==================== pwm_ramp_ctrl
Figure 1. Clock wires, drivers and flops (pwm_ramp_ctrl).
Scale bar: 50 um.
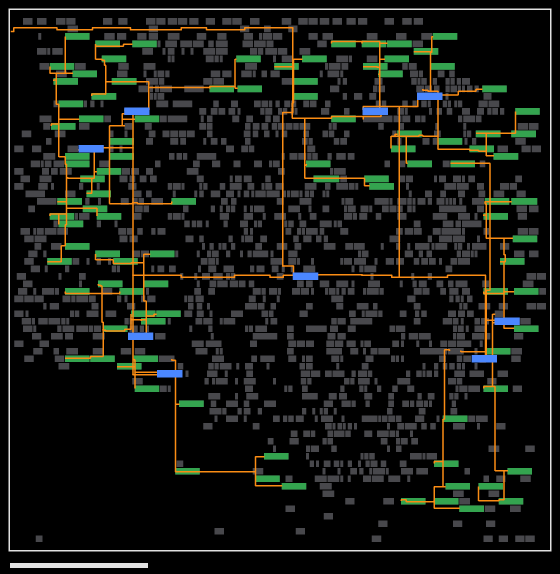

`src/rtl/pwm_pkg.sv`:
```
// Shared constants and types for the PWM channel and its write-port sequencers.
package pwm_pkg;

  localparam int unsigned PWM_W   = 16;
  localparam int unsigned PWM_PW  = 8;
  localparam int unsigned SEL_W   = 2;

  localparam logic [SEL_W-1:0] SEL_NONE = 2'd0;
  localparam logic [SEL_W-1:0] SEL_CMP  = 2'd1;
  localparam logic [SEL_W-1:0] SEL_TOP  = 2'd2;
  localparam logic [SEL_W-1:0] SEL_CNT  = 2'd3;

  typedef enum logic [2:0] {
    IDLE,
    LOAD_TOP,
    LOAD_CMP,
    LOAD_CNT,
    RUN,
    FINISH
  } ramp_state_t;

endpackage

```
`src/rtl/pwm_step_calc.sv`:
```
// Saturating next compare value: moves cur toward target by step, never passing target.
module pwm_step_calc #(
  parameter int unsigned W = 16
) (
  input  logic [W-1:0] cur,
  input  logic [W-1:0] step,
  input  logic [W-1:0] target,
  input  logic         down,
  output logic [W-1:0] next_cmp
);

  logic [W:0] sum;
  logic [W:0] diff;

  assign sum  = {1'b0, cur} + {1'b0, step};
  assign diff = {1'b0, cur} - {1'b0, step};

  always_comb begin
    next_cmp = target;
    if (step != '0) begin
      if (!down) begin
        if (sum < {1'b0, target}) next_cmp = sum[W-1:0];
      end else begin
        // diff[W] set means cur - step went below 0, which saturates to target
        if (!diff[W] && (diff > {1'b0, target})) next_cmp = diff[W-1:0];
      end
    end
  end

endmodule

```
`src/rtl/pwm_ramp_ctrl.sv`:
```
// Drives a PWM write port: loads top/cmp/cnt, then ramps cmp toward a target on period wraps.
module pwm_ramp_ctrl
  import pwm_pkg::*;
#(
  parameter int unsigned W  = 16,
  parameter int unsigned PW = 8
) (
  input  logic          clk,
  input  logic          rst_n,
  input  logic          start,
  input  logic          abort,
  input  logic [W-1:0]  cfg_top,
  input  logic [W-1:0]  cfg_start_cmp,
  input  logic [W-1:0]  cfg_target_cmp,
  input  logic [W-1:0]  cfg_step,
  input  logic [PW-1:0] cfg_periods,
  input  logic [W-1:0]  pwm_cnt,
  output logic [W-1:0]  pwm_d,
  output logic [1:0]    pwm_sel,
  output logic [W-1:0]  cur_cmp,
  output logic          busy,
  output logic          done
);

  ramp_state_t   state_q, state_d;
  logic [W-1:0]  top_q, start_q, tgt_q, step_q;
  logic [PW-1:0] per_q;
  logic          down_q;
  logic [PW-1:0] pcnt_q, pcnt_d;
  logic [W-1:0]  cur_q, cur_d;
  logic          latch;

  logic [W-1:0]  next_cmp;
  logic          wrap;
  logic [PW-1:0] per_eff;
  logic          step_hit;

  pwm_step_calc #(
    .W(W)
  ) u_step_calc (
    .cur     (cur_q),
    .step    (step_q),
    .target  (tgt_q),
    .down    (down_q),
    .next_cmp(next_cmp)
  );

  // Same condition the PWM uses to reset its counter, so the cmp write shares the wrap edge
  assign wrap     = (pwm_cnt >= top_q);
  assign per_eff  = (per_q == '0) ? {{(PW-1){1'b0}}, 1'b1} : per_q;
  assign step_hit = wrap && (({1'b0, pcnt_q} + {{PW{1'b0}}, 1'b1}) == {1'b0, per_eff});

  always_comb begin
    state_d = state_q;
    pcnt_d  = pcnt_q;
    cur_d   = cur_q;
    latch   = 1'b0;
    pwm_sel = SEL_NONE;
    pwm_d   = '0;
    case (state_q)
      IDLE: begin
        if (start && !abort) begin
          latch   = 1'b1;
          state_d = LOAD_TOP;
        end
      end
      LOAD_TOP: begin
        pwm_sel = SEL_TOP;
        pwm_d   = top_q;
        state_d = LOAD_CMP;
      end
      LOAD_CMP: begin
        pwm_sel = SEL_CMP;
        pwm_d   = start_q;
        cur_d   = start_q;
        state_d = LOAD_CNT;
      end
      LOAD_CNT: begin
        pwm_sel = SEL_CNT;
        pcnt_d  = '0;
        state_d = (start_q == tgt_q) ? FINISH : RUN;
      end
      RUN: begin
        if (step_hit) begin
          pwm_sel = SEL_CMP;
          pwm_d   = next_cmp;
          cur_d   = next_cmp;
          pcnt_d  = '0;
          if (next_cmp == tgt_q) state_d = FINISH;
        end else if (wrap) begin
          pcnt_d = pcnt_q + 1'b1;
        end
      end
      FINISH:  state_d = IDLE;
      default: state_d = IDLE;
    endcase
    // Abort wins over any write that would otherwise land this cycle
    if (abort && (state_q != IDLE)) begin
      state_d = IDLE;
      pcnt_d  = pcnt_q;
      cur_d   = cur_q;
      pwm_sel = SEL_NONE;
      pwm_d   = '0;
    end
  end

  always_ff @(posedge clk or negedge rst_n) begin
    if (!rst_n) begin
      state_q <= IDLE;
      pcnt_q  <= '0;
      cur_q   <= '0;
      top_q   <= '0;
      start_q <= '0;
      tgt_q   <= '0;
      step_q  <= '0;
      per_q   <= '0;
      down_q  <= 1'b0;
    end else begin
      state_q <= state_d;
      pcnt_q  <= pcnt_d;
      cur_q   <= cur_d;
      if (latch) begin
        top_q   <= cfg_top;
        start_q <= cfg_start_cmp;
        tgt_q   <= cfg_target_cmp;
        step_q  <= cfg_step;
        per_q   <= cfg_periods;
        down_q  <= (cfg_target_cmp < cfg_start_cmp);
      end
    end
  end

  assign cur_cmp = cur_q;
  assign busy    = (state_q != IDLE) && (state_q != FINISH);
  assign done    = (state_q == FINISH);

endmodule

```
`config.mk`:
```
export PLATFORM = sky130hd
export DESIGN_NAME = pwm_ramp_ctrl
export DESIGN_NICKNAME = d
export VERILOG_FILES = /design/src/rtl/pwm_pkg.sv /design/src/rtl/pwm_step_calc.sv /design/src/rtl/pwm_ramp_ctrl.sv
export SDC_FILE = /design/constraint.sdc
export NUM_CORES = 1
export LEC_CHECK = 0
export CAP_MARGIN = 30
export CORE_UTILIZATION = 25
export CTS_CLUSTER_DIAMETER = 40
export DETAILED_ROUTE_END_ITERATION = 8
export PLACE_DENSITY = 0.42
export SYNTH_ARGS = -nofsm -noshare
export SYNTH_HDL_FRONTEND = slang
export SYNTH_SLANG_ARGS = --single-unit
```
`constraint.sdc`:
```
create_clock -name clk -period 7.1 [get_ports clk]
set_input_delay 1.775 -clock clk [delete_from_list [all_inputs] [get_ports clk]]
set_output_delay 1.775 -clock clk [all_outputs]
set_load 0.03 [all_outputs]
```
==================== mem_stream_reader
==> config.mk <==
export PLATFORM = sky130hd
export DESIGN_NAME = mem_stream_reader
export DESIGN_NICKNAME = d
export VERILOG_FILES = /design/src/rtl/mem_stream_reader.sv
export SDC_FILE = /design/constraint.sdc
export NUM_CORES = 1
export LEC_CHECK = 0
export ABC_CLOCK_PERIOD_IN_PS = 5900
export CAP_MARGIN = 20
export CELL_PAD_IN_SITES_DETAIL_PLACEMENT = 1
export CELL_PAD_IN_SITES_GLOBAL_PLACEMENT = 1
export CORE_MARGIN = 3
export CORE_UTILIZATION = 48
export CTS_CLUSTER_DIAMETER = 150
export DETAILED_ROUTE_END_ITERATION = 12
export PLACE_DENSITY = 0.83
export REMOVE_ABC_BUFFERS = 1
export SLEW_MARGIN = 20
export SYNTH_ARGS = -nofsm -noshare
export SYNTH_HDL_FRONTEND = slang
export SYNTH_SLANG_ARGS = --single-unit
==> constraint.sdc <==
create_clock -name clk -period 5.9 [get_ports clk]
set_input_delay 0.885 -clock clk [delete_from_list [all_inputs] [get_ports clk]]
set_output_delay 0.885 -clock clk [all_outputs]
set_load 0.05 [all_outputs]
==> src/rtl/mem_stream_reader.sv <==
// mem_stream_reader
//   Read-side initiator for the image memory. A start command reads the run
//   [base_addr, base_addr+length) and presents the words in ascending address
//   order as a valid/ready stream. A small FIFO absorbs the memory's fixed
//   read latency. A credit check makes sure every issued read has a FIFO slot
//   reserved, so the FIFO cannot overflow.
//
// Stream handshake: a word transfers on the rising edge where
//   out_valid && out_ready. out_valid never drops, and out_data/out_last hold
//   steady, while a word waits for out_ready.
//
// Ports
//   clk, rst_n            clock, asynchronous active-low reset
//   start, base_addr,     transfer request (sampled only in IDLE)
//   length
//   busy, done, err       status: running / completion pulse / reject pulse
//   mem_address,          memory port (read-only use; write controls tied 0)
//   mem_writeEnable,
//   mem_inputData,
//   mem_out
//   out_data, out_valid,  output stream; out_last marks the final word
//   out_ready, out_last
module mem_stream_reader #(
  parameter int ADDR_W     = 16,
  parameter int DATA_W     = 64,
  parameter int LEN_W      = 16,
  parameter int MEM_WORDS  = 49152,
  parameter int FIFO_DEPTH = 4
) (
  input  logic              clk,
  input  logic              rst_n,
  input  logic              start,
  input  logic [ADDR_W-1:0] base_addr,
  input  logic [LEN_W-1:0]  length,
  output logic              busy,
  output logic              done,
  output logic              err,
  output logic [ADDR_W-1:0] mem_address,
  output logic              mem_writeEnable,
  output logic [DATA_W-1:0] mem_inputData,
  input  logic [DATA_W-1:0] mem_out,
  output logic [DATA_W-1:0] out_data,
  output logic              out_valid,
  input  logic              out_ready,
  output logic              out_last
);

  localparam int PTR_W = $clog2(FIFO_DEPTH);
  localparam int CNT_W = PTR_W + 1;

  typedef enum logic {S_IDLE, S_RUN} state_t;

  state_t            state, state_nxt;
  logic [ADDR_W-1:0] next_addr;
  logic [LEN_W-1:0]  issue_rem;
  logic [LEN_W-1:0]  pop_rem;
  logic              inflight;

  logic [DATA_W-1:0] fifo_mem [FIFO_DEPTH];
  logic [PTR_W-1:0]  wr_ptr, rd_ptr;
  logic [CNT_W-1:0]  fifo_count;

  logic [LEN_W:0]    end_addr;
  logic              range_ok, len_zero, accept;
  logic              credit_ok, issue, push, pop, final_pop;

  assign mem_writeEnable = 1'b0;
  assign mem_inputData   = '0;

  // One extra bit so base_addr+length cannot wrap before the range check.
  assign end_addr = (LEN_W+1)'(base_addr) + (LEN_W+1)'(length);
  assign range_ok = end_addr <= (LEN_W+1)'(MEM_WORDS);
  assign len_zero = (length == '0);
  assign accept   = (state == S_IDLE) && start && !len_zero && range_ok;

  // A read issued last cycle already owns a slot that it fills on this edge.
  assign credit_ok = ((CNT_W+1)'(fifo_count) + (CNT_W+1)'(inflight))
                     < (CNT_W+1)'(FIFO_DEPTH);
  assign issue     = (state == S_RUN) && (issue_rem != '0) && credit_ok;
  assign push      = inflight;
  assign pop       = out_valid && out_ready;
  assign final_pop = (state == S_RUN) && pop && (pop_rem == LEN_W'(1));

  assign out_valid = (fifo_count != '0);
  assign out_data  = fifo_mem[rd_ptr];
  assign out_last  = out_valid && (pop_rem == LEN_W'(1));
  assign busy      = (state == S_RUN);

  always_comb begin
    state_nxt = state;
    case (state)
      S_IDLE: if (accept)    state_nxt = S_RUN;
      S_RUN:  if (final_pop) state_nxt = S_IDLE;
      default:               state_nxt = S_IDLE;
    endcase
  end

  always_ff @(posedge clk or negedge rst_n) begin
    if (!rst_n) state <= S_IDLE;
    else        state <= state_nxt;
  end

  always_ff @(posedge clk or negedge rst_n) begin
    if (!rst_n) begin
      next_addr   <= '0;
      issue_rem   <= '0;
      pop_rem     <= '0;
      inflight    <= 1'b0;
      mem_address <= '0;
      done        <= 1'b0;
      err         <= 1'b0;
    end else begin
      done     <= ((state == S_IDLE) && start && len_zero) || final_pop;
      err      <= (state == S_IDLE) && start && !len_zero && !range_ok;
      inflight <= issue;
      if (accept) begin
        next_addr <= base_addr;
        issue_rem <= length;
        pop_rem   <= length;
      end else begin
        if (issue) begin
          mem_address <= next_addr;
          next_addr   <= next_addr + ADDR_W'(1);
          issue_rem   <= issue_rem - LEN_W'(1);
        end
        if (pop && (state == S_RUN)) pop_rem <= pop_rem - LEN_W'(1);
      end
    end
  end

  // FIFO storage needs no reset: the pointers and count define what is live.
  always_ff @(posedge clk) begin
    if (push) fifo_mem[wr_ptr] <= mem_out;
  end

  always_ff @(posedge clk or negedge rst_n) begin
    if (!rst_n) begin
      wr_ptr     <= '0;
      rd_ptr     <= '0;
      fifo_count <= '0;
    end else begin
      if (push) wr_ptr <= wr_ptr + PTR_W'(1);
      if (pop)  rd_ptr <= rd_ptr + PTR_W'(1);
      case ({push, pop})
        2'b10:   fifo_count <= fifo_count + CNT_W'(1);
        2'b01:   fifo_count <= fifo_count - CNT_W'(1);
        default: fifo_count <= fifo_count;
      endcase
    end
  end

endmodule

==================== conv_kernel_loader
## config.mk

```make
export PLATFORM = sky130hd
export DESIGN_NAME = conv_kernel_loader
export DESIGN_NICKNAME = d
export VERILOG_FILES = /design/src/rtl/conv_pkg.sv /design/src/rtl/sw_sync_debounce.sv /design/src/rtl/conv_kernel_loader.sv
export SDC_FILE = /design/constraint.sdc
export NUM_CORES = 1
export LEC_CHECK = 0
export ABC_AREA = 1
export CORE_ASPECT_RATIO = 1.2
export CORE_MARGIN = 1
export CORE_UTILIZATION = 40
export DETAILED_ROUTE_END_ITERATION = 10
export GPL_ROUTABILITY_DRIVEN = 0
export GPL_TIMING_DRIVEN = 0
export PLACE_DENSITY = 0.71
export SLEW_MARGIN = 20
export SYNTH_ARGS = -nofsm -noshare
export SYNTH_HDL_FRONTEND = slang
export SYNTH_SLANG_ARGS = --single-unit
```

## constraint.sdc

```tcl
create_clock -name clk -period 1.4 [get_ports clk]
set_input_delay 0.42 -clock clk [delete_from_list [all_inputs] [get_ports clk]]
set_output_delay 0.42 -clock clk [all_outputs]
set_load 0.02 [all_outputs]
```

## src/rtl/conv_pkg.sv

```systemverilog
// Shared constants, FSM state type and built-in kernel ROM for the convolution
// coefficient loader.
package conv_pkg;

   localparam int NTAPS = 5;
   localparam int CW    = 8;

   typedef enum logic [1:0] {
      IDLE,
      WAIT_VS,
      LOAD,
      COMMIT
   } state_t;

   typedef logic signed [CW-1:0] coef_t;

   // Every kernel sums to 64 so the cascade's >>6 output stage keeps unity gain.
   localparam coef_t KERNEL_ROM [8][NTAPS] = '{
      '{ 8'sd0,   8'sd0,  8'sd64, 8'sd0,   8'sd0  },
      '{ 8'sd16,  8'sd16, 8'sd0,  8'sd16,  8'sd16 },
      '{ 8'sd8,   8'sd16, 8'sd16, 8'sd16,  8'sd8  },
      '{ -8'sd16, 8'sd0,  8'sd96, 8'sd0,   -8'sd16 },
      '{ 8'sd0,   8'sd0,  8'sd64, 8'sd0,   8'sd0  },
      '{ 8'sd0,   8'sd0,  8'sd64, 8'sd0,   8'sd0  },
      '{ 8'sd0,   8'sd0,  8'sd64, 8'sd0,   8'sd0  },
      '{ 8'sd0,   8'sd0,  8'sd64, 8'sd0,   8'sd0  }
   };

endpackage

```

## src/rtl/sw_sync_debounce.sv

```systemverilog
// Two-flop switch synchronizer with an optional stability filter, compiled in
// when SW_DEBOUNCE_EN is defined.
module sw_sync_debounce #(
   parameter int W       = 4,
   parameter int DEB_CYC = 1_000_000
) (
   input  logic         clk,
   input  logic         rst,
   input  logic [W-1:0] d,
   output logic [W-1:0] q
);

   logic [W-1:0] sync1;
   logic [W-1:0] sync2;

   always_ff @(posedge clk) begin
      if (!rst) begin
         sync1 <= '0;
         sync2 <= '0;
      end else begin
         sync1 <= d;
         sync2 <= sync1;
      end
   end

`ifdef SW_DEBOUNCE_EN
   localparam int CNTW = $clog2(DEB_CYC + 1);

   logic [CNTW-1:0] cnt;
   logic [W-1:0]    last;

   // Any movement restarts the count; the output follows only a value that
   // has held still for DEB_CYC cycles.
   always_ff @(posedge clk) begin
      if (!rst) begin
         cnt  <= '0;
         last <= '0;
         q    <= '0;
      end else if (sync2 != last) begin
         last <= sync2;
         cnt  <= '0;
      end else if (cnt != CNTW'(DEB_CYC)) begin
         cnt <= cnt + CNTW'(1);
      end else begin
         q <= last;
      end
   end
`else
   localparam int deb_unused = DEB_CYC;

   assign q = sync2;
`endif

endmodule

```

## src/rtl/conv_kernel_loader.sv

```systemverilog
// Loads one of eight built-in kernels into the 5-tap cascade at a frame
// boundary and commits it atomically. SW_DEBOUNCE_EN enables switch debounce.
module conv_kernel_loader
   import conv_pkg::*;
#(
   parameter int DEB_CYC = 1_000_000
) (
   input  logic          clk,
   input  logic          rst,
   input  logic [7:0]    sw,
   input  logic          vsync,
   input  logic          coef_ready,
   output logic          coef_we,
   output logic [2:0]    coef_addr,
   output logic [CW-1:0] coef_data,
   output logic          commit,
   output logic [2:0]    kernel_id,
   output logic          bypass,
   output logic          busy
);

   localparam logic [2:0] LAST_IDX = 3'(NTAPS - 1);

   state_t     state;
   state_t     next;
   logic [3:0] synced;
   logic [3:0] snap;
   logic       pending;
   logic [2:0] idx;
   logic       vs_prev;
   logic       vs_rise;
   logic       sw_unused;

   assign sw_unused = ^sw[6:3];

   sw_sync_debounce #(
      .W       (4),
      .DEB_CYC (DEB_CYC)
   ) u_sync (
      .clk (clk),
      .rst (rst),
      .d   ({sw[7], sw[2:0]}),
      .q   (synced)
   );

   assign vs_rise = vsync && !vs_prev;
   assign busy    = (state != IDLE) || pending;

   always_ff @(posedge clk) begin
      if (!rst) begin
         state <= IDLE;
      end else begin
         state <= next;
      end
   end

   always_comb begin
      next      = state;
      coef_we   = 1'b0;
      coef_addr = '0;
      coef_data = '0;
      commit    = 1'b0;
      case (state)
         IDLE: begin
            if (pending) next = WAIT_VS;
         end
         WAIT_VS: begin
            if (vs_rise) next = LOAD;
         end
         LOAD: begin
            coef_we   = 1'b1;
            coef_addr = idx;
            coef_data = KERNEL_ROM[snap[2:0]][idx];
            if (coef_ready && idx == LAST_IDX) next = COMMIT;
         end
         COMMIT: begin
            commit = 1'b1;
            next   = IDLE;
         end
         default: next = IDLE;
      endcase
   end

   // Pending starts set so the first frame after reset picks up the switches;
   // the snapshot is frozen from the vsync edge until the commit.
   always_ff @(posedge clk) begin
      if (!rst) begin
         pending   <= 1'b1;
         snap      <= '0;
         idx       <= '0;
         vs_prev   <= 1'b0;
         kernel_id <= '0;
         bypass    <= 1'b1;
      end else begin
         vs_prev <= vsync;
         if (state == WAIT_VS && vs_rise) begin
            snap    <= synced;
            pending <= 1'b0;
            idx     <= '0;
         end else if (synced != snap) begin
            pending <= 1'b1;
         end
         if (state == LOAD && coef_ready && idx != LAST_IDX) begin
            idx <= idx + 3'd1;
         end
         if (state == COMMIT) begin
            kernel_id <= snap[2:0];
            bypass    <= ~snap[3];
         end
      end
   end

endmodule

```

==================== mem_port_arbiter
File: config.mk
export PLATFORM = sky130hd
export DESIGN_NAME = mem_port_arbiter
export DESIGN_NICKNAME = d
export VERILOG_FILES = /design/src/rtl/mem_port_arbiter.sv
export SDC_FILE = /design/constraint.sdc
export NUM_CORES = 1
export LEC_CHECK = 0
export CAP_MARGIN = 20
export CORE_MARGIN = 2
export CORE_UTILIZATION = 40
export CTS_CLUSTER_SIZE = 12
export DETAILED_ROUTE_END_ITERATION = 10
export PLACE_DENSITY = 0.94
export SLEW_MARGIN = 30
export SYNTH_ARGS = -nofsm -noshare
export SYNTH_HDL_FRONTEND = slang
export SYNTH_SLANG_ARGS = --single-unit
File: constraint.sdc
create_clock -name clk -period 2.7 [get_ports clk]
set_input_delay 0.27 -clock clk [delete_from_list [all_inputs] [get_ports clk]]
set_output_delay 0.27 -clock clk [all_outputs]
set_load 0.03 [all_outputs]
File: src/rtl/mem_port_arbiter.sv
// mem_port_arbiter: shares one single-ported memory between the fetch (F)
// and data-memory (M) stages. M wins simultaneous requests; the stage that
// just completed is never re-granted directly, so contention alternates.
// Optional build macro MEM_TIMEOUT_EN adds a bus_err output and aborts an
// access that sees no mem_ack within TIMEOUT wait cycles.
//
// state | meaning
// IDLE  | no access in flight, mem_req low
// I_ACC | fetch access in flight on the memory port
// D_ACC | data access in flight on the memory port
module mem_port_arbiter #(
  parameter int AW      = 32,
  parameter int DW      = 32,
  parameter int TIMEOUT = 16
) (
  input  logic          clk,
  input  logic          reset,
  input  logic          i_req,
  input  logic [AW-1:0] i_addr,
  output logic [DW-1:0] i_rdata,
  output logic          i_ready,
  input  logic          d_req,
  input  logic          d_we,
  input  logic [AW-1:0] d_addr,
  input  logic [DW-1:0] d_wdata,
  output logic [DW-1:0] d_rdata,
  output logic          d_ready,
  output logic          mem_req,
  output logic          mem_we,
  output logic [AW-1:0] mem_addr,
  output logic [DW-1:0] mem_wdata,
  input  logic [DW-1:0] mem_rdata,
  input  logic          mem_ack,
`ifdef MEM_TIMEOUT_EN
  output logic          bus_err,
`endif
  output logic          stall_f,
  output logic          stall_m
);

  typedef enum logic [1:0] {
    IDLE  = 2'd0,
    I_ACC = 2'd1,
    D_ACC = 2'd2
  } state_t;

  localparam logic [31:0] ABORT_DATA = 32'hDEADBEEF;

  generate
    if (TIMEOUT < 1) begin : g_bad_timeout
      $error("mem_port_arbiter: TIMEOUT must be at least 1");
    end
  endgenerate

  state_t        state_q, state_d;
  logic [AW-1:0] addr_q, addr_d;
  logic          we_q, we_d;
  logic [DW-1:0] wdata_q, wdata_d;

  logic          grant_i;
  logic          grant_d;
  logic          done;
  logic          timeout_hit;
  logic [DW-1:0] rsp_data;

`ifdef MEM_TIMEOUT_EN
  localparam int CW = $clog2(TIMEOUT + 1);
  logic [CW-1:0] cnt_q, cnt_d;

  // Abort fires when the wait counter has reached TIMEOUT and ack is still absent.
  always_comb begin
    timeout_hit = (state_q != IDLE) && !mem_ack && (cnt_q == CW'(TIMEOUT));
  end

  // Wait counter: cleared on every grant, counts ack-less cycles of an access.
  always_comb begin
    cnt_d = cnt_q;
    if (grant_i || grant_d) begin
      cnt_d = '0;
    end else if ((state_q != IDLE) && !mem_ack && (cnt_q != CW'(TIMEOUT))) begin
      cnt_d = cnt_q + CW'(1);
    end
  end

  // Wait counter register.
  always_ff @(posedge clk) begin
    if (reset) begin
      cnt_q <= '0;
    end else begin
      cnt_q <= cnt_d;
    end
  end

  assign bus_err = timeout_hit;
`else
  // Without the timeout option the arbiter waits for mem_ack indefinitely.
  always_comb begin
    timeout_hit = 1'b0;
  end
`endif

  // Completion decode, ready/rdata generation and next-state selection.
  always_comb begin
    state_d  = state_q;
    addr_d   = addr_q;
    we_d     = we_q;
    wdata_d  = wdata_q;
    grant_i  = 1'b0;
    grant_d  = 1'b0;
    i_ready  = 1'b0;
    d_ready  = 1'b0;
    i_rdata  = '0;
    d_rdata  = '0;
    done     = mem_ack || timeout_hit;
    rsp_data = timeout_hit ? DW'(ABORT_DATA) : mem_rdata;

    case (state_q)
      IDLE: begin
        if (d_req) begin
          grant_d = 1'b1;
        end else if (i_req) begin
          grant_i = 1'b1;
        end
      end
      I_ACC: begin
        if (done) begin
          i_ready = 1'b1;
          i_rdata = rsp_data;
          state_d = IDLE;
          // An aborted access returns to IDLE rather than handing over.
          if (d_req && !timeout_hit) begin
            grant_d = 1'b1;
          end
        end
      end
      D_ACC: begin
        if (done) begin
          d_ready = 1'b1;
          d_rdata = rsp_data;
          state_d = IDLE;
          if (i_req && !timeout_hit) begin
            grant_i = 1'b1;
          end
        end
      end
      default: begin
        state_d = IDLE;
      end
    endcase

    if (grant_d) begin
      state_d = D_ACC;
      addr_d  = d_addr;
      we_d    = d_we;
      wdata_d = d_wdata;
    end else if (grant_i) begin
      state_d = I_ACC;
      addr_d  = i_addr;
      we_d    = 1'b0;
    end
  end

  // State and latched access registers; held stable for the whole access.
  always_ff @(posedge clk) begin
    if (reset) begin
      state_q <= IDLE;
      addr_q  <= '0;
      we_q    <= 1'b0;
      wdata_q <= '0;
    end else begin
      state_q <= state_d;
      addr_q  <= addr_d;
      we_q    <= we_d;
      wdata_q <= wdata_d;
    end
  end

  assign mem_req   = (state_q != IDLE);
  assign mem_we    = we_q;
  assign mem_addr  = addr_q;
  assign mem_wdata = wdata_q;

  assign stall_f = i_req & ~i_ready;
  assign stall_m = d_req & ~d_ready;

endmodule
==================== nn_result_classifier
File: src/rtl/nn_result_classifier.sv
// Classifies NN stage results against an FP threshold and queues them for a consumer.
// A capture happens on each rising edge of nn_ready; overflowing captures are dropped but still counted.
module nn_result_classifier #(
    parameter int exp_width  = 8,
    parameter int mant_width = 24,
    parameter int DEPTH      = 4
) (
    input  logic                              clk,
    input  logic                              rst_l,
    input  logic [exp_width+mant_width-1:0]   nn_out,
    input  logic                              nn_ready,
    input  logic [exp_width+mant_width-1:0]   thresh,
    output logic                              out_valid,
    input  logic                              out_ready,
    output logic [exp_width+mant_width-1:0]   out_value,
    output logic                              out_class,
    output logic                              out_nan,
    output logic [$clog2(DEPTH):0]            fill,
    output logic [7:0]                        total,
    output logic                              overflow
);

    localparam int data_width = exp_width + mant_width;
    localparam int aw         = $clog2(DEPTH);
    localparam logic [aw:0] full_level = (aw+1)'(DEPTH);

    logic                    ready_q;
    logic                    capture;
    logic                    push;
    logic                    pop;
    logic                    full;
    logic [aw-1:0]           wr_ptr;
    logic [aw-1:0]           rd_ptr;
    logic [data_width+1:0]   mem [DEPTH];
    logic [data_width+1:0]   head;

    logic                    a_sign;
    logic                    b_sign;
    logic [data_width-2:0]   a_mag;
    logic [data_width-2:0]   b_mag;
    logic                    a_nan;
    logic                    b_nan;
    logic                    cls;

    assign a_sign = nn_out[data_width-1];
    assign b_sign = thresh[data_width-1];
    assign a_mag  = nn_out[data_width-2:0];
    assign b_mag  = thresh[data_width-2:0];
    assign a_nan  = (&nn_out[data_width-2 -: exp_width]) & (|nn_out[mant_width-2:0]);
    assign b_nan  = (&thresh[data_width-2 -: exp_width]) & (|thresh[mant_width-2:0]);

    // Sign-magnitude ordering; both zero magnitudes compare equal regardless of sign.
    always_comb begin
        cls = 1'b0;
        if (a_nan || b_nan || ((~|a_mag) && (~|b_mag))) begin
            cls = 1'b0;
        end else if (!a_sign && b_sign) begin
            cls = 1'b1;
        end else if (a_sign && !b_sign) begin
            cls = 1'b0;
        end else if (!a_sign) begin
            cls = (a_mag > b_mag);
        end else begin
            cls = (a_mag < b_mag);
        end
    end

    assign capture   = nn_ready & ~ready_q;
    assign full      = (fill == full_level);
    assign out_valid = (fill != '0);
    assign pop       = out_valid & out_ready;
    assign push      = capture & (~full | pop);

    always_ff @(posedge clk) begin
        if (!rst_l) begin
            ready_q  <= 1'b0;
            wr_ptr   <= '0;
            rd_ptr   <= '0;
            fill     <= '0;
            total    <= '0;
            overflow <= 1'b0;
        end else begin
            ready_q <= nn_ready;
            if (capture) total <= total + 8'd1;
            if (push) wr_ptr <= wr_ptr + 1'b1;
            if (pop) rd_ptr <= rd_ptr + 1'b1;
            if (push && !pop) begin
                fill <= fill + 1'b1;
            end else if (pop && !push) begin
                fill <= fill - 1'b1;
            end
            if (capture && full && !pop) overflow <= 1'b1;
        end
    end

    // Storage needs no reset: pointers and fill decide what is visible.
    always_ff @(posedge clk) begin
        if (push) mem[wr_ptr] <= {nn_out, cls, a_nan};
    end

    assign head      = mem[rd_ptr];
    assign out_value = out_valid ? head[data_width+1:2] : '0;
    assign out_class = out_valid ? head[1] : 1'b0;
    assign out_nan   = out_valid ? head[0] : 1'b0;

endmodule

File: config.mk
export PLATFORM = sky130hd
export DESIGN_NAME = nn_result_classifier
export DESIGN_NICKNAME = d
export VERILOG_FILES = /design/src/rtl/nn_result_classifier.sv
export SDC_FILE = /design/constraint.sdc
export NUM_CORES = 1
export LEC_CHECK = 0
export CAP_MARGIN = 20
export CORE_MARGIN = 2
export CORE_UTILIZATION = 34
export CTS_BUF_LIST = sky130_fd_sc_hd__clkbuf_16
export DETAILED_ROUTE_END_ITERATION = 7
export PLACE_DENSITY = 0.67
export SYNTH_ARGS = -nofsm -noshare
export SYNTH_HDL_FRONTEND = slang
export SYNTH_SLANG_ARGS = --single-unit
File: constraint.sdc
create_clock -name clk -period 2.2 [get_ports clk]
set_clock_uncertainty 0.15 [all_clocks]
set_input_delay 0.33 -clock clk [delete_from_list [all_inputs] [get_ports clk]]
set_output_delay 0.33 -clock clk [all_outputs]
set_load 0.01 [all_outputs]
Figure 2. Sequential cells coloured by netlist name (conv_kernel_loader).
Scale bar: 20 um. Other sequential cells in the stronger grey, the rest of the logic in the fainter grey.
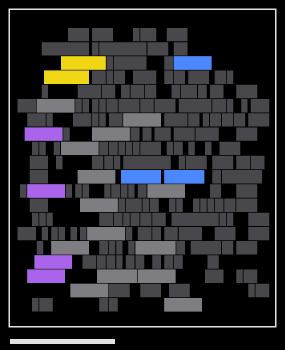
- purple: `u_sync.sync1` (placed flops 4)
- blue: `idx` (placed flops 3)
- yellow: `state` (placed flops 2)
- not coloured: 14
FF+latch area: 473 um2
seq pwr: 0.856 mW

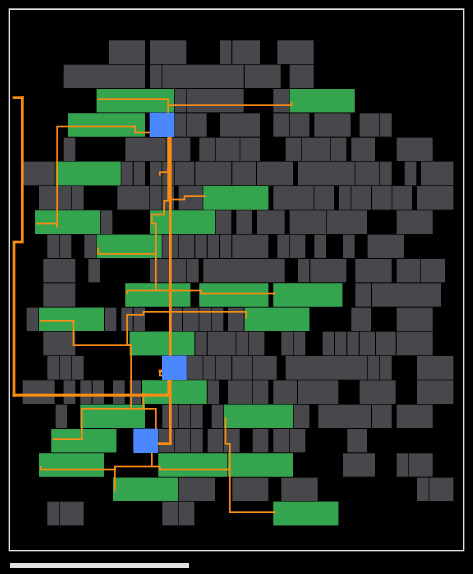
Figure 3: conv_kernel_loader, clock wires, drivers and flops.
Scale bar: 20 um.
- blue: clock drivers (count 3)
- orange: clock wires (length 303 um)
- green: flip-flops (count 23)
- routed clock nets: 4
clock skew: 0.00540 ns
P_clk: 0.314 mW
clk latency late pin: 0.32 ns
Clock power frac: 0.131

==> out/qor.csv, conv_kernel_loader <==
metric,value,unit
run status,"finished, violations left",
failing checks,setup timing,
"top cells, area","dfxtp_1 (40%), nand2_1 (10%), ha_1 (9.9%)",
Final Setup Violations,16,
Final Non-Filler Cells,232,
clock sink total,23,
dpl hpwl,1580,um
hold path depth,2,
R2R cell count,10,
pre-CTS WS,-0.743,ns
Worst EP arrival,1.51,ns
Avg WL per Cell,10.9,um
Final Max-Slew Violation Tally,0,
I/O pin cnt,30,
PnR worst setup slack,-0.527,ns
Total Negative Setup Slacks,-4.73,ns
Hold EP,u_sync.q[2],
core area,2630,um2
AO/OA Area Share,0.105,
Max clock buf depth,2,
busiest grt layer,met2,
cells in synth_stat.txt,156,
conv_kernel_loader: critical path: stages, from the launching register on:
cell	delay (ns)
dfxtp_4	0.42
ha_4	0.15
buf_6	0.12
inv_8	0.04
nor2_4	0.08
nand4_1	0.15
o21ai_4	0.10
buf_6	0.13
conv_kernel_loader: area by class of cell:
| class | count | area, um2 |
|---|---|---|
| fill | 205 | 867 |
| multi-input combinational | 97 | 687 |
| sequential | 23 | 473 |
| timing repair buffer | 37 | 350 |
| inverter | 31 | 129 |
| buffer | 7 | 53.8 |
| tap | 33 | 41.3 |
| clock buffer | 4 | 26.3 |
conv_kernel_loader: cells in the final DEF, fill, tap and decap left out, types with 2 or more instances in the layout:
cell type,count
inv_2,5
clkbuf_4,3
dfxtp_4,2
clkdlybuf4s15_2,3
nor2_2,2
o21ai_1,3
nor2_4,3
nand2_1,24
conb_1,3
a21oi_2,2
a21oi_1,9
ha_4,4
nor2_1,6
nand4_1,4
dfxtp_1,17
nand3_1,5
buf_2,2
dfxtp_2,4
clkdlybuf4s50_1,7
ha_1,5
inv_4,2
buf_4,15
buf_6,15
o21ai_0,9
nand3_4,2
inv_1,23
nand2_4,2
nand3_2,2
nand2_2,6
clkbuf_1,2
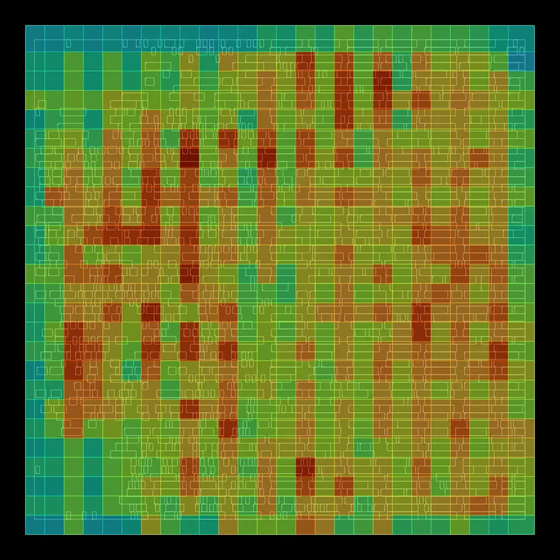
Figure 4: mem_stream_reader, routing congestion.
gr usage total: 0.232
busiest grt layer: met2
met1 global-route usage: 0.305
final core occ: 0.600
met2 usage: 0.403

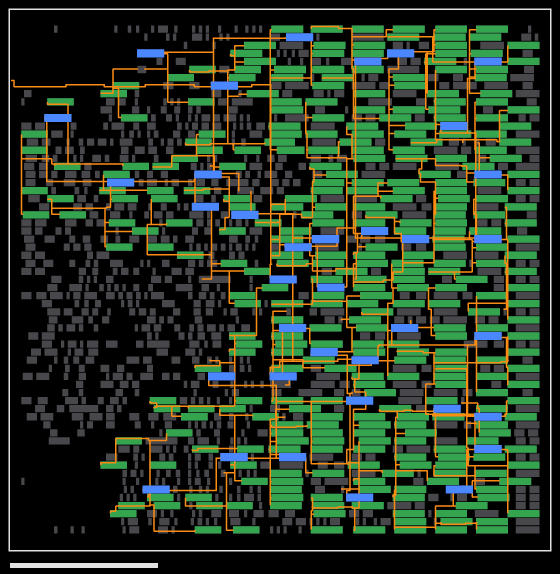
Figure 5: mem_stream_reader, clock wires, drivers and flops.
Scale bar: 50 um.
- green: flip-flops (count 331)
- blue: clock drivers (count 36)
- orange: clock wires (length 3,970 um)
- routed clock nets: 37

==> out/qor.csv, mem_stream_reader <==
metric,value,unit
run status,"finished, final reports clean",
fraction of layout cells with a size suffix above 1,0.135,
I/O pin cnt,250,
die width,182,um
total power,10.0,mW
# H-tree levels,2,
Setup Buffers After CTS,0,
P_clk,2.23,mW
Post-Synthesis Cell Area,14800,um2
most frequent cells in the layout,"edfxtp_1 (256), clkdlybuf4s50_1 (183), nand2_1 (100)",
Worst EP arrival,5.02,ns
post-synth top area cell,edfxtp_1,
Final nets,1310,
number of synthesized register bits,331,
Synth logic family,multiplexers,
TritonCTS clock tree,yes,
-- mem_stream_reader: layout make-up --
class                      count  share of cell area
inverter                      20             0.00417
clock buffer                  40              0.0508
sequential                   331               0.531
tap                          390              0.0271
multi-input combinational    597               0.265
antenna                        1            0.000139
timing repair buffer         197               0.107
clock inverter                26              0.0142
-- mem_stream_reader: state kept, by name, summed over array words and instances, names as in the netlist --
| register | flops |
|---|---|
| busy | 1 |
| done | 1 |
| err | 1 |
| fifo_count | 3 |
| fifo_mem | 256 |
| inflight | 1 |
| issue_rem | 16 |
| mem_address | 16 |
| next_addr | 16 |
| pop_rem | 16 |
| rd_ptr | 2 |
| wr_ptr | 2 |
-- mem_stream_reader: critical path: cells and delay by family --
| family | cells | cell delay [ns] |
|---|---|---|
| xor+xnor | 1 | 0.17 |
| buf+inv | 1 | 0.56 |
| fa+ha+maj | 2 | 0.74 |
| simple gates | 2 | 1.03 |
| compound gates | 5 | 1.62 |
-- mem_stream_reader: per-stage QoR --
stage,setup WS [ns],utilization,std cells
finish,1.22,0.600,1602
global route,1.05,0.600,1602
CTS,1.24,0.600,1601
detailed placement,0.715,0.561,1535
global placement,0.821,0.561,1535
floorplan,1.60,-,948
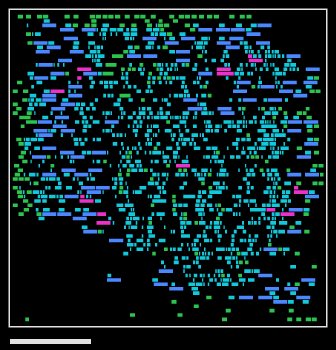
Figure 6: pwm_ramp_ctrl, cells coloured by class.
Scale bar: 50 um.
- magenta: clock drivers and dummy loads (cells 16; share of their area 2.8%)
- green: remaining buffers and delay cells (cells 195; share of their area 16%)
- blue: sequential cells (cells 100; share of their area 22%)
- cyan: combinational and other logic (cells 947; share of their area 60%)

## Picture notes: Figure 1
- orange: clock wires (length 1,930 um)
- blue: clock drivers (count 9)
- green: flip-flops (count 100)
- routed clock nets: 10
- flops lie: all over the die

==> out/qor.csv, pwm_ramp_ctrl <==
metric,value,unit
chip height,196,um
fin area,12100,um2
clk root buf,clkbuf_16,
Non-Clock Buffer Count,195,
Commonest flop,dfrtp_1,
run status,"finished, final reports clean",
"top cells, area","dfrtp_1 (27%), ha_1 (13%), mux2_2 (7.8%)",
Port Buffers,127,
Mapped Cells,1107,
Final Max-Slew Violation Tally,0,
CP max-delay cell,dfrtp_1,
routed vias,8982,
crit-path leading delay family,simple AND/OR/NAND/NOR gates,
"EDFF count, synth",0,
asr flop ratio synth,1.00,
flop share of the area,0.207,
Total Negative Setup Slacks,0,ns
worst hold margin,0.530,ns
comb_multi_in,848,
placed cells,1693,
combinational gate area,6510,um2
==> pwm_ramp_ctrl: flip-flops by register name, summed over array words and instances (netlist names) <==
name	count
state_q	3
start_q	16
step_q	16
per_q	8
pcnt_q	8
down_q	1
cur_cmp	16
tgt_q	16
top_q	16
==> pwm_ramp_ctrl: power groups by stage <==
stage               clock, mW  combinational [mW]  sequential [mW]
finish                  0.556                4.98             1.00
global route            0.593                5.36             1.03
CTS                     0.579                4.67             1.01
detailed placement          0                4.52             1.01
global placement            0                4.56             1.01
floorplan                   0                2.85            0.961
==> pwm_ramp_ctrl: cell families (layout without fill, tap and decap cells) <==
family / after synthesis / count (layout) / share of synthesized area
other cells: 0 / 1 / 0
buf+inv: 159 / 310 / 0.0665
mux: 74 / 74 / 0.0875
flops: 100 / 100 / 0.266
fa+ha+maj: 97 / 97 / 0.131
simple gates: 320 / 320 / 0.172
compound gates: 304 / 304 / 0.226
xor+xnor: 53 / 53 / 0.0509
==> pwm_ramp_ctrl: timing repair <==
item	4_1_cts	5_1_grt
setup buffers	6	11
pin swaps	5	10
resized	16	33
setup endpoints to repair	16	16
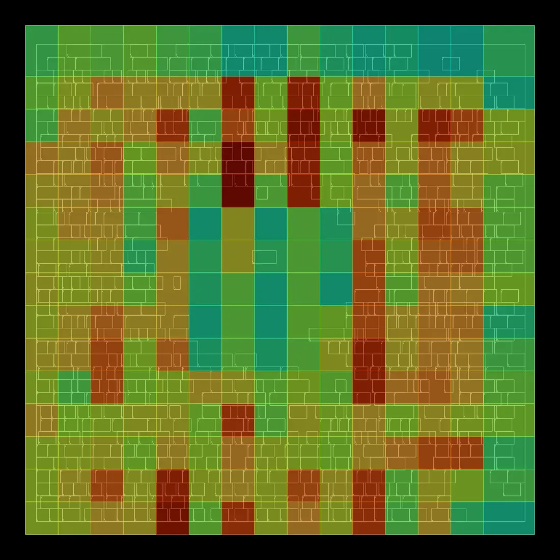
Figure 7: mem_port_arbiter, routing congestion.
Avg WL per Cell: 17.7 um
busiest grt layer: met2
gr usage total: 0.265
met1 global-route usage: 0.338

==> out/qor.csv, mem_port_arbiter <==
metric,value,unit
number of synthesized register bits,67,
yosys synthesis chip area,4270,um2
crit-path leading delay family,buffers and inverters,
# H-tree levels,3,
DIE AREA,11500,um2
Leading cell kind,buffers,
Hold Crit Class,input port to flip-flop,
invs w/o clock,5,
Power Density,514,nW/um2
run status,"finished, final reports clean",
critical path endpoint,stall_m,
worst setup path class,flip-flop to output port,
overall routed net length,16300,um
pin count of the biggest net entering global routing,99,
CP max-delay cell,clkdlybuf4s50_1,
hold_buf cts,0,
Final period util,0.918,
sequential element share of the synthesized area,0.314,
Startpoint Class,flip-flop,
worst path buffer plus inverter count,2,
Crit. path cell count,5,
Final Setup Violations,0,
-- mem_port_arbiter: report_power, final --
part           leakage, nW  switching, mW  internal (mW)
logic                 2.19          0.841          0.663
registers            0.554         0.0842           1.10
clock network       0.0987          0.423          0.452
-- mem_port_arbiter: state kept, by name, summed over array words and instances (netlist names) --
name,cells
state_q,2
mem_we,1
mem_wdata,32
mem_addr,32
-- mem_port_arbiter: per-stage QoR --
stage                      util  instance area, um2  power [mW]  hold slack, ns
final                     0.669                6940        3.57           0.468
after global routing      0.669                6940        3.72           0.471
after CTS                 0.669                6940        3.57           0.448
after detailed placement  0.649                6740        2.70           0.467
after global placement    0.649                6740        2.65           0.460
after floorplan               -                4270        2.10           0.418
-- mem_port_arbiter: cell usage in the layout (no fill, tap or decap), types with 3 or more instances in the layout --
master,n
a21oi_1,32
a31oi_1,32
and3_1,64
buf_12,3
buf_4,81
clkbuf_8,10
clkdlybuf4s50_1,199
dfxtp_1,67
ha_1,5
inv_1,3
nand2_1,32
nand2b_1,32
nand3_1,96
nor2_1,3
o21ai_0,31
o221a_1,20
o221a_2,12
o31ai_1,32
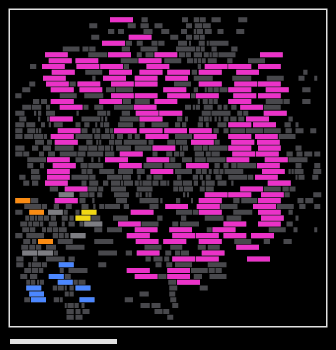
Figure 8: nn_result_classifier, sequential cells coloured by netlist name.
Scale bar: 50 um. Other sequential cells in the stronger grey, the rest of the logic in the fainter grey.
- orange: `fill` (placed flops 3)
- yellow: `wr_ptr` (placed flops 2)
- magenta: `mem` (placed flops 136)
- blue: `total` (placed flops 8; where lower left)
- not coloured: 6
flop share of the area: 0.432
FF+latch area: 4470 um2
seq pwr: 3.53 mW
final core occ: 0.512

==> out/qor.csv, nn_result_classifier <==
metric,value,unit
run status,"finished, violations left",
failing checks,setup timing,
PnR worst setup slack,-0.200,ns
combinational gate area,2730,um2
Switch Pwr,3.09,mW
n_diodes,1,
crit-path cells,buf_8 > buf_12 > mux4_2 > and2_1 > buf_2,
fin crit period,2.40,ns
sequential share of power,0.331,
gpl congestion,0.816,
Post-Route M1 WL,7490,um
Final Max-Slew Violation Tally,0,
Final Setup Violations,34,
Worst EP arrival,1.92,ns
gr ovfl total,0,
vias in the first global route,5029,
Slew HR,0.691,
AO/OA Area Share,0.0290,
-- nn_result_classifier: how the worst max path moves through the flow --
stage | cells past startpoint | startpoint | slack, ns | to
global route | 5 | flip-flop | -0.26 | out_value[19]
floorplan | 9 | fill[0] | -0.16 | fill[2]
global placement | 9 | thresh[29] | -0.58 | mem[0][1]
detailed placement | 9 | thresh[29] | -0.65 | mem[3][1]
finish | 5 | flip-flop | -0.20 | out_value[19]
CTS | 6 | flip-flop | -0.30 | out_value[19]
-- nn_result_classifier: metrics by stage --
step	hold WS, ns	power, mW	TNS [ns]
3_5_place_dp	0.360	6.99	-22.27
4_1_cts	0.143	10.4	-7.18
5_1_grt	0.111	11.2	-6.77
3_3_place_gp	0.327	6.92	-15.92
6_report	0.121	10.7	-4.39
2_1_floorplan	0.279	5.16	-0.161
-- nn_result_classifier: sequential cells by signal (all words and copies together), names as in the netlist, named ones only --
signal and flops:
total 8, rd_ptr 2, fill 3, mem 136, ready_q 1, overflow 1
wr_ptr 2
-- nn_result_classifier: timing repair --
item,in CTS,in global routing
setup endpoints to repair,41,169
gates resized,261,72
pin swaps,41,18
cloned,2,0
setup buffers,14,6

==================== branch_predictor_flat
Figure 9. Routing congestion (branch_predictor_flat).
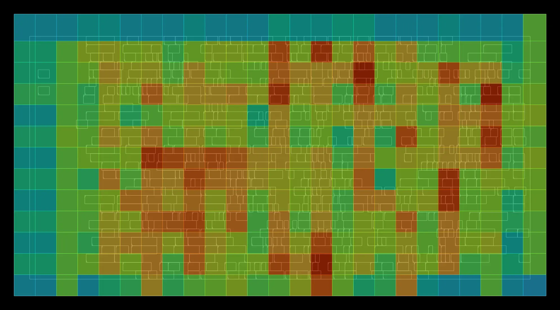

[src/rtl/branch_predictor_if.sv]
// Fetch/execute-side signals of the branch predictor, bundled for the core pipeline.
// master is the pipeline side, slave is the predictor.
interface branch_predictor_if #(
    parameter int unsigned CNT_WIDTH = 16
);
    logic [31:0]          if_pc;
    logic                 pred_taken;
    logic                 ex_valid;
    logic [31:0]          ex_pc;
    logic                 ex_pred_taken;
    logic                 actual_outcome;
    logic [31:0]          ex_target;
    logic                 stall;
    logic                 mispredict;
    logic [31:0]          redirect_pc;
    logic [CNT_WIDTH-1:0] branch_count;
    logic [CNT_WIDTH-1:0] mispredict_count;

    modport master (
        output if_pc, ex_valid, ex_pc, ex_pred_taken, actual_outcome, ex_target, stall,
        input  pred_taken, mispredict, redirect_pc, branch_count, mispredict_count
    );

    modport slave (
        input  if_pc, ex_valid, ex_pc, ex_pred_taken, actual_outcome, ex_target, stall,
        output pred_taken, mispredict, redirect_pc, branch_count, mispredict_count
    );
endinterface

[src/rtl/branch_predictor.sv]
// Bimodal branch predictor: 2-bit saturating counter table, registered mispredict/redirect
// with a one-cycle wrong-path shadow, and saturating resolve/mispredict statistics.
module branch_predictor #(
    parameter int unsigned INDEX_BITS = 4,
    parameter int unsigned CNT_WIDTH  = 16
) (
    input logic               clk,
    input logic               rst_n,
    branch_predictor_if.slave bus
);
    localparam int unsigned          Entries = 1 << INDEX_BITS;
    localparam logic [CNT_WIDTH-1:0] CntOne  = CNT_WIDTH'(1);

    logic [1:0]            bht_q [Entries];
    logic [INDEX_BITS-1:0] rd_idx;
    logic [INDEX_BITS-1:0] wr_idx;
    logic [1:0]            ctr_cur;
    logic [1:0]            ctr_next;
    logic                  resolve;
    logic                  mispredict_d;
    logic                  mispredict_q;
    logic                  shadow_q;
    logic [31:0]           redirect_d;
    logic [31:0]           redirect_q;
    logic [CNT_WIDTH-1:0]  bc_d;
    logic [CNT_WIDTH-1:0]  bc_q;
    logic [CNT_WIDTH-1:0]  mc_d;
    logic [CNT_WIDTH-1:0]  mc_q;
    logic                  unused_pc_bits;

    assign rd_idx         = bus.if_pc[INDEX_BITS+1:2];
    assign wr_idx         = bus.ex_pc[INDEX_BITS+1:2];
    assign unused_pc_bits = ^{bus.if_pc[31:INDEX_BITS+2], bus.if_pc[1:0]};

    // Read straight from the registered table, so a same-index update shows next cycle.
    assign bus.pred_taken       = bht_q[rd_idx][1];
    assign bus.mispredict       = mispredict_q;
    assign bus.redirect_pc      = redirect_q;
    assign bus.branch_count     = bc_q;
    assign bus.mispredict_count = mc_q;

    always_comb begin
        // The EX slot during a flush cycle holds a wrong-path instruction.
        resolve = bus.ex_valid & ~bus.stall & ~shadow_q;

        ctr_cur  = bht_q[wr_idx];
        ctr_next = ctr_cur;
        if (bus.actual_outcome) begin
            if (ctr_cur != 2'b11) ctr_next = ctr_cur + 2'd1;
        end else begin
            if (ctr_cur != 2'b00) ctr_next = ctr_cur - 2'd1;
        end

        mispredict_d = resolve & (bus.actual_outcome != bus.ex_pred_taken);

        redirect_d = redirect_q;
        if (mispredict_d) begin
            redirect_d = bus.actual_outcome ? bus.ex_target : bus.ex_pc + 32'd4;
        end

        bc_d = bc_q;
        if (resolve && (bc_q != '1)) bc_d = bc_q + CntOne;

        mc_d = mc_q;
        if (mispredict_d && (mc_q != '1)) mc_d = mc_q + CntOne;
    end

    always_ff @(posedge clk or negedge rst_n) begin
        if (!rst_n) begin
            for (int i = 0; i < Entries; i++) begin
                bht_q[i] <= 2'b01;
            end
            mispredict_q <= 1'b0;
            shadow_q     <= 1'b0;
            redirect_q   <= 32'd0;
            bc_q         <= '0;
            mc_q         <= '0;
        end else begin
            if (resolve) bht_q[wr_idx] <= ctr_next;
            mispredict_q <= mispredict_d;
            shadow_q     <= mispredict_d;
            redirect_q   <= redirect_d;
            bc_q         <= bc_d;
            mc_q         <= mc_d;
        end
    end
endmodule
[src/flat_wrapper.sv]
// flat-port wrapper written by rule: the top's interface ports become plain ports
module branch_predictor_flat 
#(
    parameter int unsigned INDEX_BITS = 4,
    parameter int unsigned CNT_WIDTH  = 16
)
  (clk, rst_n, bus_if_pc, bus_ex_valid, bus_ex_pc, bus_ex_pred_taken, bus_actual_outcome, bus_ex_target, bus_stall, bus_pred_taken, bus_mispredict, bus_redirect_pc, bus_branch_count, bus_mispredict_count);
  branch_predictor_if #(.CNT_WIDTH(CNT_WIDTH)) bus_i ();
  input logic clk;
  input logic rst_n;
  input wire logic [$bits(bus_i.if_pc)-1:0] bus_if_pc;
  input wire logic [$bits(bus_i.ex_valid)-1:0] bus_ex_valid;
  input wire logic [$bits(bus_i.ex_pc)-1:0] bus_ex_pc;
  input wire logic [$bits(bus_i.ex_pred_taken)-1:0] bus_ex_pred_taken;
  input wire logic [$bits(bus_i.actual_outcome)-1:0] bus_actual_outcome;
  input wire logic [$bits(bus_i.ex_target)-1:0] bus_ex_target;
  input wire logic [$bits(bus_i.stall)-1:0] bus_stall;
  output wire logic [$bits(bus_i.pred_taken)-1:0] bus_pred_taken;
  output wire logic [$bits(bus_i.mispredict)-1:0] bus_mispredict;
  output wire logic [$bits(bus_i.redirect_pc)-1:0] bus_redirect_pc;
  output wire logic [$bits(bus_i.branch_count)-1:0] bus_branch_count;
  output wire logic [$bits(bus_i.mispredict_count)-1:0] bus_mispredict_count;
  assign bus_i.if_pc = bus_if_pc;
  assign bus_i.ex_valid = bus_ex_valid;
  assign bus_i.ex_pc = bus_ex_pc;
  assign bus_i.ex_pred_taken = bus_ex_pred_taken;
  assign bus_i.actual_outcome = bus_actual_outcome;
  assign bus_i.ex_target = bus_ex_target;
  assign bus_i.stall = bus_stall;
  assign bus_pred_taken = bus_i.pred_taken;
  assign bus_mispredict = bus_i.mispredict;
  assign bus_redirect_pc = bus_i.redirect_pc;
  assign bus_branch_count = bus_i.branch_count;
  assign bus_mispredict_count = bus_i.mispredict_count;
  branch_predictor #(.INDEX_BITS(INDEX_BITS), .CNT_WIDTH(CNT_WIDTH)) u_core (.clk(clk), .rst_n(rst_n), .bus(bus_i));
endmodule
[config.mk]
export PLATFORM = sky130hd
export DESIGN_NAME = branch_predictor_flat
export DESIGN_NICKNAME = d
export VERILOG_FILES = /design/src/rtl/branch_predictor_if.sv /design/src/rtl/branch_predictor.sv /design/src/flat_wrapper.sv
export SDC_FILE = /design/constraint.sdc
export NUM_CORES = 1
export LEC_CHECK = 0
export CAP_MARGIN = 30
export CORE_ASPECT_RATIO = 0.5
export CORE_MARGIN = 5
export CORE_UTILIZATION = 40
export DETAILED_ROUTE_END_ITERATION = 16
export MAX_ROUTING_LAYER = met4
export PLACE_DENSITY = 0.68
export SYNTH_ARGS = -nofsm -noshare
export SYNTH_HDL_FRONTEND = slang
export SYNTH_SLANG_ARGS = --single-unit
[constraint.sdc]
create_clock -name clk -period 3.8 [get_ports clk]
set_input_delay 0.38 -clock clk [delete_from_list [all_inputs] [get_ports clk]]
set_output_delay 0.38 -clock clk [all_outputs]
set_load 0.01 [all_outputs]
==================== gf2_poly_affine_prng_seq
### config.mk
export PLATFORM = sky130hd
export DESIGN_NAME = gf2_poly_affine_prng_seq
export DESIGN_NICKNAME = d
export VERILOG_FILES = /design/src/rtl/gf2_prng_pkg.sv /design/src/rtl/gf2_poly_digit_step.sv /design/src/rtl/gf2_poly_affine_prng_seq.sv
export SDC_FILE = /design/constraint.sdc
export NUM_CORES = 1
export LEC_CHECK = 0
export CAP_MARGIN = 30
export CELL_PAD_IN_SITES_DETAIL_PLACEMENT = 1
export CELL_PAD_IN_SITES_GLOBAL_PLACEMENT = 2
export CORE_UTILIZATION = 34
export CTS_BUF_LIST = sky130_fd_sc_hd__clkbuf_8
export DETAILED_ROUTE_END_ITERATION = 10
export PLACE_DENSITY = 0.94
export RECOVER_POWER = 50
export SKIP_LAST_GASP = 1
export SLEW_MARGIN = 0
export SYNTH_ARGS = -nofsm -noshare
export SYNTH_HDL_FRONTEND = slang
export SYNTH_HIERARCHICAL = 1
export SYNTH_SLANG_ARGS = --single-unit
export TNS_END_PERCENT = 10
### constraint.sdc
create_clock -name clk -period 4.65 [get_ports clk]
set_input_delay 0.93 -clock clk [delete_from_list [all_inputs] [get_ports clk]]
set_output_delay 0.93 -clock clk [all_outputs]
set_load 0.05 [all_outputs]
### src/rtl/gf2_prng_pkg.sv
// Shared types and default constants for the GF(2)[x] affine PRNG.
// Holds the sequencer FSM encoding and the 31-bit default polynomials.
package gf2_prng_pkg;

    typedef enum logic [1:0] {
        IDLE = 2'd0,
        CALC = 2'd1,
        OUT  = 2'd2
    } fsm_t;

    localparam int unsigned DEF_N      = 31;
    localparam logic [30:0] DEF_A_POLY = 31'h00000011;
    localparam logic [30:0] DEF_C_POLY = 31'h00000001;
    localparam logic [30:0] DEF_H_LOW  = 31'h00002109;

endpackage

### src/rtl/gf2_poly_digit_step.sv
// One digit of a Horner multiply over GF(2)[x] mod h(x).
// Consumes DIGIT bits of a(x), MSB first: acc = acc*x mod h ^ (a_j ? state : 0).
module gf2_poly_digit_step #(
    parameter int         N     = 31,
    parameter int         DIGIT = 1,
    parameter logic [N-1:0] H_LOW = '0
) (
    input  logic [N-1:0]     acc,
    input  logic [N-1:0]     state,
    input  logic [DIGIT-1:0] digit,
    output logic [N-1:0]     acc_next
);

    logic [N-1:0] a;

    // Unrolled Horner steps for the bits of this digit
    always_comb begin
        a = acc;
        for (int j = DIGIT - 1; j >= 0; j--) begin
            a = {a[N-2:0], 1'b0}
              ^ (a[N-1] ? H_LOW : '0)
              ^ (digit[j] ? state : '0);
        end
        acc_next = a;
    end

endmodule

### src/rtl/gf2_poly_affine_prng_seq.sv
// Digit-serial affine PRNG: s(k+1) = a(x)*s(k) + c(x) mod h(x).
// Optional macro GF2_PRNG_SAMPLE_CNT_EN enables the accepted-sample counter.
module gf2_poly_affine_prng_seq
    import gf2_prng_pkg::*;
#(
    parameter int           N      = DEF_N,
    parameter logic [N-1:0] A_POLY = DEF_A_POLY,
    parameter logic [N-1:0] C_POLY = DEF_C_POLY,
    parameter logic [N-1:0] H_LOW  = DEF_H_LOW,
    parameter int           DIGIT  = 1
) (
    input  logic         clk,
    input  logic         rst,
    input  logic         seed_load,
    input  logic [N-1:0] seed,
    output logic         out_valid,
    input  logic         out_ready,
    output logic [N-1:0] out_data,
    output logic         busy,
    output logic [31:0]  sample_cnt
);

    localparam int L  = (N + DIGIT - 1) / DIGIT;
    localparam int CW = (L > 1) ? $clog2(L) : 1;
    localparam int PW = L * DIGIT;

    // a(x) zero-padded on the MSB side to a whole number of digits
    localparam logic [PW-1:0] A_PAD = PW'(A_POLY);
    localparam logic [CW-1:0] LAST  = CW'(L - 1);

    fsm_t         fsm_q;
    logic [N-1:0] state_q;
    logic [N-1:0] acc_q;
    logic [CW-1:0] cnt_q;
    logic [N-1:0] acc_next;
    logic [DIGIT-1:0] digit;
    logic [CW-1:0] digit_idx;
    logic [PW-1:0] a_shift;
    logic          hs;

    // Select the a(x) digit for this iteration, most significant first
    always_comb begin
        digit_idx = LAST - cnt_q;
        a_shift   = A_PAD >> (digit_idx * DIGIT);
        digit     = a_shift[DIGIT-1:0];
    end

    gf2_poly_digit_step #(
        .N     (N),
        .DIGIT (DIGIT),
        .H_LOW (H_LOW)
    ) u_step (
        .acc      (acc_q),
        .state    (state_q),
        .digit    (digit),
        .acc_next (acc_next)
    );

    assign hs   = (fsm_q == OUT) & out_valid & out_ready & ~seed_load;
    assign busy = (fsm_q == CALC);

    // Sequencer: seed load, iterative multiply, output hold
    always_ff @(posedge clk or posedge rst) begin
        if (rst) begin
            fsm_q     <= IDLE;
            state_q   <= '0;
            acc_q     <= '0;
            cnt_q     <= '0;
            out_valid <= 1'b0;
            out_data  <= '0;
        end else if (seed_load) begin
            fsm_q     <= CALC;
            state_q   <= seed;
            acc_q     <= '0;
            cnt_q     <= '0;
            out_valid <= 1'b0;
        end else begin
            unique case (fsm_q)
                IDLE: begin
                    out_valid <= 1'b0;
                end
                CALC: begin
                    acc_q <= acc_next;
                    if (cnt_q == LAST) begin
                        out_data  <= acc_next ^ C_POLY;
                        out_valid <= 1'b1;
                        fsm_q     <= OUT;
                    end else begin
                        cnt_q <= cnt_q + 1'b1;
                    end
                end
                OUT: begin
                    if (out_ready) begin
                        state_q   <= out_data;
                        acc_q     <= '0;
                        cnt_q     <= '0;
                        out_valid <= 1'b0;
                        fsm_q     <= CALC;
                    end
                end
                default: begin
                    fsm_q <= IDLE;
                end
            endcase
        end
    end

`ifdef GF2_PRNG_SAMPLE_CNT_EN
    // Count accepted samples since the last seed load
    always_ff @(posedge clk or posedge rst) begin
        if (rst) begin
            sample_cnt <= '0;
        end else if (seed_load) begin
            sample_cnt <= '0;
        end else if (hs) begin
            sample_cnt <= sample_cnt + 32'd1;
        end
    end
`else
    assign sample_cnt = 32'd0;
    logic unused_hs;
    assign unused_hs = hs;
`endif

endmodule

==================== conv3x3_stream_flat
File: src/rtl/conv3x3_stream_if.sv
// Pixel-in / result-out stream bundle for conv3x3_stream.
// master = upstream source and downstream sink; slave = the convolver.
interface conv3x3_stream_if #(
  parameter int PIX_W = 1,
  parameter int ACC_W = 16
);
  logic             in_valid;
  logic             in_ready;
  logic [PIX_W-1:0] in_pixel;
  logic             out_valid;
  logic             out_ready;
  logic [ACC_W-1:0] out_data;
  logic             out_last;

  modport master (
    output in_valid, in_pixel, out_ready,
    input  in_ready, out_valid, out_data, out_last
  );

  modport slave (
    input  in_valid, in_pixel, out_ready,
    output in_ready, out_valid, out_data, out_last
  );
endinterface

File: src/rtl/conv3x3_stream.sv
// Streaming 3x3 convolution over a raster pixel stream with two line buffers,
// a single output holding stage, optional saturation and binary threshold.
module conv3x3_stream #(
  parameter int IMG_W = 10,
  parameter int IMG_H = 10,
  parameter int PIX_W = 1,
  parameter int ACC_W = 16,
  parameter int SAT   = 1
) (
  input  logic              clk,
  input  logic              rst_n,
  conv3x3_stream_if.slave   bus,
  input  logic [8:0][15:0]  mask,
  input  logic [15:0]       bias,
  input  logic              mode
);

  localparam int CW     = (IMG_W > 1) ? $clog2(IMG_W) : 1;
  localparam int RW     = (IMG_H > 1) ? $clog2(IMG_H) : 1;
  localparam int FULL_W = PIX_W + 20;
  localparam int EXT_W  = (FULL_W > ACC_W) ? FULL_W : ACC_W;
  localparam logic signed [EXT_W-1:0] SMAX = {{(EXT_W-ACC_W+1){1'b0}}, {(ACC_W-1){1'b1}}};
  localparam logic signed [EXT_W-1:0] SMIN = {{(EXT_W-ACC_W+1){1'b1}}, {(ACC_W-1){1'b0}}};

  logic [CW-1:0]    r_col;
  logic [RW-1:0]    r_row;
  logic [PIX_W-1:0] r_lb_top [IMG_W];
  logic [PIX_W-1:0] r_lb_mid [IMG_W];
  logic [PIX_W-1:0] r_win    [9];
  logic [PIX_W-1:0] w_nwin   [9];

  logic              r_out_valid;
  logic [ACC_W-1:0]  r_out_data;
  logic              r_out_last;

  logic              w_in_ready;
  logic              w_accept;
  logic              w_complete;
  logic              w_last_pix;
  logic signed [FULL_W-1:0] w_sum;
  logic signed [EXT_W-1:0]  w_ext;
  logic [ACC_W-1:0]  w_res;

  assign w_in_ready = ~r_out_valid | bus.out_ready;
  assign w_accept   = bus.in_valid & w_in_ready;
  assign w_complete = w_accept && (r_row >= RW'(2)) && (r_col >= CW'(2));
  assign w_last_pix = (r_row == RW'(IMG_H-1)) && (r_col == CW'(IMG_W-1));

  assign bus.in_ready  = w_in_ready;
  assign bus.out_valid = r_out_valid;
  assign bus.out_data  = r_out_data;
  assign bus.out_last  = r_out_last;

  // Window as it will be after this pixel shifts in; the result is taken from
  // it so the completing pixel's own column contributes in the same cycle.
  always_comb begin
    w_nwin[0] = r_win[1];
    w_nwin[1] = r_win[2];
    w_nwin[2] = r_lb_top[r_col];
    w_nwin[3] = r_win[4];
    w_nwin[4] = r_win[5];
    w_nwin[5] = r_lb_mid[r_col];
    w_nwin[6] = r_win[7];
    w_nwin[7] = r_win[8];
    w_nwin[8] = bus.in_pixel;
  end

  always_comb begin
    w_sum = -(FULL_W'($signed(bias)));
    for (int unsigned k = 0; k < 9; k++) begin
      w_sum = w_sum + FULL_W'($signed(mask[k])) * FULL_W'($signed({1'b0, w_nwin[k]}));
    end
    w_ext = EXT_W'(w_sum);
    w_res = w_ext[ACC_W-1:0];
    if (SAT != 0) begin
      if (w_ext > SMAX)      w_res = SMAX[ACC_W-1:0];
      else if (w_ext < SMIN) w_res = SMIN[ACC_W-1:0];
    end
    if (mode) w_res = (w_sum > 0) ? ACC_W'(1) : '0;
  end

  always_ff @(posedge clk or negedge rst_n) begin
    if (!rst_n) begin
      r_col       <= '0;
      r_row       <= '0;
      r_out_valid <= 1'b0;
      r_out_data  <= '0;
      r_out_last  <= 1'b0;
      for (int unsigned k = 0; k < 9; k++) r_win[k] <= '0;
    end else begin
      if (w_accept) begin
        r_win <= w_nwin;
        if (r_col == CW'(IMG_W-1)) begin
          r_col <= '0;
          r_row <= (r_row == RW'(IMG_H-1)) ? '0 : r_row + RW'(1);
        end else begin
          r_col <= r_col + CW'(1);
        end
      end
      if (w_complete) begin
        r_out_valid <= 1'b1;
        r_out_data  <= w_res;
        r_out_last  <= w_last_pix;
      end else if (bus.out_ready) begin
        r_out_valid <= 1'b0;
      end
    end
  end

  // Line buffers carry no reset; rows 0-1 never produce results.
  always_ff @(posedge clk) begin
    if (w_accept) begin
      r_lb_top[r_col] <= r_lb_mid[r_col];
      r_lb_mid[r_col] <= bus.in_pixel;
    end
  end

endmodule

File: src/flat_wrapper.sv
// flat-port wrapper written by rule: the top's interface ports become plain ports
module conv3x3_stream_flat 
#(
  parameter int IMG_W = 10,
  parameter int IMG_H = 10,
  parameter int PIX_W = 1,
  parameter int ACC_W = 16,
  parameter int SAT   = 1
)
  (clk, rst_n, mask, bias, mode, bus_in_valid, bus_in_pixel, bus_out_ready, bus_in_ready, bus_out_valid, bus_out_data, bus_out_last);
  conv3x3_stream_if #(.PIX_W(PIX_W), .ACC_W(ACC_W)) bus_i ();
  input  logic clk;
  input  logic rst_n;
  input  logic [8:0][15:0] mask;
  input  logic [15:0] bias;
  input  logic mode;
  input wire logic [$bits(bus_i.in_valid)-1:0] bus_in_valid;
  input wire logic [$bits(bus_i.in_pixel)-1:0] bus_in_pixel;
  input wire logic [$bits(bus_i.out_ready)-1:0] bus_out_ready;
  output wire logic [$bits(bus_i.in_ready)-1:0] bus_in_ready;
  output wire logic [$bits(bus_i.out_valid)-1:0] bus_out_valid;
  output wire logic [$bits(bus_i.out_data)-1:0] bus_out_data;
  output wire logic [$bits(bus_i.out_last)-1:0] bus_out_last;
  assign bus_i.in_valid = bus_in_valid;
  assign bus_i.in_pixel = bus_in_pixel;
  assign bus_i.out_ready = bus_out_ready;
  assign bus_in_ready = bus_i.in_ready;
  assign bus_out_valid = bus_i.out_valid;
  assign bus_out_data = bus_i.out_data;
  assign bus_out_last = bus_i.out_last;
  conv3x3_stream #(.IMG_W(IMG_W), .IMG_H(IMG_H), .PIX_W(PIX_W), .ACC_W(ACC_W), .SAT(SAT)) u_core (.clk(clk), .rst_n(rst_n), .bus(bus_i), .mask(mask), .bias(bias), .mode(mode));
endmodule
File: config.mk
export PLATFORM = sky130hd
export DESIGN_NAME = conv3x3_stream_flat
export DESIGN_NICKNAME = d
export VERILOG_FILES = /design/src/rtl/conv3x3_stream_if.sv /design/src/rtl/conv3x3_stream.sv /design/src/flat_wrapper.sv
export SDC_FILE = /design/constraint.sdc
export NUM_CORES = 1
export LEC_CHECK = 0
export CELL_PAD_IN_SITES_DETAIL_PLACEMENT = 1
export CELL_PAD_IN_SITES_GLOBAL_PLACEMENT = 1
export CORE_MARGIN = 1
export CORE_UTILIZATION = 39
export DETAILED_ROUTE_END_ITERATION = 6
export PLACE_DENSITY_LB_ADDON = 0.1
export SYNTH_ARGS = -nofsm -noshare
export SYNTH_HDL_FRONTEND = slang
export SYNTH_SLANG_ARGS = --single-unit
File: constraint.sdc
create_clock -name clk -period 9.3 [get_ports clk]
set_input_delay 1.86 -clock clk [delete_from_list [all_inputs] [get_ports clk]]
set_output_delay 1.86 -clock clk [all_outputs]
set_load 0.05 [all_outputs]
==================== ram_tracked
[src/rtl/ram_tracked.sv]
// ram_tracked: single-clock RAM with a valid bit per entry, an occupancy count,
// a registered 1-cycle read port and an optional read-to-invalidate mode.
module ram_tracked #(
    parameter int DATA_W   = 8,
    parameter int ADDR_W   = 5,
    parameter int RD_CLEAR = 1,
    parameter int WR_FIRST = 0
) (
    input  logic              clk,
    input  logic              rst,
    input  logic              wr_en,
    input  logic [ADDR_W-1:0] wr_addr,
    input  logic [DATA_W-1:0] wr_data,
    input  logic              rd_en,
    input  logic [ADDR_W-1:0] rd_addr,
    input  logic              clr,
    output logic [DATA_W-1:0] rd_data,
    output logic              rd_valid,
    output logic              rd_hit,
    output logic              wr_overwrite,
    output logic [ADDR_W:0]   count,
    output logic              empty,
    output logic              full
);

    localparam int DEPTH = 2 ** ADDR_W;
    localparam logic [ADDR_W:0] DEPTH_CNT = (ADDR_W + 1)'(DEPTH);

    logic [DATA_W-1:0] mem [DEPTH];
    logic [DEPTH-1:0]  valid;

    logic              same_addr_p0;
    logic              inc_p0;
    logic              dec_p0;
    logic              hit_p0;
    logic [DATA_W-1:0] data_p0;
    logic [ADDR_W:0]   count_next_p0;

    // Stage p0: decode this cycle's request against the current valid bits.
    // A read of the address being written keeps the entry valid, so it never
    // decrements the count; a write to an already-valid entry never increments it.
    always_comb begin
        same_addr_p0  = wr_en && (wr_addr == rd_addr);
        inc_p0        = wr_en && !valid[wr_addr];
        dec_p0        = rd_en && (RD_CLEAR != 0) && valid[rd_addr] && !same_addr_p0;
        count_next_p0 = count + {{ADDR_W{1'b0}}, inc_p0} - {{ADDR_W{1'b0}}, dec_p0};
        if (same_addr_p0 && (WR_FIRST != 0)) begin
            hit_p0  = 1'b1;
            data_p0 = wr_data;
        end else begin
            hit_p0  = valid[rd_addr];
            data_p0 = valid[rd_addr] ? mem[rd_addr] : '0;
        end
    end

    // Storage array: contents survive rst and clr; requests are ignored in those cycles.
    always_ff @(posedge clk) begin
        if (wr_en && !rst && !clr) begin
            mem[wr_addr] <= wr_data;
        end
    end

    // Valid bits: the write is applied after the read-clear so a colliding write wins.
    always_ff @(posedge clk) begin
        if (rst || clr) begin
            valid <= '0;
        end else begin
            if (rd_en && (RD_CLEAR != 0)) begin
                valid[rd_addr] <= 1'b0;
            end
            if (wr_en) begin
                valid[wr_addr] <= 1'b1;
            end
        end
    end

    // Occupancy count: bounded by construction, an increment needs a free entry
    // and a decrement needs a valid one.
    always_ff @(posedge clk) begin
        if (rst || clr) begin
            count <= '0;
        end else begin
            count <= count_next_p0;
        end
    end

    // Stage p1: registered read result and overwrite pulse; data/hit hold when idle.
    always_ff @(posedge clk) begin
        if (rst) begin
            rd_data      <= '0;
            rd_hit       <= 1'b0;
            rd_valid     <= 1'b0;
            wr_overwrite <= 1'b0;
        end else if (clr) begin
            rd_valid     <= 1'b0;
            wr_overwrite <= 1'b0;
        end else begin
            rd_valid     <= rd_en;
            wr_overwrite <= wr_en && valid[wr_addr];
            if (rd_en) begin
                rd_data <= data_p0;
                rd_hit  <= hit_p0;
            end
        end
    end

    assign empty = (count == '0);
    assign full  = (count == DEPTH_CNT);

endmodule

[config.mk]
export PLATFORM = sky130hd
export DESIGN_NAME = ram_tracked
export DESIGN_NICKNAME = d
export VERILOG_FILES = /design/src/rtl/ram_tracked.sv
export SDC_FILE = /design/constraint.sdc
export NUM_CORES = 1
export LEC_CHECK = 0
export ABC_AREA = 1
export ABC_CLOCK_PERIOD_IN_PS = 5850
export CAP_MARGIN = 20
export CORE_MARGIN = 2
export CORE_UTILIZATION = 33
export DETAILED_ROUTE_END_ITERATION = 8
export PLACE_DENSITY = 0.6
export REMOVE_ABC_BUFFERS = 1
export SLEW_MARGIN = 20
export SYNTH_ARGS = -nofsm -noshare
export SYNTH_HDL_FRONTEND = slang
export SYNTH_SLANG_ARGS = --single-unit
[constraint.sdc]
create_clock -name clk -period 5.85 [get_ports clk]
set_input_delay 1.755 -clock clk [delete_from_list [all_inputs] [get_ports clk]]
set_output_delay 1.755 -clock clk [all_outputs]
set_load 0.005 [all_outputs]
Figure 10. Cells coloured by class (conv3x3_stream_flat).
Scale bar: 50 um.
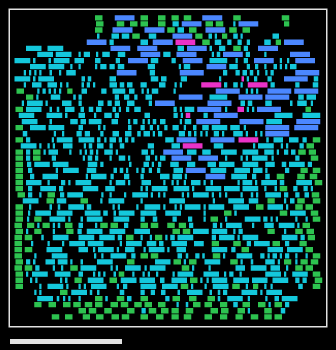
- blue: sequential cells (cells 52; share of their area 15%)
- cyan: combinational and other logic (cells 701; share of their area 64%)
- magenta: clock drivers and dummy loads (cells 8; share of their area 1.5%)
- green: remaining buffers and delay cells (cells 191; share of their area 20%)
core area: 18,800 um2
fin area: 9800 um2

==> out/qor.csv, conv3x3_stream_flat <==
metric,value,unit
R2R Path Start,u_core.r_col[0],
floorplan core density,0.399,
"Avg Cell Area, Syn",9.71,um2
area fraction in mux cells,0.0238,
Hold Crit Class,flip-flop to flip-flop,
Commonest flop,dfrtp_1,
pre-CTS WS,0.861,ns
asr flop ratio synth,0.615,
Setup Buffers After CTS,0,
hold path depth,2,
CLK BUF,6,
Synth logic family,adder cells,
Non-Clock Buffer Count,191,
run status,"finished, final reports clean",
busiest grt layer,met2,
TritonCTS clock tree,yes,
n_diodes,0,
type of destination of the critical path,flip-flop,
number of synthesized register bits,52,
xor/xnor share,0.0210,
RR Endpoint,u_core.bus.out_data[9],
conv3x3_stream_flat: critical path, cell delays in order:
cell,delay (ns)
clkdlybuf4s50_1,0.72
and2_1,0.29
ha_1,0.29
fa_1,0.53
fa_1,0.52
fa_1,0.55
inv_1,0.06
fa_1,0.48
inv_1,0.07
ha_1,0.17
inv_1,0.05
fa_1,0.39
nand2b_1,0.20
a211oi_2,0.33
o21ai_0,0.22
a21o_1,0.22
a211oi_1,0.47
a41o_1,0.35
nor3_2,0.15
a221o_1,0.29
conv3x3_stream_flat: Yosys cell counts (all sizes together), types with 8 or more instances:
cell	count	share of area
a221o	10	0.013
a21oi	22	0.015
inv	154	0.077
xor2	11	0.013
clkbuf	15	0.0075
and2	80	0.067
nand2	104	0.052
o21ai	15	0.010
dfrtp	32	0.11
ha	41	0.068
fa	134	0.36
a211oi	8	0.0087
edfxtp	20	0.080
nor2	21	0.010
conv3x3_stream_flat: flip-flops by register name (all words and copies together) (netlist names):
signal	cells
u_core.r_lb_mid	10
u_core.bus.out_valid	1
u_core.bus.out_data	16
u_core.r_col	4
u_core.bus.out_last	1
u_core.r_row	4
u_core.r_win	6
u_core.r_lb_top	10
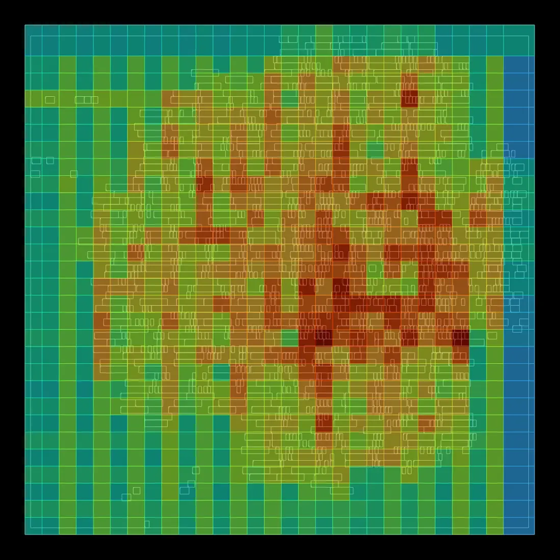
Figure 11: ram_tracked, routing congestion.
met2 usage: 0.257
Avg WL per Cell: 17.2 um
busiest grt layer: met2
met3 usage: 0.0401

==> out/qor.csv, ram_tracked <==
metric,value,unit
n_diodes,0,
CTS resizes,0,
R2R cell count,20,
routed vias,9809,
Well Taps,525,
gr ovfl total,0,
worst hold margin,0.463,ns
clk latency late pin,0.51,ns
combinational gate area,4280,um2
AO/OA Area Share,0.0490,
synthesis-to-layout area growth,15.6,%
overall routed net length,34700,um
Comb/total area,0.276,
Slowest Stage Delay on Critical Path,0.72,ns
hold path depth,2,
top cells by count,"nand2_1 (794), edfxtp_1 (256), nor2_1 (64), dfxtp_1 (49), inv_1 (40)",
min-delay src,rd_hit,
Total Negative Setup Slacks,0,ns
run status,"finished, final reports clean",
max-cap viol count,0,
NonClk Buf Share,0.0400,
DP Area,14400,um2
r2r setup slk,3.10,ns
Post-Route M1 WL,15400,um
CLK BUF,50,
xor/xnor share,0,
## ram_tracked: placed cells by master, fill, tap and decap left out
cell / netlist / layout
nand2_1: 794 / 794
edfxtp_1: 256 / 256
nor2_1: 64 / 63
dfxtp_1: 49 / 49
inv_1: 40 / 39
clkdlybuf4s50_1: 0 / 39
o21ai_0: 37 / 37
clkbuf_16: 0 / 37
o211ai_1: 32 / 32
buf_4: 3 / 30
a22oi_1: 16 / 16
a21oi_1: 15 / 15
nand3_1: 15 / 15
clkbuf_1: 16 / 12
ha_1: 9 / 9
nor3_1: 8 / 8
nor3_2: 7 / 7
clkinv_1: 2 / 6
nor2_2: 5 / 6
inv_4: 2 / 3
o22ai_1: 3 / 3
clkinv_2: 0 / 3
bufinv_16: 0 / 3
nand4_1: 2 / 2
inv_2: 2 / 2
a221oi_1: 1 / 1
nor3_4: 1 / 1
nand2_4: 1 / 1
and3_2: 1 / 1
o21ba_2: 1 / 1
fa_1: 1 / 1
clkbuf_8: 1 / 1
inv_6: 0 / 1
buf_2: 36 / 1
## ram_tracked: flip-flops by register name, summed over array words and instances (netlist names)
name          flops
mem             256
valid            32
rd_data           8
count             6
rd_hit            1
rd_valid          1
wr_overwrite      1
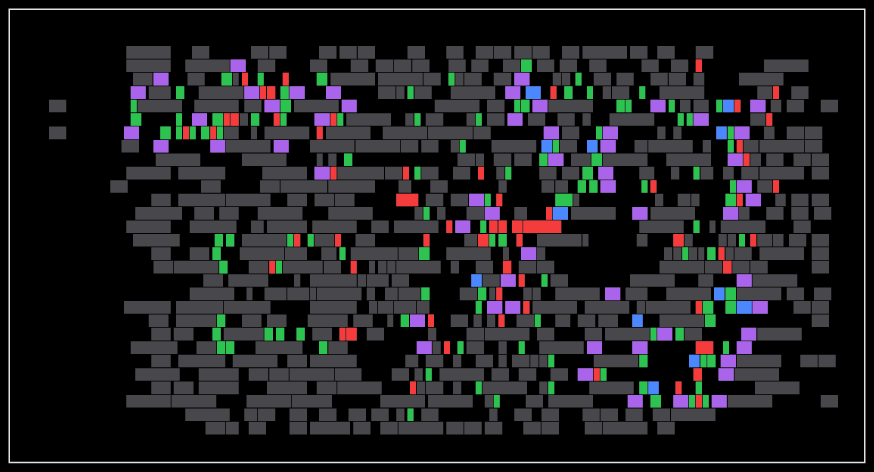
Figure 12: branch_predictor_flat, selected gate families.
- green: nand cells (cells 109)
- red: nor cells (cells 59)
- blue: and/or cells (cells 12)
- purple: xor and xnor cells (cells 57)

Notes on Figure 9 above:
final core occ: 0.558
busiest grt layer: met2
met2 usage: 0.308

==> out/qor.csv, branch_predictor_flat <==
metric,value,unit
Final Max-Slew Violation Tally,0,
worst setup path class,input port to output port,
fin area,7170,um2
"EDFF count, synth",0,
clk tree area frac,0.0386,
Unique cell types,44,
"top cells, area","dfrtp_1 (38%), dfstp_2 (7.9%), mux2_2 (7.4%)",
Mapped Cells,512,
RSZ-0062 raised after global routing,no,
Final Hold Violation Tally,0,
CLK BUF,10,
FILL cells,1157,
worst path buffer plus inverter count,2,
DRC,0,
# H-tree levels,3,
fin crit period,2.94,ns
core area,12800,um2
run status,"finished, final reports clean",
vias in the first global route,4429,
crit-path cells,clkdlybuf4s50_1 > mux4_2 > mux4_2 > clkdlybuf4s50_1,
chip height,91.5,um
Post-Synthesis Cell Area,5320,um2
branch_predictor_flat: worst max-delay path by stage:
stage | slack (ns) | to | cells after the start | start
floorplan | 1.73 | u_core.bht_q[11] | 7 | bus_ex_pc[2]
global placement | 0.67 | u_core.bht_q[3] | 7 | bus_ex_pc[2]
detailed placement | 0.61 | u_core.bht_q[3] | 7 | bus_ex_pc[2]
CTS | 0.83 | bus_pred_taken | 4 | bus_if_pc[2]
global route | 0.77 | u_core.bht_q[6] | 7 | bus_ex_pc[2]
finish | 0.86 | bus_pred_taken | 4 | bus_if_pc[2]
branch_predictor_flat: registers in the layout, summed over array words and instances, names as in the netlist:
register	cells
u_core.bus.redirect_pc	32
u_core.bht_q	32
u_core.bus.mispredict	1
u_core.bus.mispredict_count	16
u_core.bus.branch_count	16
branch_predictor_flat: logic make-up after synthesis:
kind of cell	after synthesis	share of synthesized area
buffers and inverters	34	0.0301
multiplexers	62	0.158
XOR/XNOR	57	0.0939
adder cells (fa/ha/maj)	7	0.0160
flip-flops	97	0.460
AND-OR/OR-AND	75	0.0830
AND/OR/NAND/NOR	180	0.159
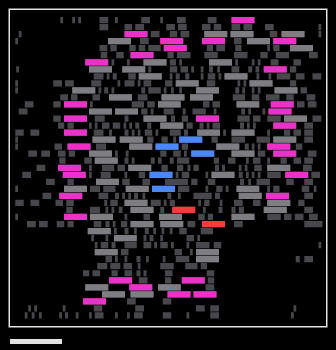
Figure 13: gf2_poly_affine_prng_seq, sequential cells coloured by netlist name.
Scale bar: 20 um. Other sequential cells in the stronger grey, the rest of the logic in the fainter grey.
- blue: `cnt_q` (placed flops 5; where centre)
- red: `fsm_q` (placed flops 2)
- magenta: `state_q` (placed flops 31; where all over the die)
- not coloured: 63
FF+latch area: 2530 um2
final core occ: 0.415
flop share of the area: 0.435

==> out/qor.csv, gf2_poly_affine_prng_seq <==
metric,value,unit
run status,"finished, violations left",
failing checks,"capacitance limit, slew limit",
initial antenna violation count,0,
vias in the first global route,3527,
post-synth top area cell,dfrtp_1,
max-cap viol count,3,
Max Fclk,310,MHz
Final Setup Violations,0,
clk tree area frac,0.0315,
Unique cell types,36,
most frequent logic cell in the layout,dfrtp_1,
Worst-Margin Slew,2.52,ns
chip height,122,um
Final Max-Slew Violation Tally,124,
overall routed net length,11000,um
[gf2_poly_affine_prng_seq: cells by family (layout without fill, tap and decap cells)]
logic type / after synthesis / count (layout) / share of synthesized area
simple gates: 116 / 116 / 0.0993
compound gates: 106 / 106 / 0.152
flops: 101 / 101 / 0.514
buf+inv: 65 / 96 / 0.0828
xor+xnor: 34 / 34 / 0.0606
mux: 32 / 32 / 0.0853
fa+ha+maj: 2 / 2 / 0.00509
other cells: 1 / 32 / 0.000763
[gf2_poly_affine_prng_seq: path summary, 6_finish.rpt]
| kind | end | slack [ns] | cells after the start |
|---|---|---|---|
| max | cnt_q[4] | 1.43 | 6 |
| min | state_q[0] | 0.50 | 2 |
| max reg2reg | acc_q[23] | 1.93 | 8 |
| min reg2reg | state_q[0] | 0.50 | 2 |
| max in group asynchronous | acc_q[30] | 1.67 | 3 |
| min in group asynchronous | out_data[0] | 1.71 | 2 |
[gf2_poly_affine_prng_seq: sequential cells by signal, summed over array words and instances, names as in the netlist]
name       count
acc_q         31
fsm_q          2
out_data      31
out_valid      1
cnt_q          5
state_q       31


==> layout pictures side by side <==
Routing congestion.
shot_01.png
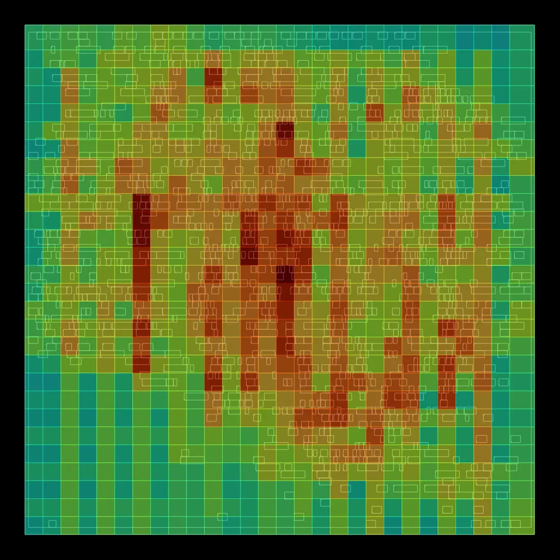
shot_02.png
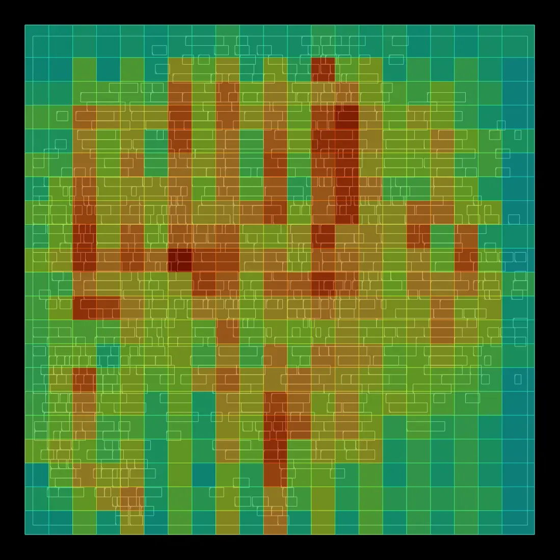
shot_03.png
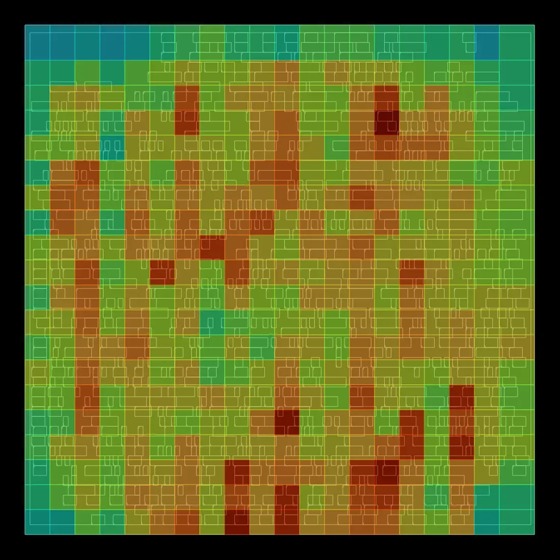
shot_04.png
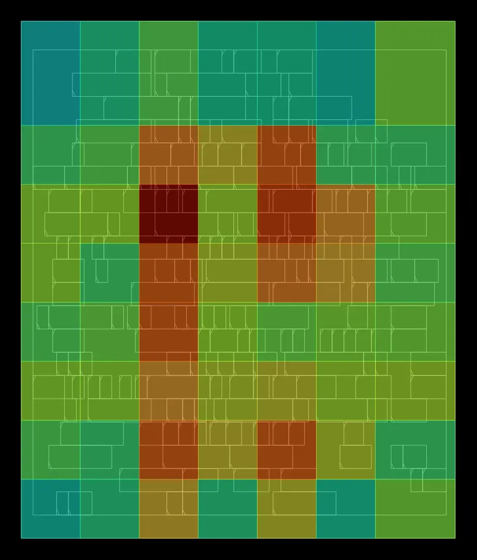
shot_05.png
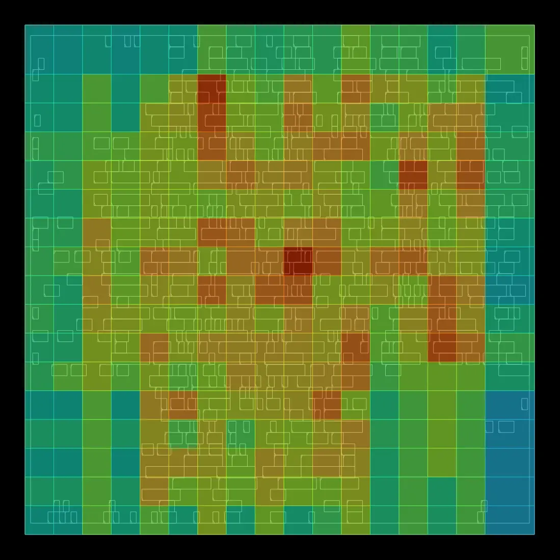
- lowest utilization: shot_01.png
- highest utilization: shot_04.png
For gf2_poly_affine_prng_seq, see shot_05.png.
For nn_result_classifier, see shot_02.png.
For conv3x3_stream_flat, see shot_03.png.
For pwm_ramp_ctrl, see shot_01.png.
For conv_kernel_loader, see shot_04.png.


==> gallery <==
Sequential cells coloured by netlist name.
picture 1
Scale bar: 50 um. Other sequential cells in the stronger grey, the rest of the logic in the fainter grey.
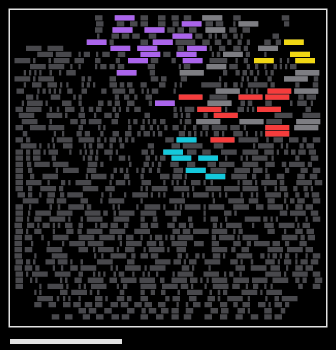
picture 2
Scale bar: 50 um. Other sequential cells in the stronger grey, the rest of the logic in the fainter grey.
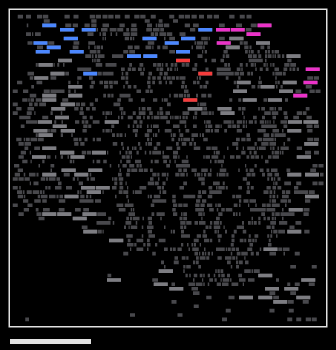
picture 3
Scale bar: 50 um. Other sequential cells in the stronger grey, the rest of the logic in the fainter grey.
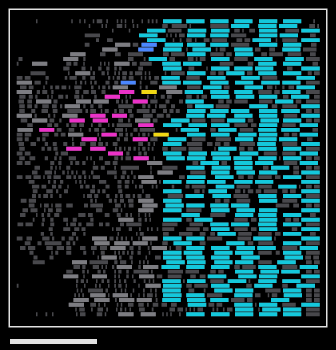
picture 4
Scale bar: 50 um. Other sequential cells in the stronger grey, the rest of the logic in the fainter grey.
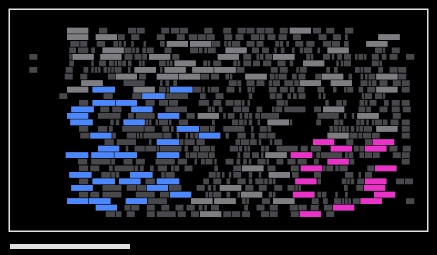
picture 5
Scale bar: 20 um. Other sequential cells in the stronger grey, the rest of the logic in the fainter grey.
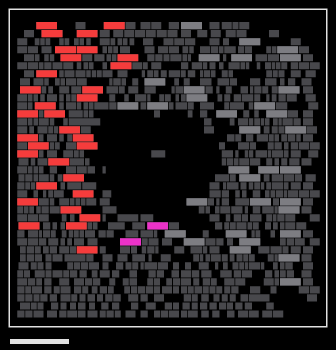
picture 6
Scale bar: 50 um. Other sequential cells in the stronger grey, the rest of the logic in the fainter grey.
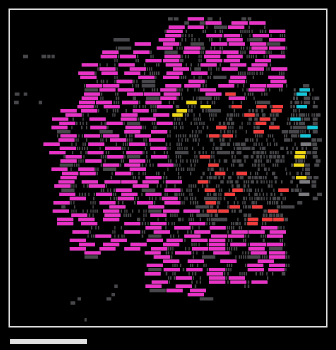
The one with the fewest sequential cells is picture 1.
The one with the smallest die is picture 5.
- picture 2 = pwm_ramp_ctrl
- picture 6 = ram_tracked
- picture 3 = mem_stream_reader
- picture 5 = mem_port_arbiter
- picture 1 = conv3x3_stream_flat
- picture 4 = branch_predictor_flat

Power and IR drop assume default switching activity.
